######## dot_seq_ctrl_flat ########
dot_seq_ctrl_flat, signal wires by layer:
The bar under the picture is 20 um long. Two of the layers only.
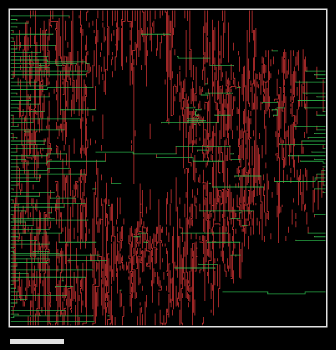
dot_seq_ctrl_flat, sequential cells grouped by signal name:
The bar under the picture is 20 um long. Other sequential cells in the stronger grey, the rest of the logic in the fainter grey.
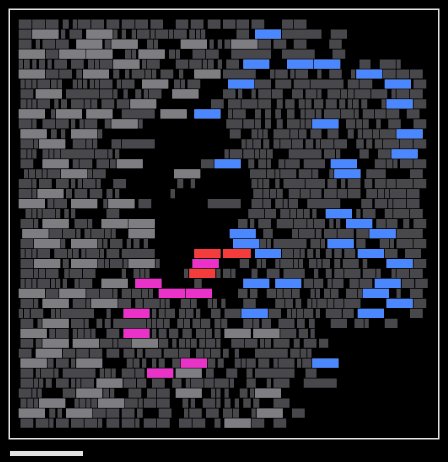
--- config.mk ---
export PLATFORM = sky130hd
export DESIGN_NAME = dot_seq_ctrl_flat
export DESIGN_NICKNAME = d
export VERILOG_FILES = /design/src/rtl/dot_seq_ctrl_if.sv /design/src/rtl/dot_seq_ctrl.sv /design/src/flat_wrapper.sv
export SDC_FILE = /design/constraint.sdc
export NUM_CORES = 1
export LEC_CHECK = 0
export CORE_MARGIN = 2
export CORE_UTILIZATION = 46
export CTS_BUF_LIST = sky130_fd_sc_hd__clkbuf_16
export DETAILED_ROUTE_END_ITERATION = 16
export GPL_ROUTABILITY_DRIVEN = 0
export PLACE_DENSITY = 0.88
export SLEW_MARGIN = 10
export SYNTH_ARGS = -nofsm -noshare
export SYNTH_HDL_FRONTEND = slang
export SYNTH_SLANG_ARGS = --single-unit
--- constraint.sdc ---
create_clock -name clock0 -period 4.3 [get_ports clock0]
set_input_delay 0.86 -clock clock0 [delete_from_list [all_inputs] [get_ports clock0]]
set_output_delay 0.86 -clock clock0 [all_outputs]
set_load 0.05 [all_outputs]
--- src/rtl/dot_seq_ctrl_if.sv ---
// Command, operand-beat, MAC and result signals of the dot-product sequencer.
// slave = sequencer side, master = environment side.
interface dot_seq_ctrl_if #(
  parameter int ACC_WIDTH = 32,
  parameter int LEN_WIDTH = 8
);
  logic                 cmd_valid;
  logic                 cmd_ready;
  logic [LEN_WIDTH-1:0] cmd_len;
  logic                 in_valid;
  logic                 in_ready;
  logic [31:0]          in_a;
  logic [31:0]          in_b;
  logic [7:0]           mac_dataa_0;
  logic [7:0]           mac_dataa_1;
  logic [7:0]           mac_dataa_2;
  logic [7:0]           mac_dataa_3;
  logic [7:0]           mac_datab_0;
  logic [7:0]           mac_datab_1;
  logic [7:0]           mac_datab_2;
  logic [7:0]           mac_datab_3;
  logic [17:0]          mac_result;
  logic                 out_valid;
  logic                 out_ready;
  logic [ACC_WIDTH-1:0] out_result;
  logic                 busy;

  modport slave (
    input  cmd_valid, cmd_len, in_valid, in_a, in_b, mac_result, out_ready,
    output cmd_ready, in_ready, out_valid, out_result, busy,
    output mac_dataa_0, mac_dataa_1, mac_dataa_2, mac_dataa_3,
    output mac_datab_0, mac_datab_1, mac_datab_2, mac_datab_3
  );

  modport master (
    output cmd_valid, cmd_len, in_valid, in_a, in_b, mac_result, out_ready,
    input  cmd_ready, in_ready, out_valid, out_result, busy,
    input  mac_dataa_0, mac_dataa_1, mac_dataa_2, mac_dataa_3,
    input  mac_datab_0, mac_datab_1, mac_datab_2, mac_datab_3
  );
endinterface

--- src/rtl/dot_seq_ctrl.sv ---
// Sequences 4-lane int8 beats through an external pipelined MAC and
// accumulates the returned lane sums into one signed dot product.
module dot_seq_ctrl #(
  parameter int MAC_LATENCY = 2,
  parameter int ACC_WIDTH   = 32,
  parameter int LEN_WIDTH   = 8
) (
  input logic           clock0,
  input logic           reset,
  dot_seq_ctrl_if.slave bus
);
  typedef enum logic [1:0] {IDLE, RUN, DRAIN, DONE} state_t;
  localparam int SR_W = MAC_LATENCY + 1;

  state_t               state_reg;
  logic [LEN_WIDTH-1:0] remaining_reg;
  logic [SR_W-1:0]      issue_reg;
  logic [ACC_WIDTH-1:0] acc_reg;
  logic [31:0]          mac_a_reg;
  logic [31:0]          mac_b_reg;
  logic                 cmd_ready_reg;
  logic                 in_ready_reg;
  logic                 out_valid_reg;
  logic                 busy_reg;

  logic                 cmd_fire;
  logic                 in_fire;
  logic                 acc_en;
  logic                 last_drain;
  logic signed [17:0]   mac_s;
  logic [ACC_WIDTH-1:0] mac_ext;

  assign cmd_fire = bus.cmd_valid && cmd_ready_reg;
  assign in_fire  = bus.in_valid && in_ready_reg;
  assign acc_en   = issue_reg[SR_W-1];
  // Only the tail bit set means the beat being accumulated now is the last one in flight.
  assign last_drain = (issue_reg == (SR_W'(1) << MAC_LATENCY));
  assign mac_s    = bus.mac_result;
  assign mac_ext  = ACC_WIDTH'(mac_s);

  always_ff @(posedge clock0) begin
    if (reset) begin
      mac_a_reg <= '0;
      mac_b_reg <= '0;
    end else if (in_fire) begin
      mac_a_reg <= bus.in_a;
      mac_b_reg <= bus.in_b;
    end
  end

  always_ff @(posedge clock0) begin
    if (reset) begin
      state_reg     <= IDLE;
      remaining_reg <= '0;
      issue_reg     <= '0;
      acc_reg       <= '0;
      cmd_ready_reg <= 1'b1;
      in_ready_reg  <= 1'b0;
      out_valid_reg <= 1'b0;
      busy_reg      <= 1'b0;
    end else begin
      issue_reg <= (issue_reg << 1) | SR_W'(in_fire);
      if (acc_en) begin
        acc_reg <= acc_reg + mac_ext;
      end
      case (state_reg)
        IDLE: begin
          if (cmd_fire) begin
            remaining_reg <= bus.cmd_len;
            acc_reg       <= '0;
            cmd_ready_reg <= 1'b0;
            busy_reg      <= 1'b1;
            if (bus.cmd_len != '0) begin
              state_reg    <= RUN;
              in_ready_reg <= 1'b1;
            end else begin
              state_reg     <= DONE;
              out_valid_reg <= 1'b1;
            end
          end
        end
        RUN: begin
          if (in_fire) begin
            remaining_reg <= remaining_reg - LEN_WIDTH'(1);
            if (remaining_reg == LEN_WIDTH'(1)) begin
              state_reg    <= DRAIN;
              in_ready_reg <= 1'b0;
            end
          end
        end
        DRAIN: begin
          if (last_drain) begin
            state_reg     <= DONE;
            out_valid_reg <= 1'b1;
          end
        end
        DONE: begin
          if (bus.out_ready) begin
            state_reg     <= IDLE;
            out_valid_reg <= 1'b0;
            busy_reg      <= 1'b0;
            cmd_ready_reg <= 1'b1;
          end
        end
        default: state_reg <= IDLE;
      endcase
    end
  end

  assign bus.cmd_ready   = cmd_ready_reg;
  assign bus.in_ready    = in_ready_reg;
  assign bus.out_valid   = out_valid_reg;
  assign bus.out_result  = acc_reg;
  assign bus.busy        = busy_reg;
  assign bus.mac_dataa_0 = mac_a_reg[7:0];
  assign bus.mac_dataa_1 = mac_a_reg[15:8];
  assign bus.mac_dataa_2 = mac_a_reg[23:16];
  assign bus.mac_dataa_3 = mac_a_reg[31:24];
  assign bus.mac_datab_0 = mac_b_reg[7:0];
  assign bus.mac_datab_1 = mac_b_reg[15:8];
  assign bus.mac_datab_2 = mac_b_reg[23:16];
  assign bus.mac_datab_3 = mac_b_reg[31:24];
endmodule

--- src/flat_wrapper.sv ---
// flat-port wrapper written by rule: the top's interface ports become plain ports
module dot_seq_ctrl_flat 
#(
  parameter int MAC_LATENCY = 2,
  parameter int ACC_WIDTH   = 32,
  parameter int LEN_WIDTH   = 8
)
  (clock0, reset, bus_cmd_valid, bus_cmd_len, bus_in_valid, bus_in_a, bus_in_b, bus_mac_result, bus_out_ready, bus_cmd_ready, bus_in_ready, bus_out_valid, bus_out_result, bus_busy, bus_mac_dataa_0, bus_mac_dataa_1, bus_mac_dataa_2, bus_mac_dataa_3, bus_mac_datab_0, bus_mac_datab_1, bus_mac_datab_2, bus_mac_datab_3);
  dot_seq_ctrl_if #(.ACC_WIDTH(ACC_WIDTH), .LEN_WIDTH(LEN_WIDTH)) bus_i ();
  input logic clock0;
  input logic reset;
  input wire logic [$bits(bus_i.cmd_valid)-1:0] bus_cmd_valid;
  input wire logic [$bits(bus_i.cmd_len)-1:0] bus_cmd_len;
  input wire logic [$bits(bus_i.in_valid)-1:0] bus_in_valid;
  input wire logic [$bits(bus_i.in_a)-1:0] bus_in_a;
  input wire logic [$bits(bus_i.in_b)-1:0] bus_in_b;
  input wire logic [$bits(bus_i.mac_result)-1:0] bus_mac_result;
  input wire logic [$bits(bus_i.out_ready)-1:0] bus_out_ready;
  output wire logic [$bits(bus_i.cmd_ready)-1:0] bus_cmd_ready;
  output wire logic [$bits(bus_i.in_ready)-1:0] bus_in_ready;
  output wire logic [$bits(bus_i.out_valid)-1:0] bus_out_valid;
  output wire logic [$bits(bus_i.out_result)-1:0] bus_out_result;
  output wire logic [$bits(bus_i.busy)-1:0] bus_busy;
  output wire logic [$bits(bus_i.mac_dataa_0)-1:0] bus_mac_dataa_0;
  output wire logic [$bits(bus_i.mac_dataa_1)-1:0] bus_mac_dataa_1;
  output wire logic [$bits(bus_i.mac_dataa_2)-1:0] bus_mac_dataa_2;
  output wire logic [$bits(bus_i.mac_dataa_3)-1:0] bus_mac_dataa_3;
  output wire logic [$bits(bus_i.mac_datab_0)-1:0] bus_mac_datab_0;
  output wire logic [$bits(bus_i.mac_datab_1)-1:0] bus_mac_datab_1;
  output wire logic [$bits(bus_i.mac_datab_2)-1:0] bus_mac_datab_2;
  output wire logic [$bits(bus_i.mac_datab_3)-1:0] bus_mac_datab_3;
  assign bus_i.cmd_valid = bus_cmd_valid;
  assign bus_i.cmd_len = bus_cmd_len;
  assign bus_i.in_valid = bus_in_valid;
  assign bus_i.in_a = bus_in_a;
  assign bus_i.in_b = bus_in_b;
  assign bus_i.mac_result = bus_mac_result;
  assign bus_i.out_ready = bus_out_ready;
  assign bus_cmd_ready = bus_i.cmd_ready;
  assign bus_in_ready = bus_i.in_ready;
  assign bus_out_valid = bus_i.out_valid;
  assign bus_out_result = bus_i.out_result;
  assign bus_busy = bus_i.busy;
  assign bus_mac_dataa_0 = bus_i.mac_dataa_0;
  assign bus_mac_dataa_1 = bus_i.mac_dataa_1;
  assign bus_mac_dataa_2 = bus_i.mac_dataa_2;
  assign bus_mac_dataa_3 = bus_i.mac_dataa_3;
  assign bus_mac_datab_0 = bus_i.mac_datab_0;
  assign bus_mac_datab_1 = bus_i.mac_datab_1;
  assign bus_mac_datab_2 = bus_i.mac_datab_2;
  assign bus_mac_datab_3 = bus_i.mac_datab_3;
  dot_seq_ctrl #(.MAC_LATENCY(MAC_LATENCY), .ACC_WIDTH(ACC_WIDTH), .LEN_WIDTH(LEN_WIDTH)) u_core (.clock0(clock0), .reset(reset), .bus(bus_i));
endmodule
==> deck_impl_summary.md <==
Run Summary

Die
  – I/O pin count: 195
  – Row count: 41

Layout
  – Signal buffers share of area: 0.234
  – Logic Gate Count: roughly 570
  – Layout cells sized above 1: 0.0596
  – Top cell category: multi-input combinational cells

Logic synthesis
  – Ys flop type: dfxtp_1
  – Synth Instances: roughly 730
  – Floorplan Nets: ~870
  – Ys async rst share: 0
  – Cells in synth_stat.txt: approximately 730
  – Top logic family: simple AND/OR/NAND/NOR gates
  – Mapped Area: a little under 6000 um^2
  – Yosys stat area: around 5800 um^2

Power
  – Total power: approximately 3.9 mW
  – Worst vdd ir: roughly 0.33 mV

Clocking
  – Resized Gates After CTS: 0
  – Worst-path clk slew: approximately 0.050 ns
  – Clock latency on the worst-skew pair: between 0.4 and 0.5 ns
  – # clock sinks: approximately 110

Outcome
  – Status: completed

Final timing
  – Max-slew violations: 0
  – Fin crit share: 0.831
  – Final WS setup: 0.726 ns
  – FMAX: roughly 280 MHz
  – RSZ-0062 raised after global routing: no
  – Final Critical Period: between 3 and 4 ns

Setup path
  – CP Class: in2reg
  – Critical Path Max Stage Delay: between 0.4 and 0.5 ns
  – Critical Path Source: bus_mac_result[0]
  – WP data arrival: 3.87 ns
  – CP cell instances: clkdlybuf4s50_1, ha_1, fa_1, a21o_1, a221oi_2, o31a_2, o21ai_4, a211oi_2, o41ai_2, o211ai_1, mux2i_1, nand3_1
  – Worst EP required: around 4.6 ns
  – Slowest CP cell: a211oi_2

Route
  – Drt drc: 0
  – Number of DRC markers in iteration 0: about 380

Job
  – Maxcap violations: 0
  – Tally of OpenROAD warnings: 30

Worst hold path
  – Hold endpoint: u_core.mac_a_reg[20]

Global routing
  – Grt ovf: 0
## Picture notes: 'signal wires by layer' of dot_seq_ctrl_flat
met2: in red, wire length 8090 um. met3: in green, wire length 1640 um.
Avg WL per Cell: 15.2 um
Vias: 5849
All-Layer GR Usage: 0.247
final WL: 16.7 mm

## Picture notes: 'sequential cells grouped by signal name' of dot_seq_ctrl_flat
`u_core.bus.out_result`: in blue, flops 32. `u_core.remaining_reg`: in magenta, flops 8. `u_core.issue_reg`: in red, flops 3.
Reg area: 2260 um^2
seq pwr: 1.27 mW
Seq/total area: 0.267

metrics by stage:
stage | cells | hold WS, ns
final | 1095 | 0.450
after global routing | 1095 | 0.469
after CTS | 1095 | 0.453
after detailed placement | 1064 | 0.446
after global placement | 1064 | 0.441
after floorplan | 732 | 0.439
layer usage:
layer	routed length (um)	vias to the layer above	global-route usage
met5	0	-	0
met2	8090	206	0.415
met4	383	0	0.106
li1	-	2907	-
met3	1640	34	0.103
met1	6580	2702	0.275
critical path: cells and delay by family:
family | cells | cell delay (ns)
buffers and inverters | 1 | 0.41
muxes | 1 | 0.21
adders and majority gates | 2 | 0.61
and+or+nand+nor | 1 | 0.08
AOI/OAI and AO/OA | 7 | 1.70
report_power, final:
| part | internal, mW | leakage (nW) | total (mW) | switching, mW |
|---|---|---|---|---|
| Clock | 0.894 | 0.287 | 1.38 | 0.490 |
| Combinational | 0.459 | 2.01 | 1.25 | 0.793 |
| Sequential | 1.18 | 0.918 | 1.27 | 0.0935 |

######## ssd_value_formatter ########
ssd_value_formatter, cell density map:
10 x 11 tiles, from black (low) to pale yellow (high), 0 to 100% covered.
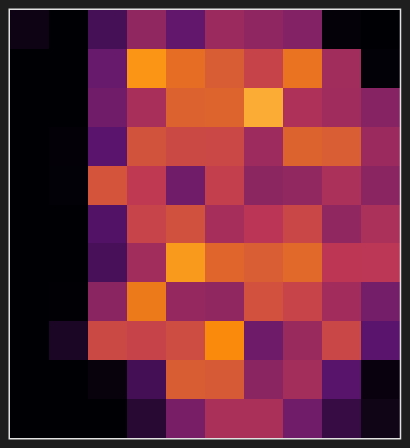
## src/rtl/ssd_value_formatter.sv

```systemverilog
// ssd_value_formatter
//   Captures a 16-bit value on a start pulse and turns it into four 4-bit
//   digit codes for the seven-segment path. Hex commits in one clock.
//   Decimal runs a 16-step double-dabble (add-3 then shift) and then commits
//   in one extra cycle. Committed outputs hold until the next commit, so the
//   display multiplexer never sees a partial result.
//
// Ports
//   clk    : system clock
//   rst    : asynchronous, active-low reset
//   value  : unsigned operand, sampled when start is accepted
//   dec    : format select sampled with value (0 = hex, 1 = decimal)
//   start  : request pulse, accepted only while idle
//   busy   : high while a decimal conversion is in progress
//   done   : one-cycle pulse when new digits are committed
//   ovf    : decimal value exceeded 9999; held until the next commit
//   dig0..dig3 : digit codes, dig0 least significant
//   blank  : bit i set = digit i is a leading zero (blank[0] always 0)
module ssd_value_formatter (
  input  logic        clk,
  input  logic        rst,
  input  logic [15:0] value,
  input  logic        dec,
  input  logic        start,
  output logic        busy,
  output logic        done,
  output logic        ovf,
  output logic [3:0]  dig0,
  output logic [3:0]  dig1,
  output logic [3:0]  dig2,
  output logic [3:0]  dig3,
  output logic [3:0]  blank
);

  typedef enum logic {IDLE = 1'b0, CONV = 1'b1} state_t;

  state_t      state;
  state_t      state_nxt;
  logic [4:0]  cnt;
  logic [15:0] bin;
  logic [19:0] bcd;

  logic        accept_dec;
  logic        last_step;
  logic        commit;
  logic [15:0] dig_nxt;
  logic [3:0]  blank_nxt;
  logic        ovf_nxt;

  // Add 3 to every BCD nibble that is 5 or more, so the following left
  // shift carries correctly into the next decimal digit.
  function automatic logic [19:0] add3_all(input logic [19:0] b);
    logic [19:0] r;
    r = b;
    for (int i = 0; i < 5; i++) begin
      if (r[i*4 +: 4] >= 4'd5)
        r[i*4 +: 4] = r[i*4 +: 4] + 4'd3;
    end
    return r;
  endfunction

  // Leading-zero mask; the least significant digit is never blanked.
  function automatic logic [3:0] blank_of(input logic [15:0] d);
    logic b3, b2, b1;
    b3 = (d[15:12] == 4'd0);
    b2 = b3 & (d[11:8] == 4'd0);
    b1 = b2 & (d[7:4] == 4'd0);
    return {b3, b2, b1, 1'b0};
  endfunction

  assign accept_dec = (state == IDLE) && start && dec;
  // cnt reaches 16 after the 16th shift; the following cycle is the commit.
  assign last_step  = (state == CONV) && (cnt == 5'd16);

  // ---- state register ----
  always_ff @(posedge clk or negedge rst) begin
    if (!rst) begin
      state <= IDLE;
      cnt   <= 5'd0;
    end else begin
      state <= state_nxt;
      if (accept_dec)
        cnt <= 5'd0;
      else if (state == CONV && !last_step)
        cnt <= cnt + 5'd1;
    end
  end

  // Shift/accumulate datapath; always loaded before use, so no reset.
  always_ff @(posedge clk) begin
    if (accept_dec) begin
      bin <= value;
      bcd <= 20'd0;
    end else if (state == CONV && !last_step) begin
      {bcd, bin} <= {add3_all(bcd), bin} << 1;
    end
  end

  // ---- next-state logic ----
  always_comb begin
    state_nxt = state;
    case (state)
      IDLE: if (start && dec) state_nxt = CONV;
      CONV: if (cnt == 5'd16) state_nxt = IDLE;
      default: state_nxt = IDLE;
    endcase
  end

  // ---- output logic: values to commit on this edge ----
  always_comb begin
    commit    = 1'b0;
    dig_nxt   = {dig3, dig2, dig1, dig0};
    blank_nxt = blank;
    ovf_nxt   = ovf;
    if ((state == IDLE) && start && !dec) begin
      commit    = 1'b1;
      dig_nxt   = value;
      blank_nxt = blank_of(value);
      ovf_nxt   = 1'b0;
    end else if (last_step) begin
      commit = 1'b1;
      if (bcd[19:16] == 4'd0) begin
        dig_nxt   = bcd[15:0];
        blank_nxt = blank_of(bcd[15:0]);
        ovf_nxt   = 1'b0;
      end else begin
        dig_nxt   = 16'hFFFF;
        blank_nxt = 4'b0000;
        ovf_nxt   = 1'b1;
      end
    end
  end

  // ---- registered outputs ----
  always_ff @(posedge clk or negedge rst) begin
    if (!rst) begin
      busy  <= 1'b0;
      done  <= 1'b0;
      ovf   <= 1'b0;
      dig0  <= 4'd0;
      dig1  <= 4'd0;
      dig2  <= 4'd0;
      dig3  <= 4'd0;
      blank <= 4'b1110;
    end else begin
      busy <= (state_nxt == CONV);
      done <= commit;
      if (commit) begin
        {dig3, dig2, dig1, dig0} <= dig_nxt;
        blank <= blank_nxt;
        ovf   <= ovf_nxt;
      end
    end
  end

endmodule

```

## config.mk

```make
export PLATFORM = sky130hd
export DESIGN_NAME = ssd_value_formatter
export DESIGN_NICKNAME = d
export VERILOG_FILES = /design/src/rtl/ssd_value_formatter.sv
export SDC_FILE = /design/constraint.sdc
export NUM_CORES = 1
export LEC_CHECK = 0
export CORE_ASPECT_RATIO = 1.1
export CORE_UTILIZATION = 30
export CTS_CLUSTER_DIAMETER = 50
export CTS_CLUSTER_SIZE = 14
export DETAILED_ROUTE_END_ITERATION = 8
export GPL_ROUTABILITY_DRIVEN = 0
export GPL_TIMING_DRIVEN = 0
export PLACE_DENSITY_LB_ADDON = 0.2
export REMOVE_ABC_BUFFERS = 1
export SKIP_LAST_GASP = 1
export SLEW_MARGIN = 20
export SYNTH_ARGS = -nofsm -noshare
export SYNTH_HDL_FRONTEND = slang
export SYNTH_SLANG_ARGS = --single-unit
```

## constraint.sdc

```tcl
create_clock -name clk -period 2.28 [get_ports clk]
set_input_delay 0.57 -clock clk [delete_from_list [all_inputs] [get_ports clk]]
set_output_delay 0.57 -clock clk [all_outputs]
set_load 0.01 [all_outputs]
```

==> deck_impl_summary.md <==
Run Summary

Clocking
  – Root buffer cell: clkbuf_8
  – Num CTS Buffers: 9
  – Number of setup buffers added after CTS: 2

Outcome
  – Status: completed

Die
  – Die height: about 110 um
  – Die ar.: around 11000 um^2

Logic synthesis
  – XORs/XNORs by Area: 0.0279
  – Cells in synth_stat.txt: roughly 350
  – MUX share of area: 0.0180

Route
  – Post-DRT Antenna Nets: 0
  – Max layer used: met4

Layout
  – Nets: around 420
  – Layout cells sized above 1: 0.120

Global routing
  – All-Layer GR Usage: 0.147
  – GR Util met3: 0.0244
  – GR Util met1: 0.174

Setup path
  – Worst EP required: ~2.6 ns
  – Worst reg-to-reg setup slack: 0.06 ns

Power
  – Pwr dens: about 1400 nW/um^2
  – P_leak: between 1.5 and 2 nW

Final timing
  – RSZ-0062 raised after global routing: yes

Place
  – I/O Buffers: roughly 40
Notes on 'cell density map' of ssd_value_formatter above:
The emptiest ninth of the die: bottom left. 2.7% of the tiles are over 75% full. The mean over all tiles is 34%.
Core ar.: 10000 um^2
Pre-Place Util: 0.312
utilization after layout: 0.388

==> cell usage after synthesis, types with 5 or more instances <==
cell      instances
dfrtp_1          24
o21ai_0          23
nor2_1           29
dfxtp_1          20
inv_1            13
edfxtp_1         16
mux2_2            5
a21oi_1          14
nand2_1          68
clkbuf_1         17
nor3_1           19
ha_1             15
nand3_1          22
xnor2_1           6
o31ai_1          19
==> stage by stage <==
stage / utilization / setup TNS (ns) / total power [mW] / area, um^2
4_1_cts: 0.387 / 0 / 5.41 / 3880
6_report: 0.388 / 0 / 5.36 / 3890
3_3_place_gp: 0.362 / -87.42 / 4.37 / 3630
3_5_place_dp: 0.366 / -15.31 / 4.43 / 3670
2_1_floorplan: - / -19.15 / 3.57 / 3050
5_1_grt: 0.388 / -0.819 / 5.80 / 3890
==> how the worst min path moves through the flow <==
stage | from | endpoint | slack, ns | depth (start not counted)
6_report | rst | dig3[1] | 0.25 | 1
5_1_grt | rst | dig3[3] | 0.29 | 1
4_1_cts | rst | dig3[3] | 0.26 | 1
3_5_place_dp | bcd[17] | bcd[17] | 0.48 | 2
3_3_place_gp | bcd[17] | bcd[17] | 0.46 | 2
2_1_floorplan | rst | busy | 0.27 | 0

######## stage_sequencer ########
<file path="src/rtl/stage_sequencer.sv">
// Game-progress controller for the stage LED bar: counts cleared stages and lives,
// paces rounds with a result pause, and blinks all lamps on victory.
module stage_sequencer #(
   parameter int SHOW_CYCLES = 50_000_000,
   parameter int BLINK_HALF  = 12_500_000,
   parameter int LIVES       = 3,
   parameter int TIMER_W     = 26
) (
   input  logic       clk,
   input  logic       rst_n,
   input  logic       start,
   input  logic       round_win,
   input  logic       round_lose,
   output logic       round_go,
   output logic       light1,
   output logic       light2,
   output logic       light3,
   output logic [1:0] stage,
   output logic [1:0] lives,
   output logic       victory,
   output logic       game_over
);

   typedef enum logic [2:0] {
      IDLE, PLAY, PASS_SHOW, FAIL_SHOW, VICTORY, GAME_OVER
   } state_t;

   localparam logic [TIMER_W-1:0] SHOW_LAST  = TIMER_W'(SHOW_CYCLES - 1);
   localparam logic [TIMER_W-1:0] BLINK_LAST = TIMER_W'(BLINK_HALF - 1);
   localparam logic [1:0]         LIVES_INIT = 2'(LIVES);

   state_t             state, state_n;
   logic [1:0]         stage_n, lives_n;
   logic [TIMER_W-1:0] timer, timer_n;
   logic               phase, phase_n;
   logic [2:0]         lamps_n;

   always_comb begin
      state_n = state;
      stage_n = stage;
      lives_n = lives;
      timer_n = timer;
      phase_n = phase;
      unique case (state)
         IDLE, VICTORY, GAME_OVER: begin
            if (start) begin
               state_n = PLAY;
               stage_n = 2'd0;
               lives_n = LIVES_INIT;
               timer_n = '0;
               phase_n = 1'b0;
            end else if (state == VICTORY) begin
               if (timer == BLINK_LAST) begin
                  timer_n = '0;
                  phase_n = ~phase;
               end else begin
                  timer_n = timer + 1'b1;
               end
            end
         end
         PLAY: begin
            // a simultaneous win and lose counts as a lose
            if (round_lose) begin
               lives_n = (lives != 2'd0) ? lives - 2'd1 : 2'd0;
               state_n = (lives_n == 2'd0) ? GAME_OVER : FAIL_SHOW;
               timer_n = '0;
            end else if (round_win) begin
               stage_n = (stage != 2'd3) ? stage + 2'd1 : 2'd3;
               state_n = (stage_n == 2'd3) ? VICTORY : PASS_SHOW;
               timer_n = '0;
               phase_n = 1'b1;
            end
         end
         PASS_SHOW, FAIL_SHOW: begin
            if (timer == SHOW_LAST) begin
               state_n = PLAY;
               timer_n = '0;
            end else begin
               timer_n = timer + 1'b1;
            end
         end
         default: state_n = IDLE;
      endcase
      if (state_n == VICTORY)
         lamps_n = {3{phase_n}};
      else
         lamps_n = {stage_n == 2'd3, stage_n >= 2'd2, stage_n >= 2'd1};
   end

   always_ff @(posedge clk or negedge rst_n) begin
      if (!rst_n) begin
         state     <= IDLE;
         stage     <= 2'd0;
         lives     <= LIVES_INIT;
         timer     <= '0;
         phase     <= 1'b0;
         round_go  <= 1'b0;
         light1    <= 1'b0;
         light2    <= 1'b0;
         light3    <= 1'b0;
         victory   <= 1'b0;
         game_over <= 1'b0;
      end else begin
         state     <= state_n;
         stage     <= stage_n;
         lives     <= lives_n;
         timer     <= timer_n;
         phase     <= phase_n;
         round_go  <= (state_n == PLAY) && (state != PLAY);
         light1    <= lamps_n[0];
         light2    <= lamps_n[1];
         light3    <= lamps_n[2];
         victory   <= (state_n == VICTORY);
         game_over <= (state_n == GAME_OVER);
      end
   end

endmodule

</file>
<file path="config.mk">
export PLATFORM = sky130hd
export DESIGN_NAME = stage_sequencer
export DESIGN_NICKNAME = d
export VERILOG_FILES = /design/src/rtl/stage_sequencer.sv
export SDC_FILE = /design/constraint.sdc
export NUM_CORES = 1
export LEC_CHECK = 0
export ABC_AREA = 1
export CORE_MARGIN = 5
export CORE_UTILIZATION = 60
export CTS_BUF_LIST = sky130_fd_sc_hd__clkbuf_4
export DETAILED_ROUTE_END_ITERATION = 12
export DONT_BUFFER_PORTS = 1
export PLACE_DENSITY = 0.88
export SYNTH_ARGS = -nofsm -noshare
export SYNTH_HDL_FRONTEND = slang
export SYNTH_SLANG_ARGS = --single-unit
</file>
<file path="constraint.sdc">
create_clock -name clk -period 4.48 [get_ports clk]
set_input_delay 0.448 -clock clk [delete_from_list [all_inputs] [get_ports clk]]
set_output_delay 0.448 -clock clk [all_outputs]
set_load 0.01 [all_outputs]
</file>
stage_sequencer, cell density map:
7 x 7 tiles, from black (low) to pale yellow (high), 0 to 100% covered.
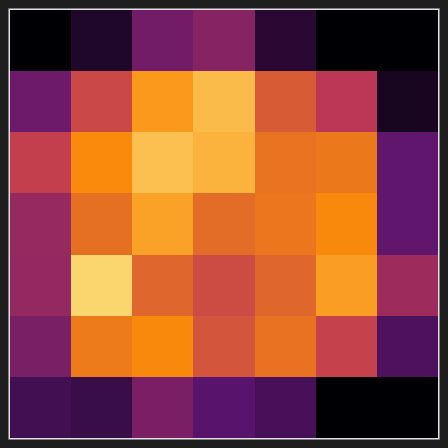
10% of the tiles are nearly empty. The emptiest ninth of the die: top right. The densest ninth of the die: middle. The fullest tile reaches 91%.
Core ar.: 4000 um^2
utilization after layout: 0.648
Pre-Place Util: 0.617

==> deck_impl_summary.md <==
Run Summary

Power
  – P_leak: about 1.3 nW

Die
  – Die ar.: 5490 um^2
  – I/O pin count: 15

Final timing
  – Final WS setup: 2.19 ns
  – # setup viols final: 0

Setup path
  – Setup crit end kind: flip-flop
  – Crit-path max FO: 32
  – Top Family by Delay on Critical Path: simple AND/OR/NAND/NOR gates

Clocking
  – Num CTS Buffers: 5
  – CTS tree: built
  – Resized Gates After CTS: 0

Logic synthesis
  – Adder Share, Synth: 0.00507
  – Synth area leader: dfrtp_1
  – Post-synthesis register bit count: around 40
  – Synth Instances: approximately 360

Layout
  – Number of clock buffers in the layout: 5
  – Signal buffers share of area: 0.0116

Global routing
  – Vias in the first global route: about 2.2k
  – GR Layer Usage met2: 0.382
  – Grt ovf: 0

Route
  – Vias: 2257

Outcome
  – Status: completed
stage_sequencer, cell classes on the final placement:
The bar under the picture is 20 um long. Fill, decap, tap and diode cells in grey.
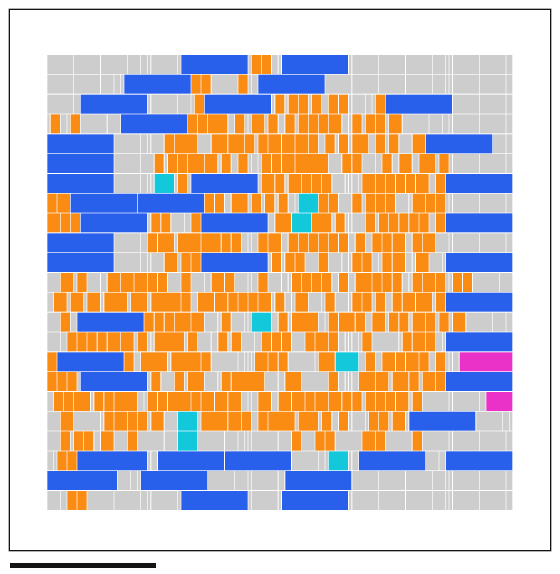
all other logic: in orange, cells 319. flops: in blue, cells 40. clock drivers and dummy loads: in cyan, cells 8. other buffers and delay cells: in magenta, cells 2.
Final Instance Area: 2590 um^2
Seq/total area: 0.387

synthesized netlist by cell type (all sizes together), types with 4 or more instances:
library cell / count
nand2: 102
inv: 61
nor2: 61
dfrtp: 38
nand3: 32
o21ai: 18
a21oi: 12
nand4: 12
nor3: 9
buf: 4
worst max-delay path by stage:
stage,startpoint,to,slack (ns),depth (start not counted)
final,state[2],timer[25],2.19,8
after CTS,state[2],timer[25],2.20,8
after global routing,state[2],timer[8],1.95,8
after floorplan,timer[0],timer[22],2.85,12
after global placement,state[2],timer[8],2.27,8
after detailed placement,state[2],timer[25],2.21,8
sequential cells by signal, summed over array words and instances (netlist names):
signal,flops
game_over,1
light1,1
light2,1
light3,1
lives,2
phase,1
round_go,1
stage,2
state,3
timer,26
victory,1
power breakdown:
part	internal, mW	total, mW	switching, mW	leakage, nW
Clock	0.0618	0.192	0.130	0.0274
Sequential	0.364	0.367	0.00305	0.488
Combinational	0.00428	0.0153	0.0110	0.780
routing by layer:
metal	share of wire	vias to the layer above
met5	0	-
met3	0.066	12
li1	-	1157
met4	0.026	0
met2	0.47	68
met1	0.44	1020

######## pf_mem_responder ########
==> config.mk <==
export PLATFORM = sky130hd
export DESIGN_NAME = pf_mem_responder
export DESIGN_NICKNAME = d
export VERILOG_FILES = /design/src/rtl/pf_pkg.sv /design/src/rtl/pf_line_buffer.sv /design/src/rtl/pf_mem_responder.sv
export SDC_FILE = /design/constraint.sdc
export NUM_CORES = 1
export LEC_CHECK = 0
export CELL_PAD_IN_SITES_DETAIL_PLACEMENT = 0
export CELL_PAD_IN_SITES_GLOBAL_PLACEMENT = 1
export CORE_AREA = 2 2 243 245
export DETAILED_ROUTE_END_ITERATION = 8
export DIE_AREA = 0 0 245 247
export PLACE_DENSITY = 0.57
export SLEW_MARGIN = 40
export SYNTH_ARGS = -nofsm -noshare
export SYNTH_HDL_FRONTEND = slang
export SYNTH_SLANG_ARGS = --single-unit
==> constraint.sdc <==
create_clock -name clk -period 10.45 [get_ports clk]
set_input_delay 1.045 -clock clk [delete_from_list [all_inputs] [get_ports clk]]
set_output_delay 1.045 -clock clk [all_outputs]
set_load 0.01 [all_outputs]
==> src/rtl/pf_pkg.sv <==
// Shared types and constants for the prefetch memory responder.
package pf_pkg;

  localparam int LINE_W   = 256;
  localparam int ADDR_W   = 32;
  localparam int OFFSET_W = 5;

  typedef logic [LINE_W-1:0] line_t;
  typedef logic [ADDR_W-1:0] addr_t;

  typedef enum logic [1:0] {
    IDLE,
    MEM_READ,
    RESP
  } pf_state_e;

  // Cacheline base address: byte offset within the line forced to zero.
  function automatic addr_t align_addr(input addr_t addr);
    return {addr[ADDR_W-1:OFFSET_W], {OFFSET_W{1'b0}}};
  endfunction

endpackage

==> src/rtl/pf_line_buffer.sv <==
// Line buffer for returned prefetch data; with PF_LINE_REUSE_EN defined it also
// tracks {addr, valid} so a repeat request for the same line is served locally.
module pf_line_buffer
  import pf_pkg::*;
(
  input  logic  clk,
  input  logic  rst,
  input  logic  fill_en,
  input  addr_t fill_addr,
  input  line_t fill_data,
  input  addr_t lookup_addr,
  input  logic  inv_en,
  input  addr_t inv_addr,
  output line_t rdata,
  output logic  hit
);

  line_t data_q, data_d;

  // NOTE: defaults first in every always_comb so no path leaves a variable unassigned (no latch).
  always_comb begin
    data_d = data_q;
    if (fill_en) data_d = fill_data;
  end

  // NOTE: the data register is reset even though it is wide: pf_rdata must read zero out of reset.
  // NOTE: non-blocking assignments in clocked blocks so every flop samples pre-edge values.
  always_ff @(posedge clk or posedge rst) begin
    if (rst) data_q <= '0;
    else     data_q <= data_d;
  end

  assign rdata = data_q;

`ifdef PF_LINE_REUSE_EN
  addr_t addr_q, addr_d;
  logic  valid_q, valid_d;
  logic  inv_match;

  assign inv_match = inv_en && (inv_addr == addr_q);

  // A demand writeback to the buffered line makes it stale; that outranks a fill.
  always_comb begin
    addr_d  = addr_q;
    valid_d = valid_q;
    if (fill_en) begin
      addr_d  = fill_addr;
      valid_d = 1'b1;
    end
    if (inv_match) valid_d = 1'b0;
  end

  always_ff @(posedge clk or posedge rst) begin
    if (rst) begin
      addr_q  <= '0;
      valid_q <= 1'b0;
    end else begin
      addr_q  <= addr_d;
      valid_q <= valid_d;
    end
  end

  assign hit = valid_q && (lookup_addr == addr_q) && !inv_match;
`else
  logic unused_reuse;
  assign unused_reuse = ^{fill_addr, lookup_addr, inv_en, inv_addr};
  assign hit          = 1'b0;
`endif

endmodule

==> src/rtl/pf_mem_responder.sv <==
// Prefetch-channel memory responder: yields to demand traffic, fetches one line per
// request and returns it with a pf_resp pulse. Optional line reuse: PF_LINE_REUSE_EN.
module pf_mem_responder
  import pf_pkg::*;
(
  input  logic              clk,
  input  logic              rst,
  input  logic              pf_read,
  input  logic [ADDR_W-1:0] pf_address,
  output logic [LINE_W-1:0] pf_rdata,
  output logic              pf_resp,
  input  logic              dmd_active,
  input  logic              dmd_write,
  input  logic [ADDR_W-1:0] dmd_address,
  output logic              pf_busy,
  output logic              pmem_read,
  output logic [ADDR_W-1:0] pmem_address,
  input  logic [LINE_W-1:0] pmem_rdata,
  input  logic              pmem_resp
);

  pf_state_e state_q, state_d;
  addr_t     req_addr_q, req_addr_d;
  logic      pmem_read_q, pmem_read_d;
  logic      pf_resp_q, pf_resp_d;
  logic      filter_hit;
  logic      fill_en;
  addr_t     pf_line;
  addr_t     dmd_line;
  logic      unused_offsets;

  assign pf_line        = align_addr(pf_address);
  assign dmd_line       = align_addr(dmd_address);
  assign unused_offsets = ^{pf_address[OFFSET_W-1:0], dmd_address[OFFSET_W-1:0]};
  assign fill_en        = (state_q == MEM_READ) && pmem_resp;

  pf_line_buffer u_line_buffer (
    .clk         (clk),
    .rst         (rst),
    .fill_en     (fill_en),
    .fill_addr   (req_addr_q),
    .fill_data   (pmem_rdata),
    .lookup_addr (pf_line),
    .inv_en      (dmd_write),
    .inv_addr    (dmd_line),
    .rdata       (pf_rdata),
    .hit         (filter_hit)
  );

  always_comb begin
    state_d    = state_q;
    req_addr_d = req_addr_q;
    unique case (state_q)
      IDLE: begin
        // Hits bypass memory entirely, so demand ownership does not block them.
        if (pf_read && filter_hit) begin
          state_d = RESP;
        end else if (pf_read && !dmd_active) begin
          state_d    = MEM_READ;
          req_addr_d = pf_line;
        end
      end
      MEM_READ: if (pmem_resp) state_d = RESP;
      RESP:     state_d = IDLE;
      default:  state_d = IDLE;
    endcase
    pmem_read_d = (state_d == MEM_READ);
    pf_resp_d   = (state_d == RESP);
  end

  always_ff @(posedge clk or posedge rst) begin
    if (rst) begin
      state_q     <= IDLE;
      req_addr_q  <= '0;
      pmem_read_q <= 1'b0;
      pf_resp_q   <= 1'b0;
    end else begin
      state_q     <= state_d;
      req_addr_q  <= req_addr_d;
      pmem_read_q <= pmem_read_d;
      pf_resp_q   <= pf_resp_d;
    end
  end

  // Combinational so the arbiter sees ownership in the very cycle a request is accepted.
  assign pf_busy = ((state_q == IDLE) && pf_read && !dmd_active && !filter_hit)
                 || (state_q == MEM_READ);

  assign pmem_read    = pmem_read_q;
  assign pmem_address = req_addr_q;
  assign pf_resp      = pf_resp_q;

endmodule

==> deck_impl_summary.md <==
Run Summary

Outcome
  – Status: completed

Final timing
  – Relative slew slack: 0.515
  – Min Hold Slack: ~0.5 ns
  – # setup viols final: 0
  – RSZ-0062 raised after global routing: no
  – Final setup TNS: 0 ns

Layout
  – Reg area: 7180 um^2
  – Number of clock buffers in the layout: between 50 and 60
  – Fillers: between 5k and 6k
  – Most frequent cells in the layout: clkdlybuf4s50_1 (573), dfrtp_1 (287), mux2_2 (282)
  – Comb. cell area: around 3300 um^2
  – Top cell category: flip-flops and latches
  – Logic Gate Count: roughly 300

Route
  – DR vias/cell: 3.67
  – Post-Route M1 WL: ~12 mm

Logic synthesis
  – Syn_area_per_cell: around 17 um^2
  – Yosys top cell by instances: dfrtp_1
  – Synth area leader: dfrtp_1
  – Cells in synth_stat.txt: about 620
  – Cell Type Count: 13
  – Post-synthesis register bit count: roughly 290
  – Seq share, synth: 0.668

Setup path
  – WP data arrival: 2.46 ns
  – Worst reg-to-reg setup slack: between 7 and 8 ns
  – Startpoint types: input pin
  – WP depth: 4
  – Most used cell, CP: clkdlybuf4s50_1
  – CP Class: in2out

Global routing
  – GR Util met3: 0.0436

Job
  – Maxcap violations: 0
  – Tally of OpenROAD warnings: between 60 and 70

Die
  – Die X: about 250 um
  – Die ar.: a little over 60000 um^2

Clocking
  – # clock sinks: 287

Power
  – Pwr dens: 251 nW/um^2
state kept, by name, summed over array words and instances, names as in the netlist:
name	cells
pmem_address	27
state_q	2
pmem_read	1
pf_resp	1
u_line_buffer.rdata	256
cells by family (layout without fill, tap and decap cells):
logic type,Yosys count,count (layout),share of synthesized area
flip-flops,287,287,0.668
multiplexers,283,283,0.296
buffers and inverters,39,647,0.0291
AND/OR/NAND/NOR,5,5,0.00489
AND-OR/OR-AND,3,3,0.00140
other,1,5,0.000349
stage by stage:
stage                     power, mW   util  setup WS, ns  cell area, um^2  std cells
after floorplan                2.35      -          1.48            10800        622
after global placement         3.42  0.296          6.48            17200       1940
after detailed placement       3.44  0.296          6.87            17300       1940
after CTS                      4.72  0.316          6.92            18400       2002
after global routing           4.89  0.317          6.90            18500       2003
final                          4.62  0.317          6.94            18500       2003
where the power goes:
| part | internal (mW) | switching, mW | leakage (nW) | total, mW |
|---|---|---|---|---|
| Sequential | 1.52 | 0.201 | 3.39 | 1.72 |
| Clock | 0.753 | 0.477 | 0.576 | 1.23 |
| Combinational | 1.08 | 0.596 | 3.56 | 1.67 |
| Total | 3.35 | 1.27 | 7.53 | 4.62 |
pf_mem_responder, cell density map:
24 x 25 tiles, from black (low) to pale yellow (high), 0 to 100% covered.
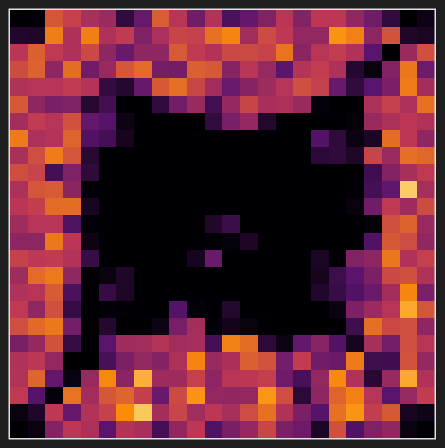
1.5% of the tiles are over 75% full. The emptiest ninth of the die: middle. The mean over all tiles is 29%.
Pre-Place Util: 0.185
Core ar.: 58200 um^2

pf_mem_responder, signal wires by layer:
The bar under the picture is 50 um long. Two of the layers only.
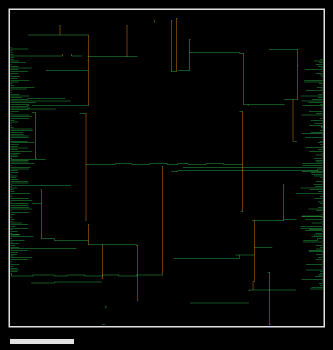
met3: in green, wire length 3200 um. met4: in orange, wire length 837 um.
All-Layer GR Usage: 0.107
Vias: 7355
Avg WL per Cell: 16.8 um
final WL: 33.6 mm


######## parity_frame ########
parity_frame, cell classes on the final placement:
The bar under the picture is 10 um long. Fill, decap, tap and diode cells in grey.
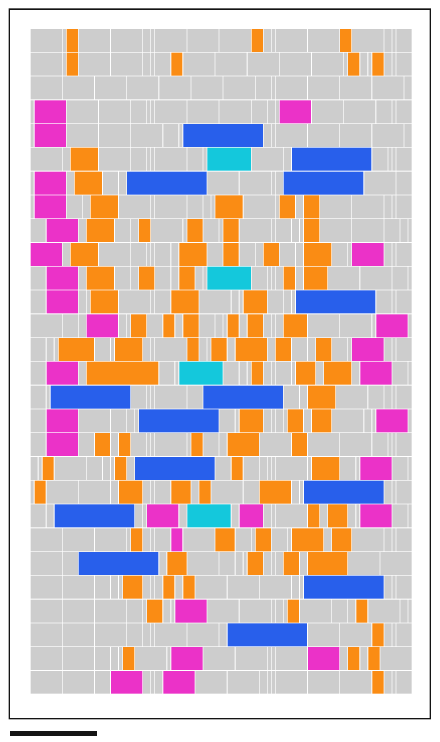
parity_frame, signal wires by layer:
The bar under the picture is 10 um long. Two of the layers only.
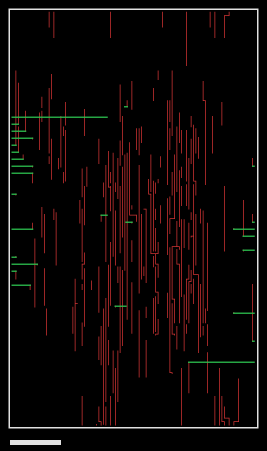
parity_frame, sequential cells grouped by signal name:
The bar under the picture is 10 um long. Other sequential cells in the stronger grey, the rest of the logic in the fainter grey.
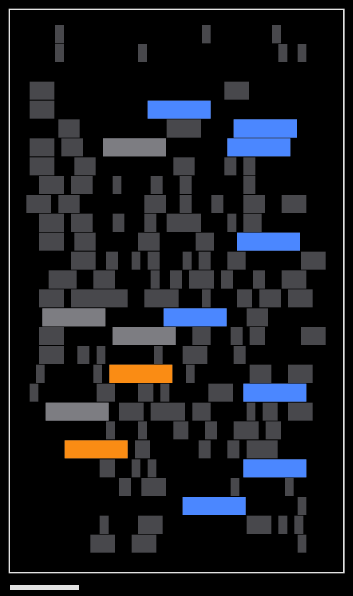
$ cat src/rtl/parity_frame.sv
// rtl/parity_frame.sv - frame parity checker: XOR-accumulates beats, reports parity/error/beat count per frame.
// Optional error counter enabled by defining PARITY_FRAME_ERR_CNT_EN.
module parity_frame #(
  parameter int WIDTH = 8,
  parameter int CNT_W = 8
) (
  input  logic             clk,
  input  logic             rst_n,
  input  logic             mode,
  input  logic             in_valid,
  output logic             in_ready,
  input  logic [WIDTH-1:0] in_data,
  input  logic             in_last,
  input  logic             in_par,
  output logic             out_valid,
  input  logic             out_ready,
  output logic             out_par,
  output logic             out_err,
  output logic [CNT_W-1:0] out_beats,
  output logic [15:0]      err_cnt
);

  typedef enum logic [1:0] {IDLE, ACC, DONE} state_e;

  state_e             state_q, state_d;
  logic               acc_q, acc_d;
  logic               mode_q, mode_d;
  logic [CNT_W-1:0]   cnt_q, cnt_d;
  logic               out_par_q, out_par_d;
  logic               out_err_q, out_err_d;

  logic               accept;
  logic               first_beat;
  logic               acc_nxt;
  logic               mode_eff;
  logic               par_nxt;
  logic [CNT_W-1:0]   cnt_base;

  assign in_ready  = (state_q != DONE);
  assign out_valid = (state_q == DONE);
  assign out_par   = out_par_q;
  assign out_err   = out_err_q;
  assign out_beats = cnt_q;

  assign accept     = in_valid && in_ready;
  assign first_beat = (state_q == IDLE);

  // The first beat of a frame starts from a clean accumulator and latches mode.
  always_comb begin
    acc_nxt  = (first_beat ? 1'b0 : acc_q) ^ (^in_data);
    mode_eff = first_beat ? mode : mode_q;
    par_nxt  = acc_nxt ^ mode_eff;
    cnt_base = first_beat ? '0 : cnt_q;
  end

  always_comb begin
    state_d   = state_q;
    acc_d     = acc_q;
    mode_d    = mode_q;
    cnt_d     = cnt_q;
    out_par_d = out_par_q;
    out_err_d = out_err_q;
    case (state_q)
      IDLE, ACC: begin
        if (accept) begin
          acc_d  = acc_nxt;
          mode_d = mode_eff;
          cnt_d  = (cnt_base == {CNT_W{1'b1}}) ? cnt_base : cnt_base + CNT_W'(1);
          if (in_last) begin
            state_d   = DONE;
            out_par_d = par_nxt;
            out_err_d = par_nxt ^ in_par;
          end else begin
            state_d = ACC;
          end
        end
      end
      DONE: begin
        if (out_ready) begin
          state_d = IDLE;
          acc_d   = 1'b0;
          cnt_d   = '0;
        end
      end
      default: state_d = IDLE;
    endcase
  end

  always_ff @(posedge clk or negedge rst_n) begin
    if (!rst_n) begin
      state_q   <= IDLE;
      acc_q     <= 1'b0;
      mode_q    <= 1'b0;
      cnt_q     <= '0;
      out_par_q <= 1'b0;
      out_err_q <= 1'b0;
    end else begin
      state_q   <= state_d;
      acc_q     <= acc_d;
      mode_q    <= mode_d;
      cnt_q     <= cnt_d;
      out_par_q <= out_par_d;
      out_err_q <= out_err_d;
    end
  end

`ifdef PARITY_FRAME_ERR_CNT_EN
  logic [15:0] err_cnt_q, err_cnt_d;

  always_comb begin
    err_cnt_d = err_cnt_q;
    if (out_valid && out_ready && out_err_q && (err_cnt_q != 16'hFFFF))
      err_cnt_d = err_cnt_q + 16'd1;
  end

  always_ff @(posedge clk or negedge rst_n) begin
    if (!rst_n) err_cnt_q <= 16'd0;
    else        err_cnt_q <= err_cnt_d;
  end

  assign err_cnt = err_cnt_q;
`else
  assign err_cnt = 16'd0;
`endif

endmodule

$ cat config.mk
export PLATFORM = sky130hd
export DESIGN_NAME = parity_frame
export DESIGN_NICKNAME = d
export VERILOG_FILES = /design/src/rtl/parity_frame.sv
export SDC_FILE = /design/constraint.sdc
export NUM_CORES = 1
export LEC_CHECK = 0
export CAP_MARGIN = 20
export CELL_PAD_IN_SITES_DETAIL_PLACEMENT = 1
export CELL_PAD_IN_SITES_GLOBAL_PLACEMENT = 1
export CORE_AREA = 2 2 46 79
export CTS_BUF_LIST = sky130_fd_sc_hd__clkbuf_8
export DETAILED_ROUTE_END_ITERATION = 7
export DIE_AREA = 0 0 48 81
export PLACE_DENSITY_LB_ADDON = 0.3
export RECOVER_POWER = 100
export SLEW_MARGIN = 20
export SYNTH_ARGS = -nofsm -noshare
export SYNTH_HDL_FRONTEND = slang
export SYNTH_SLANG_ARGS = --single-unit
export TNS_END_PERCENT = 20
$ cat constraint.sdc
create_clock -name clk -period 2.6 [get_ports clk]
set_clock_uncertainty 0.05 [all_clocks]
set_input_delay 0.52 -clock clk [delete_from_list [all_inputs] [get_ports clk]]
set_output_delay 0.52 -clock clk [all_outputs]
set_load 0.02 [all_outputs]
==> deck_impl_summary.md <==
Run Summary

Logic synthesis
  – MUX share of area: 0.0117
  – Post-synthesis register bit count: 14
  – Yosys warnings: 0
  – Cells in synth_stat.txt: 105
  – XORs/XNORs by Area: 0.113
  – Ys async rst share: 1.00
  – Yosys top cell by instances: buf_4

Global routing
  – GR Util met1: 0.161

Clocking
  – Hold Buf Count CTS: 0
  – Maximum clock insertion buffer count: 2
  – Number of setup buffers added after CTS: 0
  – Root buffer cell: clkbuf_8
  – Worst-path clk slew: roughly 0.060 ns

Place
  – Placed cell areas: 1220 um^2

Layout
  – Most frequent logic cell in the layout: conb_1
  – Most frequent cells in the layout: conb_1 (16), dlygate4sd3_1 (15), dfrtp_1 (14)
  – Area Growth Syn to Fin: 31.6%
  – Flip-flop count of the largest register after layout: 8

Die
  – I/O pin count: between 40 and 50
  – Core ar.: approximately 3300 um^2

Setup path
  – Startpoint types: input pin

Power
  – Total power: approximately 0.84 mW
  – Sw frac: 0.355
  – Comb power: around 0.32 mW

Outcome
  – Status: completed

Final timing
  – FMAX: ~440 MHz
## Picture notes: 'cell classes on the final placement' of parity_frame
all other logic: in orange, cells 88. other buffers and delay cells: in magenta, cells 28. clock drivers and dummy loads: in cyan, cells 4. flops: in blue, cells 14.
Seq/total area: 0.277
utilization after layout: 0.380
Final Instance Area: 1260 um^2
row count: 28

## Picture notes: 'signal wires by layer' of parity_frame
met2: in red, wire length 1390 um. met3: in green, wire length 81.9 um.
All-Layer GR Usage: 0.151
Vias: 845
final WL: 2.47 mm
Avg WL per Cell: 13.8 um

## Picture notes: 'sequential cells grouped by signal name' of parity_frame
`state_q`: in orange, flops 2. `out_beats`: in blue, flops 8.
Reg area: 350 um^2
seq pwr: 0.300 mW

-- final timing paths --
path	startpoint	to	slack (ns)	depth (start not counted)
setup / recovery	in_data[6]	out_err	0.31	6
hold / removal	out_err	out_err	0.47	1
hold reg to reg	out_err	out_err	0.47	1
min in group asynchronous	rst_n	out_beats[2]	0.69	1
max in group asynchronous	rst_n	state_q[1]	1.38	1
setup reg to reg	state_q[1]	out_beats[1]	0.49	7
-- metrics by stage --
step | worst slack [ns] | utilization
after floorplan | 0.600 | -
after global placement | 0.272 | 0.367
after detailed placement | 0.211 | 0.367
after CTS | 0.472 | 0.383
after global routing | 0.214 | 0.380
final | 0.311 | 0.380
-- critical path, cell delays in order --
cell and delay [ns]:
dlygate4sd3_1 0.55, xor2_1 0.16, xnor2_1 0.14, xnor2_1 0.37, xnor3_1 0.38, mux2_2 0.26
-- area by class of cell --
class                      instances  area (um^2)  share of cell area
multi-input combinational         86          524               0.414
timing repair buffer              28          272               0.215
tap                               45         56.3              0.0445
sequential                        14          350               0.277
inverter                           2         7.51             0.00593
clock buffer                       4         55.1              0.0435
-- metal layers --
layer  wire length (um)  part of all wire
met1                934              0.38
met3                 81             0.033
met2               1390              0.56
met4                 57             0.023
met5                  0                 0

######## exec_writeback ########
**src/rtl/exec_writeback.sv**
```systemverilog
// exec_writeback
//   Execute-stage writeback for an ARM-style data-processing pipeline.
//   Evaluates the instruction condition against the committed flags,
//   updates NZCV, and queues register writebacks in a small FIFO that
//   the register file drains with a valid/ready handshake.
//
// Ports
//   in_Clock, in_Reset       clock, asynchronous active-high reset
//   in_Valid / out_Ready     ALU result handshake
//   in_Y, in_CNZV            ALU result and flags ({C,N,Z,V})
//   in_Opcode, in_SetFlags   data-processing opcode and S bit
//   in_Cond, in_Rd           condition field and destination register
//   in_Flush                 discard all queued writebacks
//   out_WbValid / in_WbReady writeback queue head handshake
//   out_WbRd, out_WbData     head destination and data
//   out_PcWrite              head targets r15
//   out_NZCV                 committed flags ({N,Z,C,V})

`ifndef WordWidth
`define WordWidth 32
`endif

module exec_writeback #(
    parameter int WordWidth = `WordWidth,
    parameter int Depth     = 2
) (
    input  logic                 in_Clock,
    input  logic                 in_Reset,
    input  logic                 in_Valid,
    output logic                 out_Ready,
    input  logic [WordWidth-1:0] in_Y,
    input  logic [3:0]           in_CNZV,
    input  logic [3:0]           in_Opcode,
    input  logic                 in_SetFlags,
    input  logic [3:0]           in_Cond,
    input  logic [3:0]           in_Rd,
    input  logic                 in_Flush,
    output logic                 out_WbValid,
    input  logic                 in_WbReady,
    output logic [3:0]           out_WbRd,
    output logic [WordWidth-1:0] out_WbData,
    output logic                 out_PcWrite,
    output logic [3:0]           out_NZCV
);

    localparam int PtrW = $clog2(Depth);
    localparam int CntW = PtrW + 1;

    logic [PtrW-1:0]      wr_ptr_q, wr_ptr_d;
    logic [PtrW-1:0]      rd_ptr_q, rd_ptr_d;
    logic [CntW-1:0]      count_q, count_d;
    logic [3:0]           nzcv_q, nzcv_d;
    logic                 live_q;

    logic [3:0]           rd_mem_q   [Depth];
    logic [WordWidth-1:0] data_mem_q [Depth];
    logic                 pc_mem_q   [Depth];

    logic accept, pass, is_test, is_arith, flag_upd, enq, deq, wb_valid;

    function automatic logic cond_pass(input logic [3:0] cond, input logic [3:0] f);
        logic n, z, c, v;
        n = f[3];
        z = f[2];
        c = f[1];
        v = f[0];
        case (cond)
            4'h0:    cond_pass = z;
            4'h1:    cond_pass = !z;
            4'h2:    cond_pass = c;
            4'h3:    cond_pass = !c;
            4'h4:    cond_pass = n;
            4'h5:    cond_pass = !n;
            4'h6:    cond_pass = v;
            4'h7:    cond_pass = !v;
            4'h8:    cond_pass = c && !z;
            4'h9:    cond_pass = !c || z;
            4'hA:    cond_pass = (n == v);
            4'hB:    cond_pass = (n != v);
            4'hC:    cond_pass = !z && (n == v);
            4'hD:    cond_pass = z || (n != v);
            4'hE:    cond_pass = 1'b1;
            default: cond_pass = 1'b0;
        endcase
    endfunction

    // live_q keeps out_Ready low until the first edge after reset releases.
    assign wb_valid    = (count_q != '0);
    assign out_Ready   = live_q && (count_q < CntW'(Depth));
    assign out_WbValid = wb_valid;
    assign out_NZCV    = nzcv_q;

    // Storage is not reset; head fields are forced to zero while empty.
    assign out_WbRd    = wb_valid ? rd_mem_q[rd_ptr_q]   : '0;
    assign out_WbData  = wb_valid ? data_mem_q[rd_ptr_q] : '0;
    assign out_PcWrite = wb_valid ? pc_mem_q[rd_ptr_q]   : 1'b0;

    always_comb begin
        accept   = in_Valid && out_Ready;
        pass     = accept && cond_pass(in_Cond, nzcv_q);
        is_test  = (in_Opcode[3:2] == 2'b10);
        is_arith = ((in_Opcode >= 4'h2) && (in_Opcode <= 4'h7)) ||
                   (in_Opcode == 4'hA) || (in_Opcode == 4'hB);
        flag_upd = pass && (in_SetFlags || is_test);
        enq      = pass && !is_test && !in_Flush;
        deq      = wb_valid && in_WbReady && !in_Flush;

        // in_CNZV is {C,N,Z,V}; out_NZCV is {N,Z,C,V}. Logical ops keep V.
        nzcv_d = nzcv_q;
        if (flag_upd) begin
            nzcv_d = {in_CNZV[2], in_CNZV[1], in_CNZV[3],
                      is_arith ? in_CNZV[0] : nzcv_q[0]};
        end

        wr_ptr_d = wr_ptr_q;
        rd_ptr_d = rd_ptr_q;
        count_d  = count_q;
        if (in_Flush) begin
            wr_ptr_d = '0;
            rd_ptr_d = '0;
            count_d  = '0;
        end else begin
            if (enq) wr_ptr_d = wr_ptr_q + PtrW'(1);
            if (deq) rd_ptr_d = rd_ptr_q + PtrW'(1);
            case ({enq, deq})
                2'b10:   count_d = count_q + CntW'(1);
                2'b01:   count_d = count_q - CntW'(1);
                default: count_d = count_q;
            endcase
        end
    end

    always_ff @(posedge in_Clock or posedge in_Reset) begin
        if (in_Reset) begin
            wr_ptr_q <= '0;
            rd_ptr_q <= '0;
            count_q  <= '0;
            nzcv_q   <= '0;
            live_q   <= 1'b0;
        end else begin
            wr_ptr_q <= wr_ptr_d;
            rd_ptr_q <= rd_ptr_d;
            count_q  <= count_d;
            nzcv_q   <= nzcv_d;
            live_q   <= 1'b1;
        end
    end

    always_ff @(posedge in_Clock) begin
        if (enq) begin
            rd_mem_q[wr_ptr_q]   <= in_Rd;
            data_mem_q[wr_ptr_q] <= in_Y;
            pc_mem_q[wr_ptr_q]   <= (in_Rd == 4'hF);
        end
    end

endmodule

```
**config.mk**
```make
export PLATFORM = sky130hd
export DESIGN_NAME = exec_writeback
export DESIGN_NICKNAME = d
export VERILOG_FILES = /design/src/rtl/exec_writeback.sv
export SDC_FILE = /design/constraint.sdc
export NUM_CORES = 1
export LEC_CHECK = 0
export CELL_PAD_IN_SITES_DETAIL_PLACEMENT = 1
export CELL_PAD_IN_SITES_GLOBAL_PLACEMENT = 2
export CORE_MARGIN = 4
export CORE_UTILIZATION = 45
export DETAILED_ROUTE_END_ITERATION = 12
export DONT_BUFFER_PORTS = 1
export PLACE_DENSITY = 0.89
export SLEW_MARGIN = 25
export SYNTH_ARGS = -nofsm -noshare
export SYNTH_HDL_FRONTEND = slang
export SYNTH_SLANG_ARGS = --single-unit
```
**constraint.sdc**
```tcl
create_clock -name in_Clock -period 8.9 [get_ports in_Clock]
set_input_delay 1.78 -clock in_Clock [delete_from_list [all_inputs] [get_ports in_Clock]]
set_output_delay 1.78 -clock in_Clock [all_outputs]
set_load 0.005 [all_outputs]
```
==> deck_impl_summary.md <==
Run Summary

Outcome
  – Status: completed

Final timing
  – Final Critical Period: around 3.7 ns
  – Final hold vios: 0
  – Final setup TNS: 0 ns
  – FMAX: roughly 270 MHz
  – Worst Max-Slew Pin Slew: between 0.9 and 1 ns
  – Relative slew slack: 0.394
  – Fin crit share: 0.417

Setup path
  – Reg2Reg Depth: 6
  – Startpoint types: input pin
  – Setup crit end kind: flip-flop
  – Critical Path Source: in_Cond[2]
  – Crit Reg-Reg Startpoint: count_q[1]
  – CP Class: in2reg

Power
  – Worst vdd ir: 0.101 mV
  – Pwr dens: between 200 and 250 nW/um^2
  – P_leak: approximately 1.3 nW

Logic synthesis
  – Post-synthesis register bit count: approximately 83
  – Synth area leader: edfxtp_1
  – Top cells, area: edfxtp_1 (61%), mux2i_1 (10%), dfrtp_1 (6.2%)
  – Area leader share: 0.612
  – Floorplan Nets: between 300 and 400
  – Top logic family: multiplexers

Layout
  – Antenna diode count: 0
  – Layout cells sized above 1: 0.150
  – Most frequent logic cell in the layout: edfxtp_1
  – Flip-flop count of the largest register after layout: around 64
  – Most frequent cells in the layout: edfxtp_1 (74), nor2_1 (44), mux2i_1 (38)
  – Final Instance Area: 4020 um^2

Global routing
  – First-pass GRT wire length: roughly 11 mm
  – Antenna violations before repair: 0

Die
  – Die height: around 98 um
  – Die X: between 90 and 100 um
  – Row count: 32

Clocking
  – CTS tree: built
  – Worst-path clk slew: ~0.09 ns
  – Resized Gates After CTS: 0
  – Clock latency on the worst-skew pair: 0.35 ns

Worst hold path
  – Hold crit path type: reg2reg

Place
  – GPL Wtd Cong: just under 0.8
  – Pre-CTS setup slack: 4.79 ns
  – Placed cell areas: about 3700 um^2

Route
  – Drt drc: 0
  – Number of DRC markers in iteration 0: ~78
[report_power, final]
group / internal (mW) / total, mW / switching (mW)
Combinational: 0.0465 / 0.0927 / 0.0462
Sequential: 0.444 / 0.471 / 0.0275
Clock: 0.244 / 0.376 / 0.132
Total: 0.734 / 0.940 / 0.206
[synthesized netlist by cell type, drive strengths merged, types with 2 or more instances]
master and count:
a21o 2, a21oi 2, a221oi 2, a22oi 2, a31o 2, a32oi 2, and2 2, buf 9
clkbuf 3, dfrtp 9, edfxtp 74, inv 5, mux2 5, mux2i 38, nand2 4, nand2b 3
nand3b 4, nor2 45, nor2b 6, nor3 2, nor3b 4, xor2 2
[routing by layer]
metal  share of wire  GRT usage
met1            0.39      0.175
met2            0.52      0.269
met3           0.082     0.0686
met4           0.011     0.0383
met5               0          0
[layout make-up]
| cell class | count | area, um^2 |
|---|---|---|
| Inverter | 5 | 18.8 |
| Multi-Input combinational cell | 148 | 1120 |
| Clock buffer | 9 | 124 |
| Timing Repair Buffer | 2 | 15.0 |
| Clock inverter | 6 | 161 |
| Sequential cell | 83 | 2450 |
| Fill cell | 782 | 3750 |
| Tap cell | 102 | 128 |
exec_writeback, cell density map:
10 x 10 tiles, from black (low) to pale yellow (high), 0 to 100% covered.
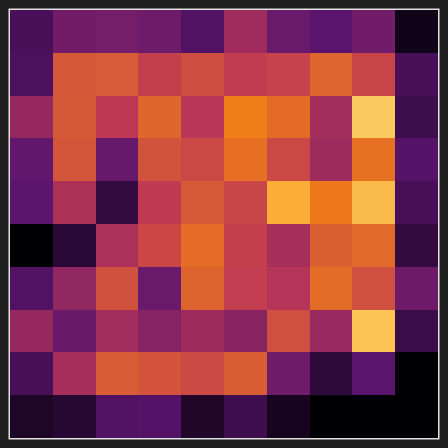
The densest ninth of the die: middle. 5.0% of the tiles are nearly empty. The mean over all tiles is 41%.
Pre-Place Util: 0.467
Core ar.: 7770 um^2
utilization after layout: 0.517

exec_writeback, signal wires by layer:
The bar under the picture is 20 um long. Two of the layers only.
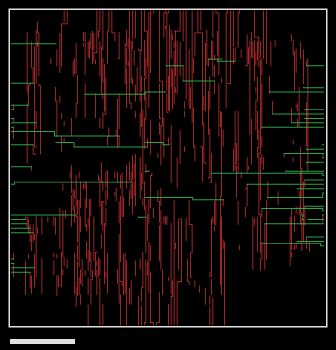
met3: in green, wire length 588 um. met2: in red, wire length 3730 um.
Avg WL per Cell: 20.2 um
final WL: 7.16 mm
All-Layer GR Usage: 0.155
Vias: 1976


######## operand_serializer ########
operand_serializer, congestion heat map:
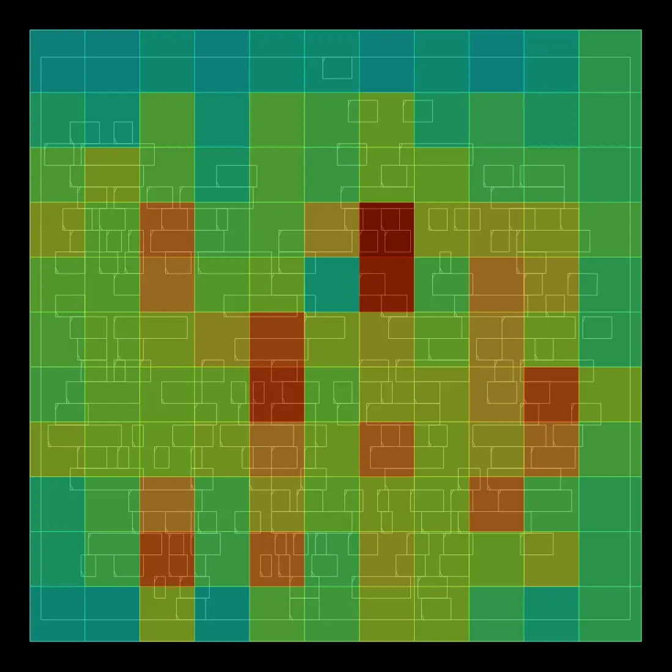
File: src/rtl/operand_serializer.sv
// Host-side operand front end: takes N X/Y word pairs per frame, shifts them out
// MSB-first on two serial lines, pulses init, then waits for the core's result.
module operand_serializer #(
  parameter int D_W  = 8,
  parameter int N    = 2,
  parameter int WORD = 8
) (
  input  logic           clk,
  input  logic           rst,
  input  logic           s_valid,
  output logic           s_ready,
  input  logic [D_W-1:0] s_x,
  input  logic [D_W-1:0] s_y,
  input  logic           abort,
  input  logic           core_rdy,
  output logic           ser_x,
  output logic           ser_y,
  output logic           load_en,
  output logic           init,
  output logic           busy,
  output logic [7:0]     frame_cnt
);

  localparam int BW = (D_W > 1) ? $clog2(D_W) : 1;
  localparam int WW = (N > 1) ? $clog2(N) : 1;

  generate
    if (WORD != D_W) begin : g_word_chk
      $error("operand_serializer: WORD must equal D_W");
    end
  endgenerate

  typedef enum logic [1:0] {IDLE, SHIFT, INIT, WAIT} state_t;

  state_t          r_state, w_next_state;
  logic [BW-1:0]   r_bit_cnt;
  logic [WW-1:0]   r_word_cnt;
  logic [D_W-1:0]  r_sx, r_sy;
  logic [7:0]      r_frame_cnt;
  logic            w_accept, w_last_bit, w_last_word;

  assign w_last_bit  = (r_bit_cnt == BW'(D_W - 1));
  assign w_last_word = (r_word_cnt == WW'(N - 1));
  assign w_accept    = s_valid & s_ready;

  always_ff @(posedge clk or negedge rst) begin
    if (!rst) r_state <= IDLE;
    else      r_state <= w_next_state;
  end

  // abort overrides every transition, including accepts and core release
  always_comb begin
    w_next_state = r_state;
    if (abort) begin
      w_next_state = IDLE;
    end else begin
      case (r_state)
        IDLE:  if (w_accept) w_next_state = SHIFT;
        SHIFT: if (w_last_bit) begin
                 if (w_last_word)    w_next_state = INIT;
                 else if (!w_accept) w_next_state = IDLE;
               end
        INIT:  w_next_state = WAIT;
        WAIT:  if (core_rdy) w_next_state = IDLE;
        default: w_next_state = IDLE;
      endcase
    end
  end

  // every output is a decode of registered state, never of live inputs
  always_comb begin
    s_ready   = (r_state == IDLE) |
                ((r_state == SHIFT) & w_last_bit & ~w_last_word);
    load_en   = (r_state == SHIFT);
    ser_x     = (r_state == SHIFT) & r_sx[D_W-1];
    ser_y     = (r_state == SHIFT) & r_sy[D_W-1];
    init      = (r_state == INIT);
    busy      = (r_state != IDLE) | (r_word_cnt != '0);
    frame_cnt = r_frame_cnt;
  end

  always_ff @(posedge clk or negedge rst) begin
    if (!rst) begin
      r_bit_cnt   <= '0;
      r_word_cnt  <= '0;
      r_sx        <= '0;
      r_sy        <= '0;
      r_frame_cnt <= '0;
    end else if (abort) begin
      r_bit_cnt  <= '0;
      r_word_cnt <= '0;
    end else begin
      case (r_state)
        IDLE: if (w_accept) begin
                r_sx      <= s_x;
                r_sy      <= s_y;
                r_bit_cnt <= '0;
              end
        SHIFT: begin
          if (!w_last_bit) begin
            r_bit_cnt <= r_bit_cnt + BW'(1);
            r_sx      <= {r_sx[D_W-2:0], 1'b0};
            r_sy      <= {r_sy[D_W-2:0], 1'b0};
          end else begin
            r_bit_cnt <= '0;
            if (!w_last_word) begin
              r_word_cnt <= r_word_cnt + WW'(1);
              // reload on the last bit keeps back-to-back words gapless
              if (w_accept) begin
                r_sx <= s_x;
                r_sy <= s_y;
              end
            end
          end
        end
        INIT: begin
          r_word_cnt  <= '0;
          r_frame_cnt <= r_frame_cnt + 8'd1;
        end
        default: ;
      endcase
    end
  end

endmodule

File: config.mk
export PLATFORM = sky130hd
export DESIGN_NAME = operand_serializer
export DESIGN_NICKNAME = d
export VERILOG_FILES = /design/src/rtl/operand_serializer.sv
export SDC_FILE = /design/constraint.sdc
export NUM_CORES = 1
export LEC_CHECK = 0
export CAP_MARGIN = 10
export CELL_PAD_IN_SITES_DETAIL_PLACEMENT = 1
export CELL_PAD_IN_SITES_GLOBAL_PLACEMENT = 2
export CORE_UTILIZATION = 27
export DETAILED_ROUTE_END_ITERATION = 8
export PLACE_DENSITY = 0.77
export RECOVER_POWER = 100
export SYNTH_ARGS = -nofsm -noshare
export SYNTH_HDL_FRONTEND = slang
export SYNTH_SLANG_ARGS = --single-unit
File: constraint.sdc
create_clock -name clk -period 2.6 [get_ports clk]
set_input_delay 0.78 -clock clk [delete_from_list [all_inputs] [get_ports clk]]
set_output_delay 0.78 -clock clk [all_outputs]
set_load 0.02 [all_outputs]
==> deck_impl_summary.md <==
Run Summary

Place
  – GPL Wtd Cong: 0.764
  – Placed cell areas: 1970 um^2
  – Placed Cells: about 230
  – Pre-CTS setup slack: roughly 0.21 ns

Final timing
  – # setup viols final: 0
  – Final Critical Period: 2.52 ns
  – Min Hold Slack: 0.484 ns
  – Max-slew violations: 0

Die
  – Core ar.: about 5200 um^2
  – Row count: 26

Worst hold path
  – Hold Crit Start: frame_cnt[7]
  – Hold crit path type: reg2reg

Power
  – P_leak: roughly 0.86 nW
  – Comb power: 0.202 mW
  – Net Switching: approximately 0.28 mW
  – Worst vdd ir: around 0.24 mV
  – Clk pwr: about 0.35 mW
  – Sw frac: 0.257

Global routing
  – All-Layer GR Usage: 0.140
  – Grt ovf: 0
  – Largest net degree at the start of global routing: 31
  – GR Util met1: 0.163

Logic synthesis
  – Seq share, synth: 0.496
  – Yosys stat area: ~1500 um^2
  – Mapped Area: 1510 um^2
  – Simple share: 0.130
  – Area fraction in compound gates: 0.237
  – Area leader share: 0.496
  – Top cells, area: dfrtp_1 (50%), a2bb2oi_2 (9.9%), o22ai_1 (4.5%)
  – Commonest cells post-synth: dfrtp_1 (30), o22ai_1 (11), a2bb2oi_2 (10), nor2_1 (8), nand2_1 (7)
  – Yosys top cell by instances: dfrtp_1

Layout
  – Most frequent cells in the layout: dfrtp_1 (30), clkdlybuf4s50_1 (21), dlygate4sd3_1 (12)
  – Fillers: about 580
  – Most frequent logic cell in the layout: dfrtp_1

Route
  – Post-DRT Antenna Nets: 0

Clocking
  – Num CTS Buffers: 5
  – CTS tree: built

Outcome
  – Status: completed

Setup path
  – Crit Reg-Reg Startpoint: r_bit_cnt[0]
  – Worst Path Buf+Inv: 2
  – Worst EP required: ~1.8 ns
Notes on 'congestion heat map' of operand_serializer above:
GR Layer Usage met2: 0.244
Avg WL per Cell: 16.3 um
GR peak layer: met2

## path summary, 6_finish.rpt
kind / end / depth (start not counted) / slack (ns)
worst max-delay path: busy / 3 / 0.08
worst min-delay path: frame_cnt[7] / 1 / 0.48
worst max register to register: r_sy[2] / 8 / 0.53
worst min register to register: frame_cnt[7] / 1 / 0.48
max in group asynchronous: r_sy[2] / 2 / 0.99
min in group asynchronous: r_word_cnt / 2 / 1.11
## registers in the layout, summed over array words and instances, names as in the netlist
| signal | flops |
|---|---|
| frame_cnt | 8 |
| r_bit_cnt | 3 |
| r_state | 2 |
| r_sx | 8 |
| r_sy | 8 |
| r_word_cnt | 1 |
## area by class of cell
class / count / area, um^2 / area share
flip-flops and latches: 30 / 751 / 0.379
multi-input cells: 85 / 654 / 0.330
repair buffers: 44 / 409 / 0.206
well taps: 70 / 87.6 / 0.0442
clock buffers: 7 / 76.3 / 0.0385
inverters: 1 / 3.75 / 0.00189
## kinds of logic after synthesis
kind of cell / after synthesis
AND-OR/OR-AND: 36
XOR/XNOR: 7
adder cells (fa/ha/maj): 3
buffers and inverters: 10
flip-flops: 30
multiplexers: 4
AND/OR/NAND/NOR: 35

######## truth_table_sweeper_flat ########
truth_table_sweeper_flat, cell classes on the final placement:
The bar under the picture is 10 um long. Fill, decap, tap and diode cells in grey.
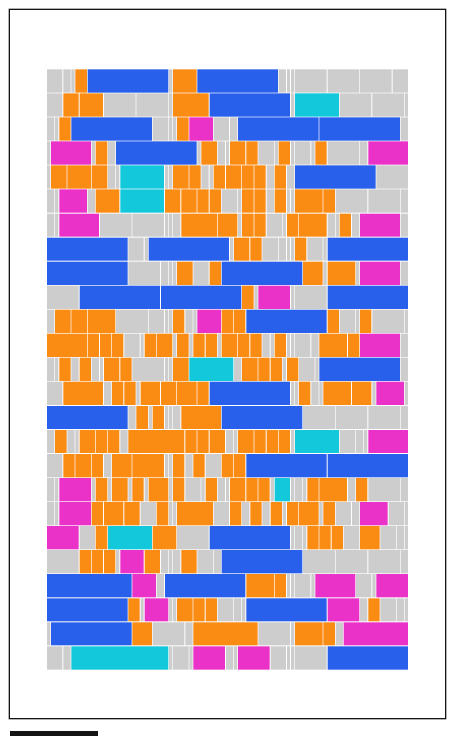
truth_table_sweeper_flat, cell density map:
5 x 8 tiles, from black (low) to pale yellow (high), 0 to 100% covered.
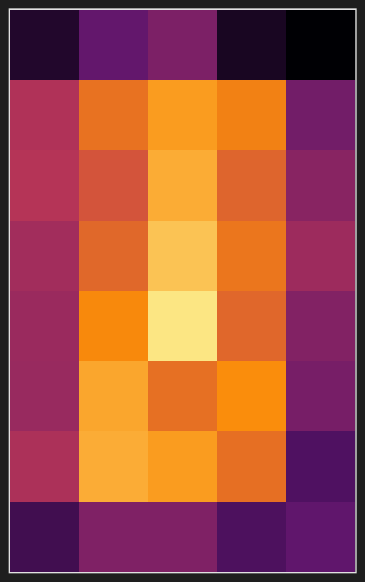
`config.mk`:
```
export PLATFORM = sky130hd
export DESIGN_NAME = truth_table_sweeper_flat
export DESIGN_NICKNAME = d
export VERILOG_FILES = /design/src/rtl/truth_table_sweeper_pkg.sv /design/src/rtl/truth_table_sweeper_if.sv /design/src/rtl/truth_table_sweeper_settle_timer.sv /design/src/rtl/truth_table_sweeper.sv /design/src/flat_wrapper.sv
export SDC_FILE = /design/constraint.sdc
export NUM_CORES = 1
export LEC_CHECK = 0
export ABC_AREA = 1
export CAP_MARGIN = 25
export CORE_ASPECT_RATIO = 1.75
export CORE_MARGIN = 4
export CORE_UTILIZATION = 54
export DETAILED_ROUTE_END_ITERATION = 8
export GPL_ROUTABILITY_DRIVEN = 0
export HOLD_SLACK_MARGIN = 0.03
export MAX_ROUTING_LAYER = met4
export PLACE_DENSITY_LB_ADDON = 0.15
export SYNTH_ARGS = -nofsm -noshare
export SYNTH_HDL_FRONTEND = slang
export SYNTH_SLANG_ARGS = --single-unit
```
`constraint.sdc`:
```
create_clock -name clk -period 1.5 [get_ports clk]
set_clock_uncertainty 0.15 [all_clocks]
set_input_delay 0.15 -clock clk [delete_from_list [all_inputs] [get_ports clk]]
set_output_delay 0.15 -clock clk [all_outputs]
set_load 0.01 [all_outputs]
```
`src/rtl/truth_table_sweeper_pkg.sv`:
```
// truth_table_sweeper_pkg: shared FSM state type, table bit mapping and default expected word.
package truth_table_pkg;

    typedef enum logic [2:0] {IDLE, DRIVE, SETTLE, SAMPLE, REPORT} tts_state_e;

    localparam logic [7:0] TTS_DEFAULT_EXPECTED = 8'hFC;

    // Combo 0 lands on the MSB, so a table reads left to right in combo order.
    function automatic int tt_index(input int combo, input int n_in);
        return (1 << n_in) - 1 - combo;
    endfunction

endpackage

```
`src/rtl/truth_table_sweeper_if.sv`:
```
// truth_table_sweeper_if: control, gate-drive and result handshake bundle for the sweeper.
//   master: test/control side plus gate model (drives start, abort, dut_out, result_ready)
//   slave : the sweeper (drives dut_in, busy, table_out, match, unstable, result_valid)
interface truth_table_sweeper_if #(parameter int N_IN = 3);
    logic                 start;
    logic                 abort;
    logic [N_IN-1:0]      dut_in;
    logic                 dut_out;
    logic                 busy;
    logic [2**N_IN-1:0]   table_out;
    logic                 match;
    logic                 unstable;
    logic                 result_valid;
    logic                 result_ready;
    modport master (
        output start, abort, dut_out, result_ready,
        input  dut_in, busy, table_out, match, unstable, result_valid
    );
    modport slave (
        input  start, abort, dut_out, result_ready,
        output dut_in, busy, table_out, match, unstable, result_valid
    );
endinterface

```
`src/rtl/truth_table_sweeper_settle_timer.sv`:
```
// tts_settle_timer: loadable down-counter that stops at zero and flags it.
//   clk, rst_n  : clock, asynchronous active-low reset
//   load_i      : load load_val_i (wins over en_i)
//   en_i        : decrement while non-zero
//   zero_o      : count is zero
module tts_settle_timer #(
    parameter int W = 3
) (
    input  logic         clk,
    input  logic         rst_n,
    input  logic         load_i,
    input  logic         en_i,
    input  logic [W-1:0] load_val_i,
    output logic         zero_o
);
    logic [W-1:0] cnt_q;
    always_ff @(posedge clk or negedge rst_n) begin
        if (!rst_n) cnt_q <= '0;
        else if (load_i) cnt_q <= load_val_i;
        else if (en_i && cnt_q != '0) cnt_q <= cnt_q - W'(1);
    end
    assign zero_o = cnt_q == '0;
endmodule

```
`src/rtl/truth_table_sweeper.sv`:
```
// truth_table_sweeper: walks a gate through every input combo, samples its output and reports the truth table.
//   clk, rst_n : clock, asynchronous active-low reset
//   bus        : truth_table_sweeper_if.slave (start/abort, dut_in/dut_out, results + valid/ready)
//   Optional TTS_STABILITY_CHECK_EN: flag outputs that move during settle and force match low.
module truth_table_sweeper import truth_table_pkg::*; #(
    parameter int                 N_IN          = 3,
    parameter int                 SETTLE_CYCLES = 4,
    parameter logic [2**N_IN-1:0] EXPECTED      = TTS_DEFAULT_EXPECTED
) (
    input logic                   clk,
    input logic                   rst_n,
    truth_table_sweeper_if.slave  bus
);
    localparam int TW = 2**N_IN;
    localparam int CW = N_IN + 1;
    localparam int SW = $clog2(SETTLE_CYCLES + 1);

    tts_state_e      state_q, state_d;
    logic [CW-1:0]   combo_q;
    logic [TW-1:0]   shadow_q, table_q;
    logic [N_IN-1:0] dut_in_q, bit_idx;
    logic            match_q, unstable_q, valid_q;
    logic            busy, settle_zero, last_combo, report_entry, unst_flag;

    assign last_combo   = combo_q == CW'(TW - 1);
    // Results are latched on the first REPORT cycle; valid_q marks that it already happened.
    assign report_entry = state_q == REPORT && !valid_q;
    assign bit_idx      = N_IN'(tt_index(int'(combo_q), N_IN));

    tts_settle_timer #(.W(SW)) u_timer (
        .clk        (clk),
        .rst_n      (rst_n),
        .load_i     (state_q == DRIVE),
        .en_i       (state_q == SETTLE),
        .load_val_i (SW'(SETTLE_CYCLES - 1)),
        .zero_o     (settle_zero)
    );

    always_ff @(posedge clk or negedge rst_n) begin
        if (!rst_n) state_q <= IDLE;
        else state_q <= state_d;
    end

    always_comb begin
        state_d = state_q;
        case (state_q)
            IDLE:    state_d = bus.start ? DRIVE : IDLE;
            DRIVE:   state_d = SETTLE;
            SETTLE:  state_d = settle_zero ? SAMPLE : SETTLE;
            SAMPLE:  state_d = last_combo ? REPORT : DRIVE;
            REPORT:  state_d = (valid_q && bus.result_ready) ? IDLE : REPORT;
            default: state_d = IDLE;
        endcase
        if (busy && bus.abort) state_d = IDLE;
    end

    always_comb begin
        busy = state_q inside {DRIVE, SETTLE, SAMPLE};
    end

    always_ff @(posedge clk or negedge rst_n) begin
        if (!rst_n) begin
            combo_q    <= '0;
            shadow_q   <= '0;
            dut_in_q   <= '0;
            table_q    <= '0;
            match_q    <= 1'b0;
            unstable_q <= 1'b0;
            valid_q    <= 1'b0;
        end else begin
            if (state_q == IDLE) begin
                combo_q  <= '0;
                shadow_q <= '0;
            end
            if (state_q == DRIVE) dut_in_q <= combo_q[N_IN-1:0];
            if (state_q == SAMPLE) begin
                shadow_q[bit_idx] <= bus.dut_out;
                combo_q           <= combo_q + CW'(1);
            end
            if (report_entry) begin
                table_q    <= shadow_q;
                match_q    <= shadow_q == EXPECTED && !unst_flag;
                unstable_q <= unst_flag;
                valid_q    <= 1'b1;
            end
            if (state_q == REPORT && valid_q && bus.result_ready) valid_q <= 1'b0;
            if (busy && bus.abort) dut_in_q <= '0;
        end
    end

`ifdef TTS_STABILITY_CHECK_EN
    logic ref_q, unst_q, drv_q, diff;
    // drv_q marks the first SETTLE cycle of a combo, where the reference value is captured.
    assign diff = ((state_q == SETTLE && !drv_q) || state_q == SAMPLE) && bus.dut_out != ref_q;
    always_ff @(posedge clk or negedge rst_n) begin
        if (!rst_n) begin
            ref_q  <= 1'b0;
            unst_q <= 1'b0;
            drv_q  <= 1'b0;
        end else begin
            drv_q <= state_q == DRIVE;
            if (state_q == SETTLE && drv_q) ref_q <= bus.dut_out;
            if (state_q == IDLE) unst_q <= 1'b0;
            else if (diff) unst_q <= 1'b1;
        end
    end
    assign unst_flag = unst_q;
`else
    assign unst_flag = 1'b0;
`endif

    assign bus.dut_in       = dut_in_q;
    assign bus.busy         = busy;
    assign bus.table_out    = table_q;
    assign bus.match        = match_q;
    assign bus.unstable     = unstable_q;
    assign bus.result_valid = valid_q;
endmodule

```
`src/flat_wrapper.sv`:
```
// flat-port wrapper written by rule: the top's interface ports become plain ports
module truth_table_sweeper_flat import truth_table_pkg::*;
#(
    parameter int                 N_IN          = 3,
    parameter int                 SETTLE_CYCLES = 4,
    parameter logic [2**N_IN-1:0] EXPECTED      = TTS_DEFAULT_EXPECTED
)
  (clk, rst_n, bus_start, bus_abort, bus_dut_out, bus_result_ready, bus_dut_in, bus_busy, bus_table_out, bus_match, bus_unstable, bus_result_valid);
  truth_table_sweeper_if #(.N_IN(N_IN)) bus_i ();
  input logic clk;
  input logic rst_n;
  input wire logic [$bits(bus_i.start)-1:0] bus_start;
  input wire logic [$bits(bus_i.abort)-1:0] bus_abort;
  input wire logic [$bits(bus_i.dut_out)-1:0] bus_dut_out;
  input wire logic [$bits(bus_i.result_ready)-1:0] bus_result_ready;
  output wire logic [$bits(bus_i.dut_in)-1:0] bus_dut_in;
  output wire logic [$bits(bus_i.busy)-1:0] bus_busy;
  output wire logic [$bits(bus_i.table_out)-1:0] bus_table_out;
  output wire logic [$bits(bus_i.match)-1:0] bus_match;
  output wire logic [$bits(bus_i.unstable)-1:0] bus_unstable;
  output wire logic [$bits(bus_i.result_valid)-1:0] bus_result_valid;
  assign bus_i.start = bus_start;
  assign bus_i.abort = bus_abort;
  assign bus_i.dut_out = bus_dut_out;
  assign bus_i.result_ready = bus_result_ready;
  assign bus_dut_in = bus_i.dut_in;
  assign bus_busy = bus_i.busy;
  assign bus_table_out = bus_i.table_out;
  assign bus_match = bus_i.match;
  assign bus_unstable = bus_i.unstable;
  assign bus_result_valid = bus_i.result_valid;
  truth_table_sweeper #(.N_IN(N_IN), .SETTLE_CYCLES(SETTLE_CYCLES), .EXPECTED(EXPECTED)) u_core (.clk(clk), .rst_n(rst_n), .bus(bus_i));
endmodule
```
==> deck_impl_summary.md <==
Run Summary

Outcome
  – Status: completed

Route
  – Number of DRC markers in iteration 0: 25
  – Met3 WL: about 160 um
  – Avg WL per Cell: 13.5 um
  – DR vias/cell: between 5 and 6
  – Metal2 WL: 1.84 mm
  – Max layer used: met4
  – Drt drc: 0
  – DRT Pass-1 Iters: 4

Logic synthesis
  – Post-synthesis register bit count: 31
  – Cells in synth_stat.txt: just under 200
  – Yosys stat area: between 1500 and 2000 um^2
  – Commonest cells post-synth: nand2_1 (51), dfrtp_1 (31), nand3_1 (22), inv_1 (21), nor2_1 (20)
  – Top cells, area: dfrtp_1 (48%), nand2_1 (12%), nand3_1 (6.9%)
  – Seq share, synth: 0.484
  – Number of enable flip-flop cells: 0

Power
  – P_leak: about 1.1 nW
  – Total power: 2.62 mW
  – Pint: roughly 1.7 mW
  – Sw frac: 0.335
  – Worst vdd ir: roughly 1.2 mV
  – Comb pwr share: 0.305
  – Power share of the clock group: 0.325

Global routing
  – GR Util met3: 0.0464
  – Largest net degree at the start of global routing: 32

Final timing
  – Min Hold Slack: roughly 0.076 ns
  – # setup viols final: 0
  – Final WS setup: about 0.036 ns

Die
  – Die X: around 49 um
  – Die ar.: about 4000 um^2
  – Die height: roughly 80 um

Clocking
  – Num CTS Buffers: 5
  – Number of setup buffers added after CTS: 0
  – Hold Buf Count CTS: 0
  – Clock latency on the worst-skew pair: around 0.29 ns

Layout
  – Area Growth Syn to Fin: 24.8%
  – Non-Filler Instances: 250
  – Most frequent logic cell in the layout: nand2_1

Place
  – Placed Cells: ~240

Job
  – Maxcap violations: 0

Setup path
  – Critical Path Max Stage Delay: 0.53 ns
  – CP cell instances: clkdlybuf4s50_1
  – Reg2Reg Depth: 4
  – Crit-path max FO: 2
  – WP data arrival: around 1.2 ns
## Picture notes: 'cell classes on the final placement' of truth_table_sweeper_flat
clock drivers and dummy loads: in cyan, cells 8. flops: in blue, cells 31. all other logic: in orange, cells 159. other buffers and delay cells: in magenta, cells 25.
row count: 25
Core ar.: 2780 um^2
utilization after layout: 0.719

## Picture notes: 'cell density map' of truth_table_sweeper_flat
The mean over all tiles is 50%. The fullest tile reaches 95%. 20% of the tiles are over 75% full.
Pre-Place Util: 0.576

flip-flops by register name (all words and copies together), names as in the netlist:
register and flops:
u_core.bus.dut_in 3, u_core.u_timer.cnt_q 3, u_core.bus.table_out 8, u_core.state_q 3, u_core.combo_q 4, u_core.bus.match 1
u_core.bus.result_valid 1, u_core.shadow_q 8
power by group through the flow:
stage                     Combinational [mW]  Sequential [mW]  Clock (mW)
after global placement                 0.762            0.979           0
final                                  0.800            0.969       0.853
after CTS                              0.782            0.969       0.867
after floorplan                        0.454             1.02           0
after global routing                   0.902            0.980       0.913
after detailed placement               0.794            0.982           0
cells by family after synthesis:
group / synth area share
buf+inv: 0.0842
flops: 0.484
xor+xnor: 0.00546
compound gates: 0.0780
fa+ha+maj: 0.0234
simple gates: 0.323
other cells: 0.00234
final cells by class:
class,instances,area [um^2]
clock inverters,2,35.0
well taps,27,33.8
fillers,225,782
clock buffers,6,82.6
flip-flops and latches,31,777
multi-input cells,134,713
inverters,25,96.3
repair buffers,25,264
worst reg2reg max path, cell delays in order (launching register included):
cell,delay [ns]
dfrtp_1,0.42
ha_1,0.24
or2_2,0.29
nand3_1,0.10
o21ai_0,0.10

######## accel_frame_packer ########
### src/rtl/accel_pkg.sv
// Shared constants, frame-length helper and FSM encoding for the accelerometer frame packer.
package accel_pkg;

    localparam logic [7:0] C_SYNC_DEFAULT = 8'hA5;
    localparam int         C_DATA_BYTES   = 6;

    typedef enum logic [1:0] {
        ST_IDLE,
        ST_LOAD,
        ST_SEND,
        ST_WAIT
    } state_t;

    // Sync byte + data bytes, plus one checksum byte when enabled.
    function automatic int frame_len(input bit csum_en);
        return csum_en ? C_DATA_BYTES + 2 : C_DATA_BYTES + 1;
    endfunction

endpackage

### src/rtl/sample_fifo.sv
// Synchronous FIFO with occupancy count; pushes while full and pops while empty are ignored.
module sample_fifo #(
    parameter int p_width = 48,
    parameter int p_depth = 4
) (
    input  logic                     clk_i,
    input  logic                     rst_i,
    input  logic                     push_i,
    input  logic                     pop_i,
    input  logic [p_width-1:0]       din_i,
    output logic [p_width-1:0]       dout_o,
    output logic                     full_o,
    output logic                     empty_o,
    output logic [$clog2(p_depth):0] level_o
);

    localparam int C_AW = $clog2(p_depth);
    localparam int C_LW = C_AW + 1;

    logic [p_width-1:0] r_mem [p_depth];
    logic [C_AW-1:0]    r_wr_ptr;
    logic [C_AW-1:0]    r_rd_ptr;
    logic [C_LW-1:0]    r_level;
    logic               w_do_push;
    logic               w_do_pop;

    assign full_o    = (r_level == C_LW'(p_depth));
    assign empty_o   = (r_level == '0);
    assign level_o   = r_level;
    assign dout_o    = r_mem[r_rd_ptr];
    assign w_do_push = push_i && !full_o;
    assign w_do_pop  = pop_i && !empty_o;

    always_ff @(posedge clk_i) begin
        if (w_do_push) begin
            r_mem[r_wr_ptr] <= din_i;
        end
    end

    // Power-of-two depth lets the pointers wrap without compare logic.
    always_ff @(posedge clk_i or posedge rst_i) begin
        if (rst_i) begin
            r_wr_ptr <= '0;
            r_rd_ptr <= '0;
            r_level  <= '0;
        end else begin
            if (w_do_push) begin
                r_wr_ptr <= r_wr_ptr + C_AW'(1);
            end
            if (w_do_pop) begin
                r_rd_ptr <= r_rd_ptr + C_AW'(1);
            end
            case ({w_do_push, w_do_pop})
                2'b10:   r_level <= r_level + C_LW'(1);
                2'b01:   r_level <= r_level - C_LW'(1);
                default: ;
            endcase
        end
    end

endmodule

### src/rtl/accel_frame_packer.sv
// Buffers 3-axis samples and serialises each as a sync/data/checksum byte frame
// over the uart_tx start/done handshake.
module accel_frame_packer
    import accel_pkg::*;
#(
    parameter int         p_depth   = 4,
    parameter logic [7:0] p_sync    = C_SYNC_DEFAULT,
    parameter bit         p_csum_en = 1'b1
) (
    input  logic                     clk_i,
    input  logic                     rst_i,
    input  logic [15:0]              ax_i,
    input  logic [15:0]              ay_i,
    input  logic [15:0]              az_i,
    input  logic                     valid_i,
    output logic [7:0]               din_o,
    output logic                     tx_start_o,
    input  logic                     tx_done_tick_i,
    output logic                     busy_o,
    output logic [$clog2(p_depth):0] level_o,
    output logic                     overflow_o,
    output logic [7:0]               drop_cnt_o
);

    localparam int         C_LW   = $clog2(p_depth) + 1;
    localparam logic [2:0] C_LAST = 3'(frame_len(p_csum_en) - 1);

    state_t          r_state;
    state_t          w_next;
    logic [47:0]     r_shift;
    logic [7:0]      r_csum;
    logic [2:0]      r_idx;
    logic            r_overflow;
    logic [7:0]      r_drop_cnt;
    logic [47:0]     w_head;
    logic [C_LW-1:0] w_level;
    logic            w_full;
    logic            w_empty;
    logic            w_push;
    logic            w_pop;
    logic            w_drop;
    logic            w_csum_byte;
    logic            w_data_byte;
    logic            w_last;
    logic            w_tick;
    logic [7:0]      w_byte;

    assign w_push      = valid_i && !w_full;
    assign w_drop      = valid_i && w_full;
    assign w_csum_byte = p_csum_en && (r_idx == 3'd7);
    assign w_data_byte = (r_idx != 3'd0) && !w_csum_byte;
    assign w_last      = (r_idx == C_LAST);
    assign w_tick      = (r_state == ST_WAIT) && tx_done_tick_i;

    sample_fifo #(
        .p_width(48),
        .p_depth(p_depth)
    ) u_fifo (
        .clk_i  (clk_i),
        .rst_i  (rst_i),
        .push_i (w_push),
        .pop_i  (w_pop),
        .din_i  ({ax_i, ay_i, az_i}),
        .dout_o (w_head),
        .full_o (w_full),
        .empty_o(w_empty),
        .level_o(w_level)
    );

    always_comb begin
        w_byte = r_shift[47:40];
        if (r_idx == 3'd0) begin
            w_byte = p_sync;
        end else if (w_csum_byte) begin
            w_byte = r_csum;
        end
    end

    always_ff @(posedge clk_i or posedge rst_i) begin
        if (rst_i) begin
            r_state <= ST_IDLE;
        end else begin
            r_state <= w_next;
        end
    end

    always_comb begin
        w_next = r_state;
        case (r_state)
            ST_IDLE: if (!w_empty) w_next = ST_LOAD;
            ST_LOAD: w_next = ST_SEND;
            ST_SEND: w_next = ST_WAIT;
            ST_WAIT: begin
                if (tx_done_tick_i) begin
                    if (!w_last) begin
                        w_next = ST_SEND;
                    end else if (!w_empty) begin
                        w_next = ST_LOAD;
                    end else begin
                        w_next = ST_IDLE;
                    end
                end
            end
            default: w_next = ST_IDLE;
        endcase
    end

    // din_o is forced to zero outside SEND/WAIT so reset leaves it clean.
    always_comb begin
        tx_start_o = 1'b0;
        w_pop      = 1'b0;
        din_o      = 8'h00;
        case (r_state)
            ST_LOAD: w_pop = 1'b1;
            ST_SEND: begin
                tx_start_o = 1'b1;
                din_o      = w_byte;
            end
            ST_WAIT: din_o = w_byte;
            default: ;
        endcase
    end

    always_ff @(posedge clk_i or posedge rst_i) begin
        if (rst_i) begin
            r_idx      <= 3'd0;
            r_overflow <= 1'b0;
            r_drop_cnt <= 8'd0;
        end else begin
            r_overflow <= w_drop;
            if (w_drop && (r_drop_cnt != 8'hFF)) begin
                r_drop_cnt <= r_drop_cnt + 8'd1;
            end
            if (r_state == ST_LOAD) begin
                r_idx <= 3'd0;
            end else if (w_tick) begin
                r_idx <= r_idx + 3'd1;
            end
        end
    end

    // Data bytes leave from the top of the shift register and fold into the checksum.
    always_ff @(posedge clk_i) begin
        if (r_state == ST_LOAD) begin
            r_shift <= w_head;
            r_csum  <= 8'h00;
        end else if (w_tick && w_data_byte) begin
            r_shift <= {r_shift[39:0], 8'h00};
            r_csum  <= r_csum ^ w_byte;
        end
    end

    assign busy_o     = (r_state != ST_IDLE) || !w_empty;
    assign level_o    = w_level;
    assign overflow_o = r_overflow;
    assign drop_cnt_o = r_drop_cnt;

endmodule

### config.mk
export PLATFORM = sky130hd
export DESIGN_NAME = accel_frame_packer
export DESIGN_NICKNAME = d
export VERILOG_FILES = /design/src/rtl/accel_pkg.sv /design/src/rtl/sample_fifo.sv /design/src/rtl/accel_frame_packer.sv
export SDC_FILE = /design/constraint.sdc
export NUM_CORES = 1
export LEC_CHECK = 0
export ABC_CLOCK_PERIOD_IN_PS = 4450
export CAP_MARGIN = 20
export CORE_ASPECT_RATIO = 0.8
export CORE_MARGIN = 3
export CORE_UTILIZATION = 45
export CTS_CLUSTER_SIZE = 8
export DETAILED_ROUTE_END_ITERATION = 10
export GPL_TIMING_DRIVEN = 0
export SYNTH_ARGS = -nofsm -noshare
export SYNTH_HDL_FRONTEND = slang
export SYNTH_SLANG_ARGS = --single-unit
### constraint.sdc
create_clock -name clk_i -period 4.45 [get_ports clk_i]
set_input_delay 0.89 -clock clk_i [delete_from_list [all_inputs] [get_ports clk_i]]
set_output_delay 0.89 -clock clk_i [all_outputs]
set_load 0.01 [all_outputs]
accel_frame_packer, cell classes on the final placement:
The bar under the picture is 50 um long. Fill, decap, tap and diode cells in grey.
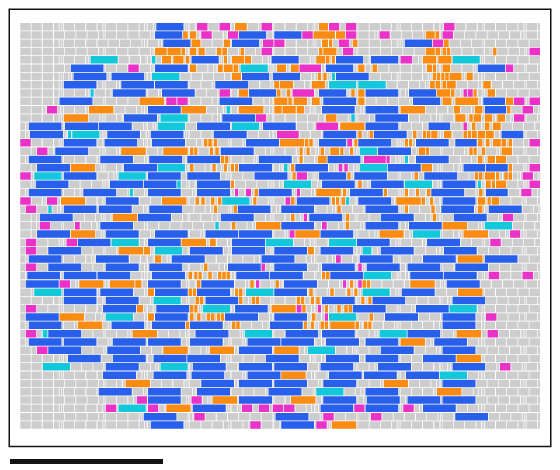
all other logic: in orange, cells 318. other buffers and delay cells: in magenta, cells 104. flops: in blue, cells 269. clock drivers and dummy loads: in cyan, cells 57.
row count: 49
Final Instance Area: 12800 um^2
Seq/total area: 0.615
Core ar.: 22700 um^2

==> deck_impl_summary.md <==
Run Summary

Logic synthesis
  – Adder Share, Synth: 0.0126
  – Seq share, synth: 0.749
  – Ys async rst share: 0.0781
  – Synth Instances: roughly 610

Final timing
  – Relative slew slack: 0.435
  – Max-slew violations: 0
  – Final hold vios: 0

Die
  – Die ar.: between 20000 and 30000 um^2

Setup path
  – Startpoint types: flip-flop
  – Critical Path Source: r_idx[0]
  – Most used cell, CP: ha_1
  – Critical Path Max Stage Delay: roughly 0.57 ns
  – Worst EP required: 3.56 ns

Worst hold path
  – Hold endpoint: r_csum[4]
  – Hold Crit Start: r_csum[4]

Layout
  – Nets: ~790
  – Area Growth Syn to Fin: 21.9%

Power
  – Power share of the clock group: 0.307
  – Pwr dens: approximately 660 nW/um^2

Outcome
  – Status: completed

Route
  – Number of DRC markers in iteration 0: approximately 430
accel_frame_packer, congestion heat map:
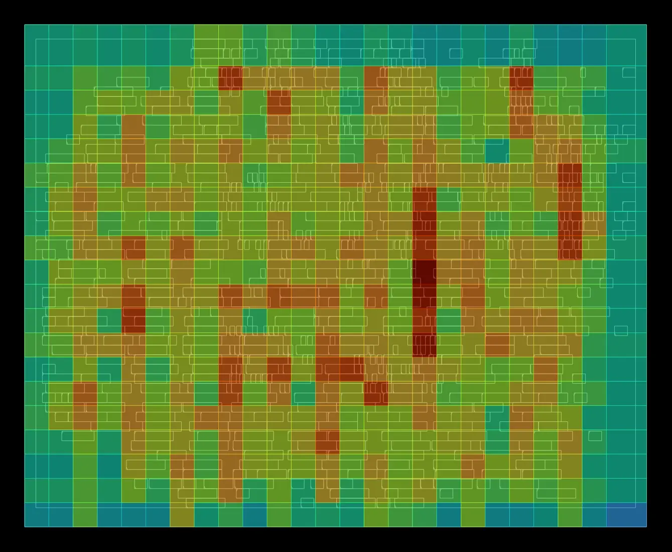
Avg WL per Cell: 19.6 um
GR Util met1: 0.243
GR Layer Usage met2: 0.275

==> area by class of cell <==
type,count,area [um^2],area share
multi-input cells,306,2480,0.193
flip-flops and latches,269,7890,0.615
plain buffers,26,120,0.00936
repair buffers,78,831,0.0647
clock buffers,54,1050,0.0821
well taps,306,383,0.0298
inverters,12,45.0,0.00351
clock inverters,3,30.0,0.00234
==> metrics by stage <==
step           setup WS (ns)  power, mW
2_1_floorplan           1.54       5.12
3_3_place_gp          0.0150       5.84
3_5_place_dp            1.20       5.95
4_1_cts                0.841       8.60
5_1_grt                0.698       8.95
6_report               0.867       8.48
==> sequential cells by signal, indices dropped and copies added, names as in the netlist <==
register,flops
u_fifo.r_mem,192
u_fifo.r_rd_ptr,2
r_shift,48
overflow_o,1
u_fifo.r_wr_ptr,2
r_csum,8
drop_cnt_o,8
u_fifo.level_o,3
r_idx,3
r_state,2
==> per-layer routing <==
layer / vias up / wire length, um
met5: - / 0
met4: 0 / 321
met3: 31 / 1170
met2: 131 / 9900
met1: 2845 / 9280
li1: 2560 / -

######## p2s_serializer ########
p2s_serializer, sequential cells grouped by signal name:
The bar under the picture is 20 um long. Other sequential cells in the stronger grey, the rest of the logic in the fainter grey.
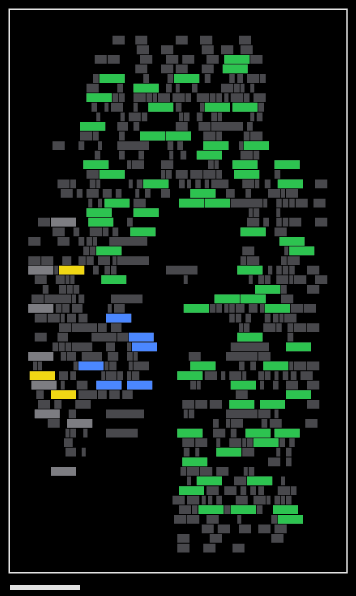
p2s_serializer, cell density map:
10 x 16 tiles, from black (low) to pale yellow (high), 0 to 100% covered.
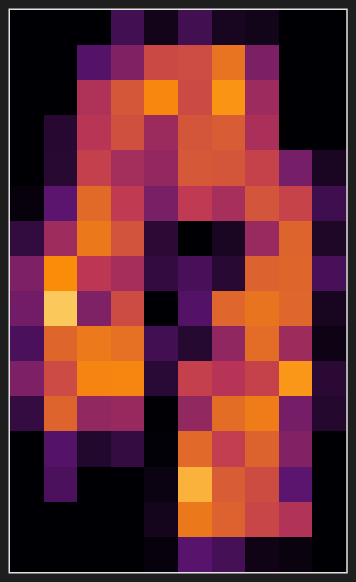
## config.mk

```make
export PLATFORM = sky130hd
export DESIGN_NAME = p2s_serializer
export DESIGN_NICKNAME = d
export VERILOG_FILES = /design/src/rtl/p2s_pkg.sv /design/src/rtl/p2s_phase_timer.sv /design/src/rtl/p2s_serializer.sv
export SDC_FILE = /design/constraint.sdc
export NUM_CORES = 1
export LEC_CHECK = 0
export CAP_MARGIN = 20
export CORE_ASPECT_RATIO = 1.75
export CORE_MARGIN = 5
export CORE_UTILIZATION = 30
export CTS_BUF_LIST = sky130_fd_sc_hd__clkbuf_4 sky130_fd_sc_hd__clkbuf_8 sky130_fd_sc_hd__clkbuf_16
export CTS_CLUSTER_SIZE = 40
export DETAILED_ROUTE_END_ITERATION = 6
export HOLD_SLACK_MARGIN = 0.03
export PLACE_DENSITY = 0.62
export SYNTH_ARGS = -nofsm -noshare
export SYNTH_HDL_FRONTEND = slang
export SYNTH_SLANG_ARGS = --single-unit
```

## constraint.sdc

```tcl
create_clock -name clk -period 3.95 [get_ports clk]
set_clock_uncertainty 0.1 [all_clocks]
set_input_delay 1.185 -clock clk [delete_from_list [all_inputs] [get_ports clk]]
set_output_delay 1.185 -clock clk [all_outputs]
set_load 0.01 [all_outputs]
```

## src/rtl/p2s_pkg.sv

```systemverilog
// p2s_pkg: shared definitions for the parallel-to-serial shift-register driver.
//   state_t        - FSM state encoding (3 bits)
//   bit_cnt_width  - width of the per-word bit counter for a given word size
package p2s_pkg;

  typedef enum logic [2:0] {
    ST_IDLE     = 3'd0,
    ST_SHIFT_LO = 3'd1,
    ST_SHIFT_HI = 3'd2,
    ST_LATCH    = 3'd3,
    ST_CLEAR    = 3'd4,
    ST_DONE     = 3'd5
  } state_t;

  // Counter must index 0..data_bits-1; never narrower than one bit.
  function automatic int bit_cnt_width(input int data_bits);
    return (data_bits < 2) ? 1 : $clog2(data_bits);
  endfunction

endpackage

```

## src/rtl/p2s_phase_timer.sv

```systemverilog
// p2s_phase_timer: per-phase down-counter for the serializer FSM.
//   clk       in  system clock
//   rstn      in  synchronous active-low reset
//   load      in  high in the cycle before a new phase begins (state change)
//   phase_end out high in the last cycle of the current phase
// Each phase lasts CLK_DIV cycles: the counter is reloaded with CLK_DIV-1 on
// entry and phase_end is asserted once it reaches zero.
module p2s_phase_timer #(
  parameter int CLK_DIV = 2
) (
  input  logic clk,
  input  logic rstn,
  input  logic load,
  output logic phase_end
);

  localparam int TW = $clog2(CLK_DIV + 1);
  localparam logic [TW-1:0] RELOAD = TW'(CLK_DIV - 1);

  logic [TW-1:0] cnt;

  always_ff @(posedge clk) begin
    if (!rstn) begin
      cnt <= '0;
    end else if (load) begin
      cnt <= RELOAD;
    end else if (cnt != '0) begin
      cnt <= cnt - TW'(1);
    end
  end

  assign phase_end = (cnt == '0);

endmodule

```

## src/rtl/p2s_serializer.sv

```systemverilog
// p2s_serializer: parallel-to-serial driver for daisy-chained shift registers
// (74HC595 style). Shifts a captured word out on a divided, registered s_clk,
// then pulses the storage latch and signals done. Also issues chain clears.
//   clk     in  system clock
//   rstn    in  synchronous active-low reset
//   start   in  send request, level-sampled in IDLE
//   clr     in  chain-clear request, level-sampled in IDLE (wins over start)
//   pdata   in  word to send, sampled only in the acceptance cycle
//   busy    out transfer or clear in progress
//   done    out one-cycle completion pulse
//   s_clk   out serial shift clock
//   s_data  out serial data
//   s_latch out storage-register latch strobe
//   s_clrn  out active-low chain clear
//
// state    | meaning
// ---------+-------------------------------------------------------------
// IDLE     | waiting for start or clr
// SHIFT_LO | s_clk low, current bit presented on s_data
// SHIFT_HI | s_clk high, chain shifts on the rising edge
// LATCH    | s_latch high, transfers chain contents to storage outputs
// CLEAR    | s_clrn low, resets the chain
// DONE     | one-cycle done pulse, then back to IDLE
module p2s_serializer
  import p2s_pkg::*;
#(
  parameter int DATA_BITS = 64,
  parameter int CLK_DIV   = 2,
  parameter int MSB_FIRST = 0
) (
  input  logic                 clk,
  input  logic                 rstn,
  input  logic                 start,
  input  logic                 clr,
  input  logic [DATA_BITS-1:0] pdata,
  output logic                 busy,
  output logic                 done,
  output logic                 s_clk,
  output logic                 s_data,
  output logic                 s_latch,
  output logic                 s_clrn
);

  localparam int CW = bit_cnt_width(DATA_BITS);
  localparam logic [CW-1:0] LAST_BIT = CW'(DATA_BITS - 1);

  state_t                 state, state_nxt;
  logic                   phase_end;
  logic                   phase_load;
  logic                   accept;
  logic                   advance;
  logic [DATA_BITS-1:0]   shreg;
  logic [DATA_BITS-1:0]   shreg_shifted;
  logic [CW-1:0]          bit_cnt;
  logic                   first_of_pdata;
  logic                   first_of_shifted;

  p2s_phase_timer #(.CLK_DIV(CLK_DIV)) u_timer (
    .clk       (clk),
    .rstn      (rstn),
    .load      (phase_load),
    .phase_end (phase_end)
  );

  always_comb begin
    state_nxt = state;
    unique case (state)
      ST_IDLE: begin
        if (clr)        state_nxt = ST_CLEAR;
        else if (start) state_nxt = ST_SHIFT_LO;
      end
      ST_SHIFT_LO: if (phase_end) state_nxt = ST_SHIFT_HI;
      ST_SHIFT_HI: begin
        if (phase_end) state_nxt = (bit_cnt == LAST_BIT) ? ST_LATCH : ST_SHIFT_LO;
      end
      ST_LATCH:    if (phase_end) state_nxt = ST_DONE;
      ST_CLEAR:    if (phase_end) state_nxt = ST_DONE;
      ST_DONE:     state_nxt = ST_IDLE;
      default:     state_nxt = ST_IDLE;
    endcase
  end

  // Every state change starts a fresh phase, so the timer reloads on it.
  assign phase_load = (state_nxt != state);
  assign accept     = (state == ST_IDLE) && start && !clr;
  assign advance    = (state == ST_SHIFT_HI) && (state_nxt == ST_SHIFT_LO);

  always_comb begin
    shreg_shifted    = (MSB_FIRST != 0) ? (shreg << 1) : (shreg >> 1);
    first_of_pdata   = (MSB_FIRST != 0) ? pdata[DATA_BITS-1] : pdata[0];
    first_of_shifted = (MSB_FIRST != 0) ? shreg_shifted[DATA_BITS-1] : shreg_shifted[0];
  end

  // Outputs are registered from the next state so every pin is a flop and
  // changes exactly on state entry.
  always_ff @(posedge clk) begin
    if (!rstn) begin
      state   <= ST_IDLE;
      shreg   <= '0;
      bit_cnt <= '0;
      busy    <= 1'b0;
      done    <= 1'b0;
      s_clk   <= 1'b0;
      s_data  <= 1'b0;
      s_latch <= 1'b0;
      s_clrn  <= 1'b1;
    end else begin
      state   <= state_nxt;
      busy    <= (state_nxt == ST_SHIFT_LO) || (state_nxt == ST_SHIFT_HI) ||
                 (state_nxt == ST_LATCH)    || (state_nxt == ST_CLEAR);
      done    <= (state_nxt == ST_DONE);
      s_clk   <= (state_nxt == ST_SHIFT_HI);
      s_latch <= (state_nxt == ST_LATCH);
      s_clrn  <= (state_nxt != ST_CLEAR);

      if (accept) begin
        shreg   <= pdata;
        bit_cnt <= '0;
        s_data  <= first_of_pdata;
      end else if (advance) begin
        shreg   <= shreg_shifted;
        bit_cnt <= bit_cnt + CW'(1);
        s_data  <= first_of_shifted;
      end else if (state_nxt == ST_DONE) begin
        s_data  <= 1'b0;
      end
    end
  end

endmodule

```

==> deck_impl_summary.md <==
Run Summary

Setup path
  – CP Class: in2reg
  – Slowest CP cell: clkdlybuf4s50_1

Final timing
  – Relative slew slack: 0.439

Layout
  – Non-Filler Instances: ~660
  – Nonclk inv count: 4
  – Comb. cell area: between 1500 and 2000 um^2
  – Top cell category: multi-input combinational cells

Worst hold path
  – Hold Crit Start: shreg[63]
  – Hold endpoint: shreg[63]

Clocking
  – # clock sinks: approximately 80
  – Root buffer cell: clkbuf_16

Global routing
  – GR Util met1: 0.155
  – First-pass GRT wire length: 15.9 mm

Logic synthesis
  – MUX share of area: 0
  – Seq share, synth: 0.418

Outcome
  – Status: completed

Die
  – Tap cells: between 150 and 200
## Picture notes: 'sequential cells grouped by signal name' of p2s_serializer
`bit_cnt`: in blue, flops 6. `shreg`: in green, flops 63. `state`: in yellow, flops 3.
Seq/total area: 0.324
seq pwr: 0.963 mW
utilization after layout: 0.395
Reg area: 1600 um^2

## Picture notes: 'cell density map' of p2s_serializer
3.1% of the tiles are over 75% full. The emptiest ninth of the die: bottom left. 24% of the tiles are nearly empty. The fullest tile reaches 88%. The mean over all tiles is 31%.
Pre-Place Util: 0.307
Core ar.: 12500 um^2

how the worst max path moves through the flow:
stage | from | end | slack [ns] | depth (start not counted)
after floorplan | rstn | bit_cnt[4] | 1.66 | 4
after global placement | clr | shreg[36] | 0.76 | 6
after detailed placement | clr | shreg[31] | 0.68 | 6
after CTS | clr | shreg[31] | 1.05 | 6
after global routing | clr | shreg[28] | 0.85 | 6
final | clr | shreg[31] | 1.04 | 6
cells in the final DEF (no fill, tap or decap), types with 3 or more instances in the layout:
master,Yosys,routed
nor3_1,57,57
o211ai_1,3,3
inv_1,4,4
dfxtp_1,80,80
nand2_1,10,9
nor3_2,67,67
buf_4,8,3
xor2_1,5,5
nor2_1,69,69
bufinv_16,0,3
a21oi_1,6,6
clkdlybuf4s50_1,0,72
nand3_1,4,4
o21ai_0,68,68
clkbuf_16,0,9
state kept, by name, indices dropped and copies added, names as in the netlist:
| name | count |
|---|---|
| state | 3 |
| u_timer.cnt | 2 |
| bit_cnt | 6 |
| s_clk | 1 |
| done | 1 |
| s_latch | 1 |
| s_clrn | 1 |
| s_data | 1 |
| shreg | 63 |
| busy | 1 |

######## scan_host_bridge ########
File: config.mk
export PLATFORM = sky130hd
export DESIGN_NAME = scan_host_bridge
export DESIGN_NICKNAME = d
export VERILOG_FILES = /design/src/rtl/scan_host_bridge.sv
export SDC_FILE = /design/constraint.sdc
export NUM_CORES = 1
export LEC_CHECK = 0
export CAP_MARGIN = 20
export CORE_UTILIZATION = 70
export CTS_BUF_LIST = sky130_fd_sc_hd__clkbuf_4
export DETAILED_ROUTE_END_ITERATION = 10
export DONT_BUFFER_PORTS = 1
export GPL_ROUTABILITY_DRIVEN = 0
export PLACE_DENSITY = 0.86
export SYNTH_ARGS = -nofsm -noshare
export SYNTH_HDL_FRONTEND = slang
export SYNTH_SLANG_ARGS = --single-unit
File: constraint.sdc
create_clock -name clk -period 4.3 [get_ports clk]
set_clock_uncertainty 0.05 [all_clocks]
set_input_delay 0.86 -clock clk [delete_from_list [all_inputs] [get_ports clk]]
set_output_delay 0.86 -clock clk [all_outputs]
set_load 0.02 [all_outputs]
File: src/rtl/scan_host_bridge.sv
// -----------------------------------------------------------------------------
// scan_host_bridge
//
// Transaction front end for the scan chain controller. A host request
// (design select + input byte) is latched onto the controller drive
// (active_select / inputs). The bridge then counts controller ready pulses
// until the sampled outputs are known to reflect the new drive, captures
// them and presents them on a valid/ready response channel. A watchdog
// produces a flagged response if the controller stalls.
//
// Parameters:
//   SELECT_W        width of the design select
//   IO_W            width of the input/output byte
//   SETTLE_READIES  ready pulses to count before capturing outputs (1..15)
//   TIMEOUT_CYCLES  cycles allowed in SETTLE before a timeout response (>=2)
//
// Ports:
//   clk, reset      clock, synchronous active-high reset
//   req_valid/req_ready/req_select/req_inputs   host request channel
//   rsp_valid/rsp_ready/rsp_outputs/rsp_timeout host response channel
//   active_select, inputs   drive to the controller
//   outputs, ctrl_ready     from the controller (outputs valid with ready)
// -----------------------------------------------------------------------------
module scan_host_bridge #(
    parameter int SELECT_W       = 9,
    parameter int IO_W           = 8,
    parameter int SETTLE_READIES = 2,
    parameter int TIMEOUT_CYCLES = 65535
) (
    input  logic                clk,
    input  logic                reset,
    input  logic                req_valid,
    output logic                req_ready,
    input  logic [SELECT_W-1:0] req_select,
    input  logic [IO_W-1:0]     req_inputs,
    output logic                rsp_valid,
    input  logic                rsp_ready,
    output logic [IO_W-1:0]     rsp_outputs,
    output logic                rsp_timeout,
    output logic [SELECT_W-1:0] active_select,
    output logic [IO_W-1:0]     inputs,
    input  logic [IO_W-1:0]     outputs,
    input  logic                ctrl_ready
);

    localparam int WD_W = (TIMEOUT_CYCLES > 2) ? $clog2(TIMEOUT_CYCLES) : 1;

    localparam logic [3:0]      SETTLE_LAST = 4'(SETTLE_READIES);
    localparam logic [WD_W-1:0] WD_LAST     = WD_W'(TIMEOUT_CYCLES - 1);

    typedef enum logic [1:0] {
        IDLE   = 2'd0,
        SETTLE = 2'd1,
        RESP   = 2'd2
    } state_t;

    state_t          state;
    logic [3:0]      pulse_cnt;
    logic [WD_W-1:0] watchdog;

    // The only combinational output: derived from state, never from req_*.
    assign req_ready = (state == IDLE) && !reset;

    always_ff @(posedge clk) begin
        if (reset) begin
            state         <= IDLE;
            active_select <= '0;
            inputs        <= '0;
            rsp_valid     <= 1'b0;
            rsp_outputs   <= '0;
            rsp_timeout   <= 1'b0;
            pulse_cnt     <= '0;
            watchdog      <= '0;
        end else begin
            case (state)
                IDLE: begin
                    if (req_valid) begin
                        active_select <= req_select;
                        inputs        <= req_inputs;
                        pulse_cnt     <= '0;
                        watchdog      <= '0;
                        state         <= SETTLE;
                    end
                end

                SETTLE: begin
                    // A settled capture takes priority over a watchdog
                    // expiry landing in the same cycle.
                    if (ctrl_ready && (pulse_cnt + 4'd1 == SETTLE_LAST)) begin
                        rsp_outputs <= outputs;
                        rsp_timeout <= 1'b0;
                        rsp_valid   <= 1'b1;
                        state       <= RESP;
                    end else if (watchdog == WD_LAST) begin
                        rsp_outputs <= outputs;
                        rsp_timeout <= 1'b1;
                        rsp_valid   <= 1'b1;
                        state       <= RESP;
                    end else begin
                        // Counters only advance while staying in SETTLE,
                        // so neither can step past its terminal value.
                        watchdog <= watchdog + WD_W'(1);
                        if (ctrl_ready) begin
                            pulse_cnt <= pulse_cnt + 4'd1;
                        end
                    end
                end

                RESP: begin
                    // Response held stable; ctrl_ready is ignored here.
                    if (rsp_ready) begin
                        rsp_valid <= 1'b0;
                        state     <= IDLE;
                    end
                end

                default: begin
                    state     <= IDLE;
                    rsp_valid <= 1'b0;
                end
            endcase
        end
    end

endmodule

scan_host_bridge, congestion heat map:
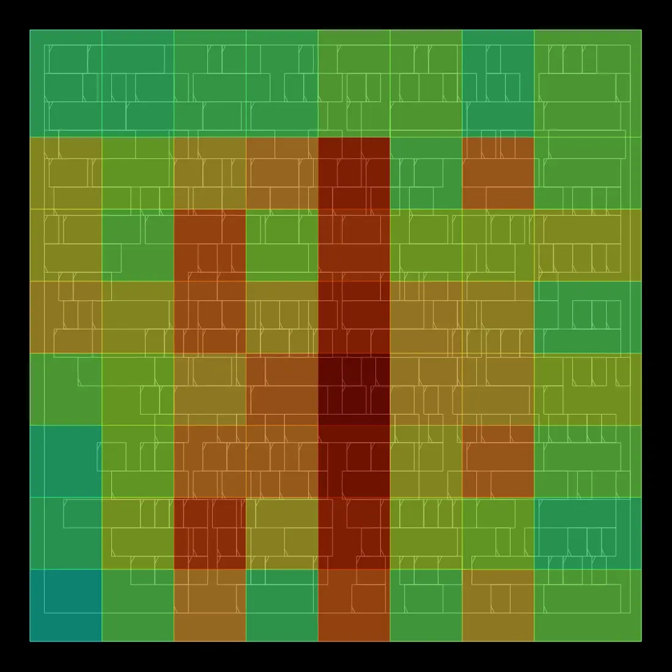
GR Util met3: 0.0769
GR peak layer: met2
GR Layer Usage met2: 0.442

scan_host_bridge, signal wires by layer:
The bar under the picture is 20 um long. Two of the layers only.
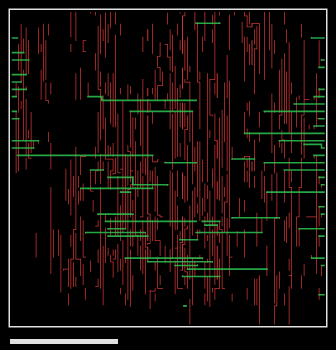
met2: in red, wire length 2150 um. met3: in green, wire length 347 um.
All-Layer GR Usage: 0.270
final WL: 4.47 mm

==> deck_impl_summary.md <==
Run Summary

Outcome
  – Status: completed

Clocking
  – Number of setup buffers added after CTS: 0
  – # clock sinks: between 40 and 50
  – Hold Buf Count CTS: 0
  – Worst-path clk slew: 0.13 ns
  – Maximum clock insertion buffer count: 2

Layout
  – Most frequent logic cell in the layout: dfxtp_1
  – Flop Count: 49
  – Fillers: between 200 and 250
  – Top cell category: multi-input combinational cells
  – Antenna diode count: 0
  – Most frequent cells in the layout: dfxtp_1 (49), nand2_1 (47), a21oi_1 (31)
  – Comb. cell area: about 1200 um^2
  – Number of clock buffers in the layout: 6
  – ClkCell Share: 0.0343
  – Final Instance Area: 2300 um^2

Logic synthesis
  – Area fraction in compound gates: 0.179
  – Cells in synth_stat.txt: about 260
  – Simple share: 0.260
  – Seq share, synth: 0.438
  – Commonest cells post-synth: dfxtp_1 (49), nand2_1 (47), a21oi_1 (31), nor2_1 (17), mux2i_1 (11)
  – Top logic family: simple AND/OR/NAND/NOR gates
  – Yosys top cell by instances: dfxtp_1
  – XORs/XNORs by Area: 0.00782

Route
  – DR vias/cell: approximately 6.4
  – Post-DRT Antenna Nets: 0

Setup path
  – Critical Path Max Stage Delay: roughly 0.75 ns
  – Reg2Reg Depth: 7
  – Startpoint types: flip-flop
  – Crit-path max FO: 23

Global routing
  – Largest net degree at the start of global routing: ~46
  – Vias in the first global route: about 1.6k

Power
  – Pwr dens: about 360 nW/um^2

Final timing
  – Fin crit share: 0.534
  – Final Critical Period: ~2.3 ns

Die
  – Die ar.: between 3000 and 4000 um^2
  – Die height: approximately 59 um

Place
  – I/O Buffers: 0
  – Post-DP HPWL: around 3 mm
scan_host_bridge, sequential cells grouped by signal name:
The bar under the picture is 20 um long. Other sequential cells in the stronger grey, the rest of the logic in the fainter grey.
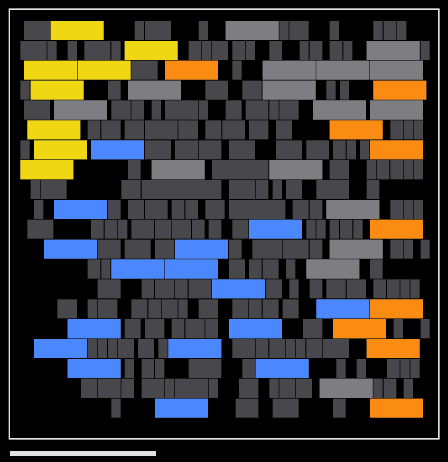
`watchdog`: in blue, flops 16. `rsp_outputs`: in yellow, flops 8, where top left. `active_select`: in orange, flops 9.
seq pwr: 0.493 mW
utilization after layout: 0.753
Reg area: 981 um^2

## layer usage
metal | global-route usage | routed length [um]
met3 | 0.0769 | 347
met1 | 0.344 | 1900
met4 | 0.0884 | 72
met5 | 0 | 0
met2 | 0.442 | 2150
## through the flow
step / setup WS (ns) / total power [mW] / utilization
6_report: 2.00 / 0.827 / 0.753
5_1_grt: 1.84 / 0.859 / 0.753
4_1_cts: 2.01 / 0.828 / 0.753
3_5_place_dp: 1.84 / 0.568 / 0.727
3_3_place_gp: 1.85 / 0.566 / 0.727
2_1_floorplan: 1.71 / 0.565 / -
## final timing paths
kind | slack [ns] | start | end
max | 2.00 | pulse_cnt[1] | watchdog[4]
min | 0.46 | watchdog[3] | watchdog[3]
max reg2reg | 2.00 | pulse_cnt[1] | watchdog[4]
min reg2reg | 0.46 | watchdog[3] | watchdog[3]
## where the power goes
part / switching (mW) / internal [mW]
Clock: 0.141 / 0.127
Sequential: 0.0247 / 0.468
Combinational: 0.0437 / 0.0221
## flip-flops by register name, summed over array words and instances (netlist names)
signal and count:
rsp_timeout 1, state 2, rsp_outputs 8, rsp_valid 1, active_select 9, pulse_cnt 4, watchdog 16, inputs 8


==> screenshots <==
Cell classes on the final placement.
The bar under the picture is 20 um long. Fill, decap, tap and diode cells in grey.
image #1
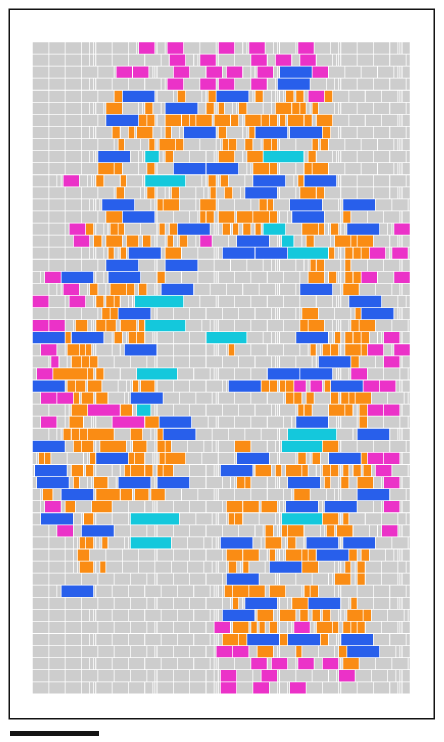
image #2
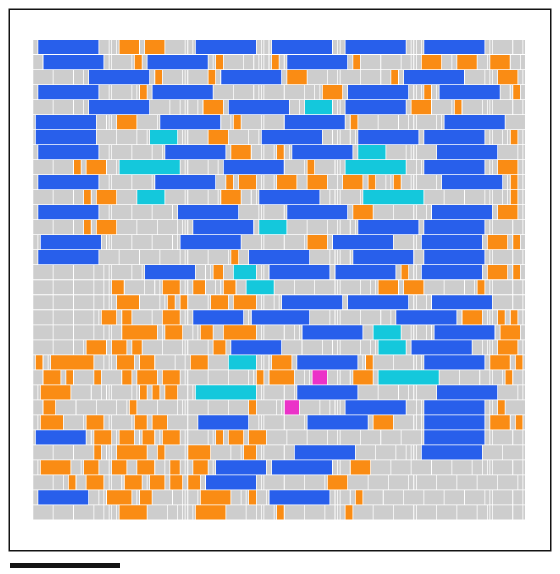
image #3
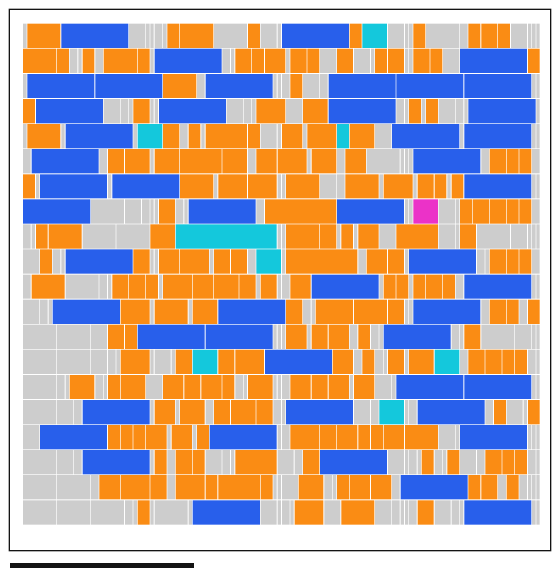
image #4
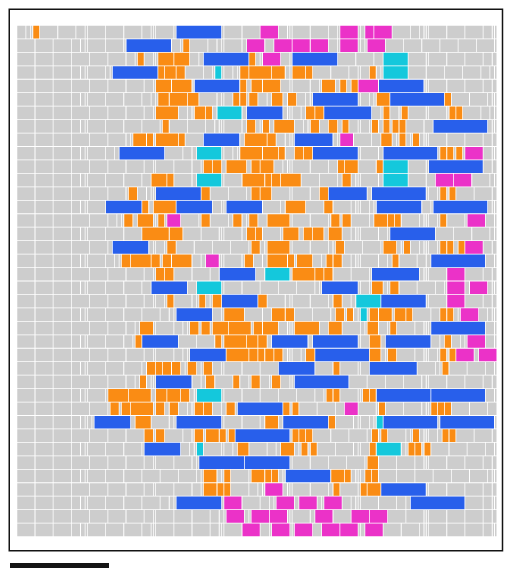
image #5
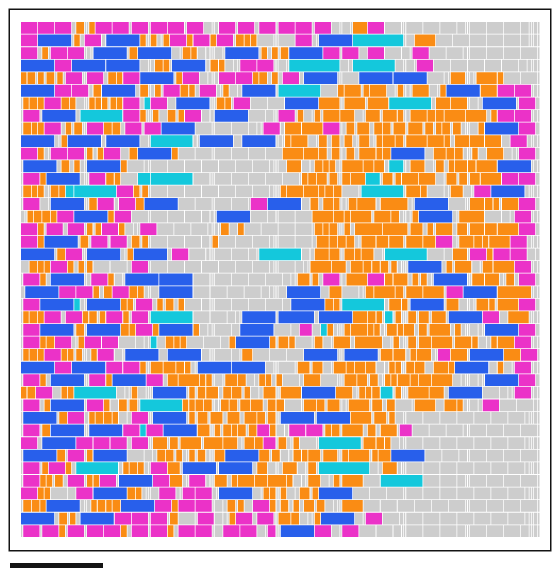
image #6
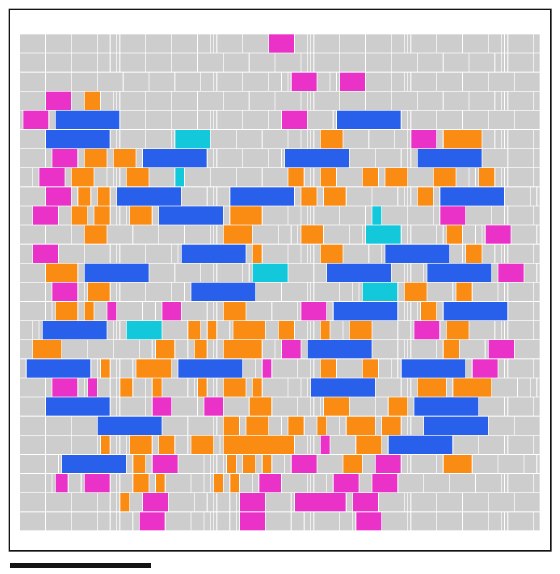
p2s_serializer: image #1
exec_writeback: image #2
ssd_value_formatter: image #4
dot_seq_ctrl_flat: image #5
scan_host_bridge: image #3
operand_serializer: image #6

Key to image #2:
clock drivers and dummy loads: in cyan, cells 15. all other logic: in orange, cells 153. flops: in blue, cells 83. other buffers and delay cells: in magenta, cells 2.


==> screenshots <==
Cell density map.
picture 1
8 x 8 tiles, from black (low) to pale yellow (high), 0 to 100% covered.
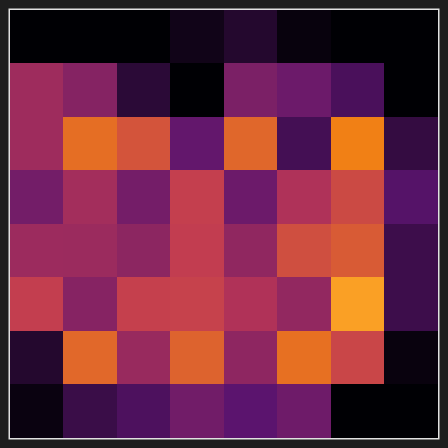
picture 2
12 x 12 tiles, from black (low) to pale yellow (high), 0 to 100% covered.
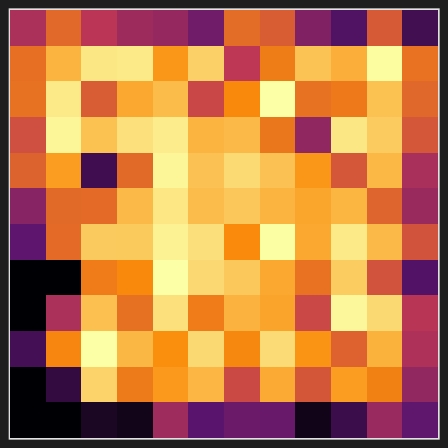
picture 3
18 x 14 tiles, from black (low) to pale yellow (high), 0 to 100% covered.
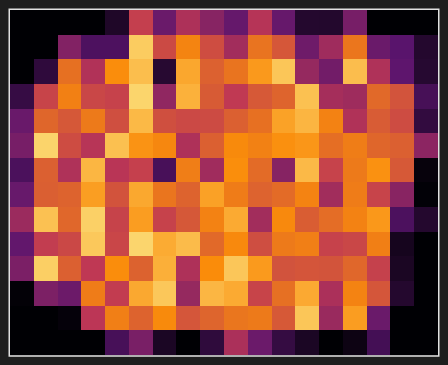
picture 4
12 x 12 tiles, from black (low) to pale yellow (high), 0 to 100% covered.
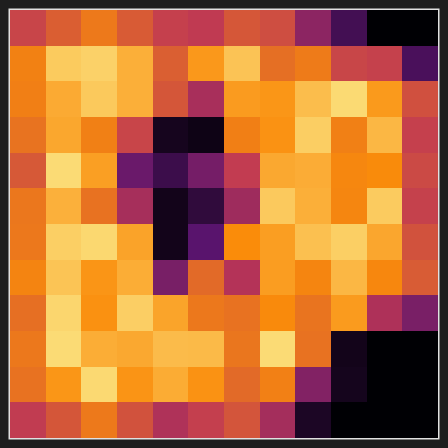
picture 5
5 x 8 tiles, from black (low) to pale yellow (high), 0 to 100% covered.
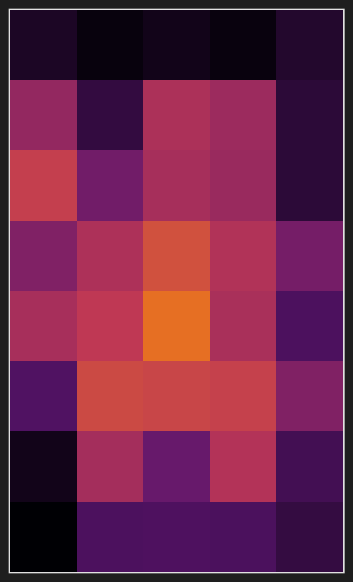
| from | picture |
|---|---|
| scan_host_bridge | picture 2 |
| accel_frame_packer | picture 3 |
| dot_seq_ctrl_flat | picture 4 |
| parity_frame | picture 5 |
| operand_serializer | picture 1 |

Power and IR drop assume default switching activity.
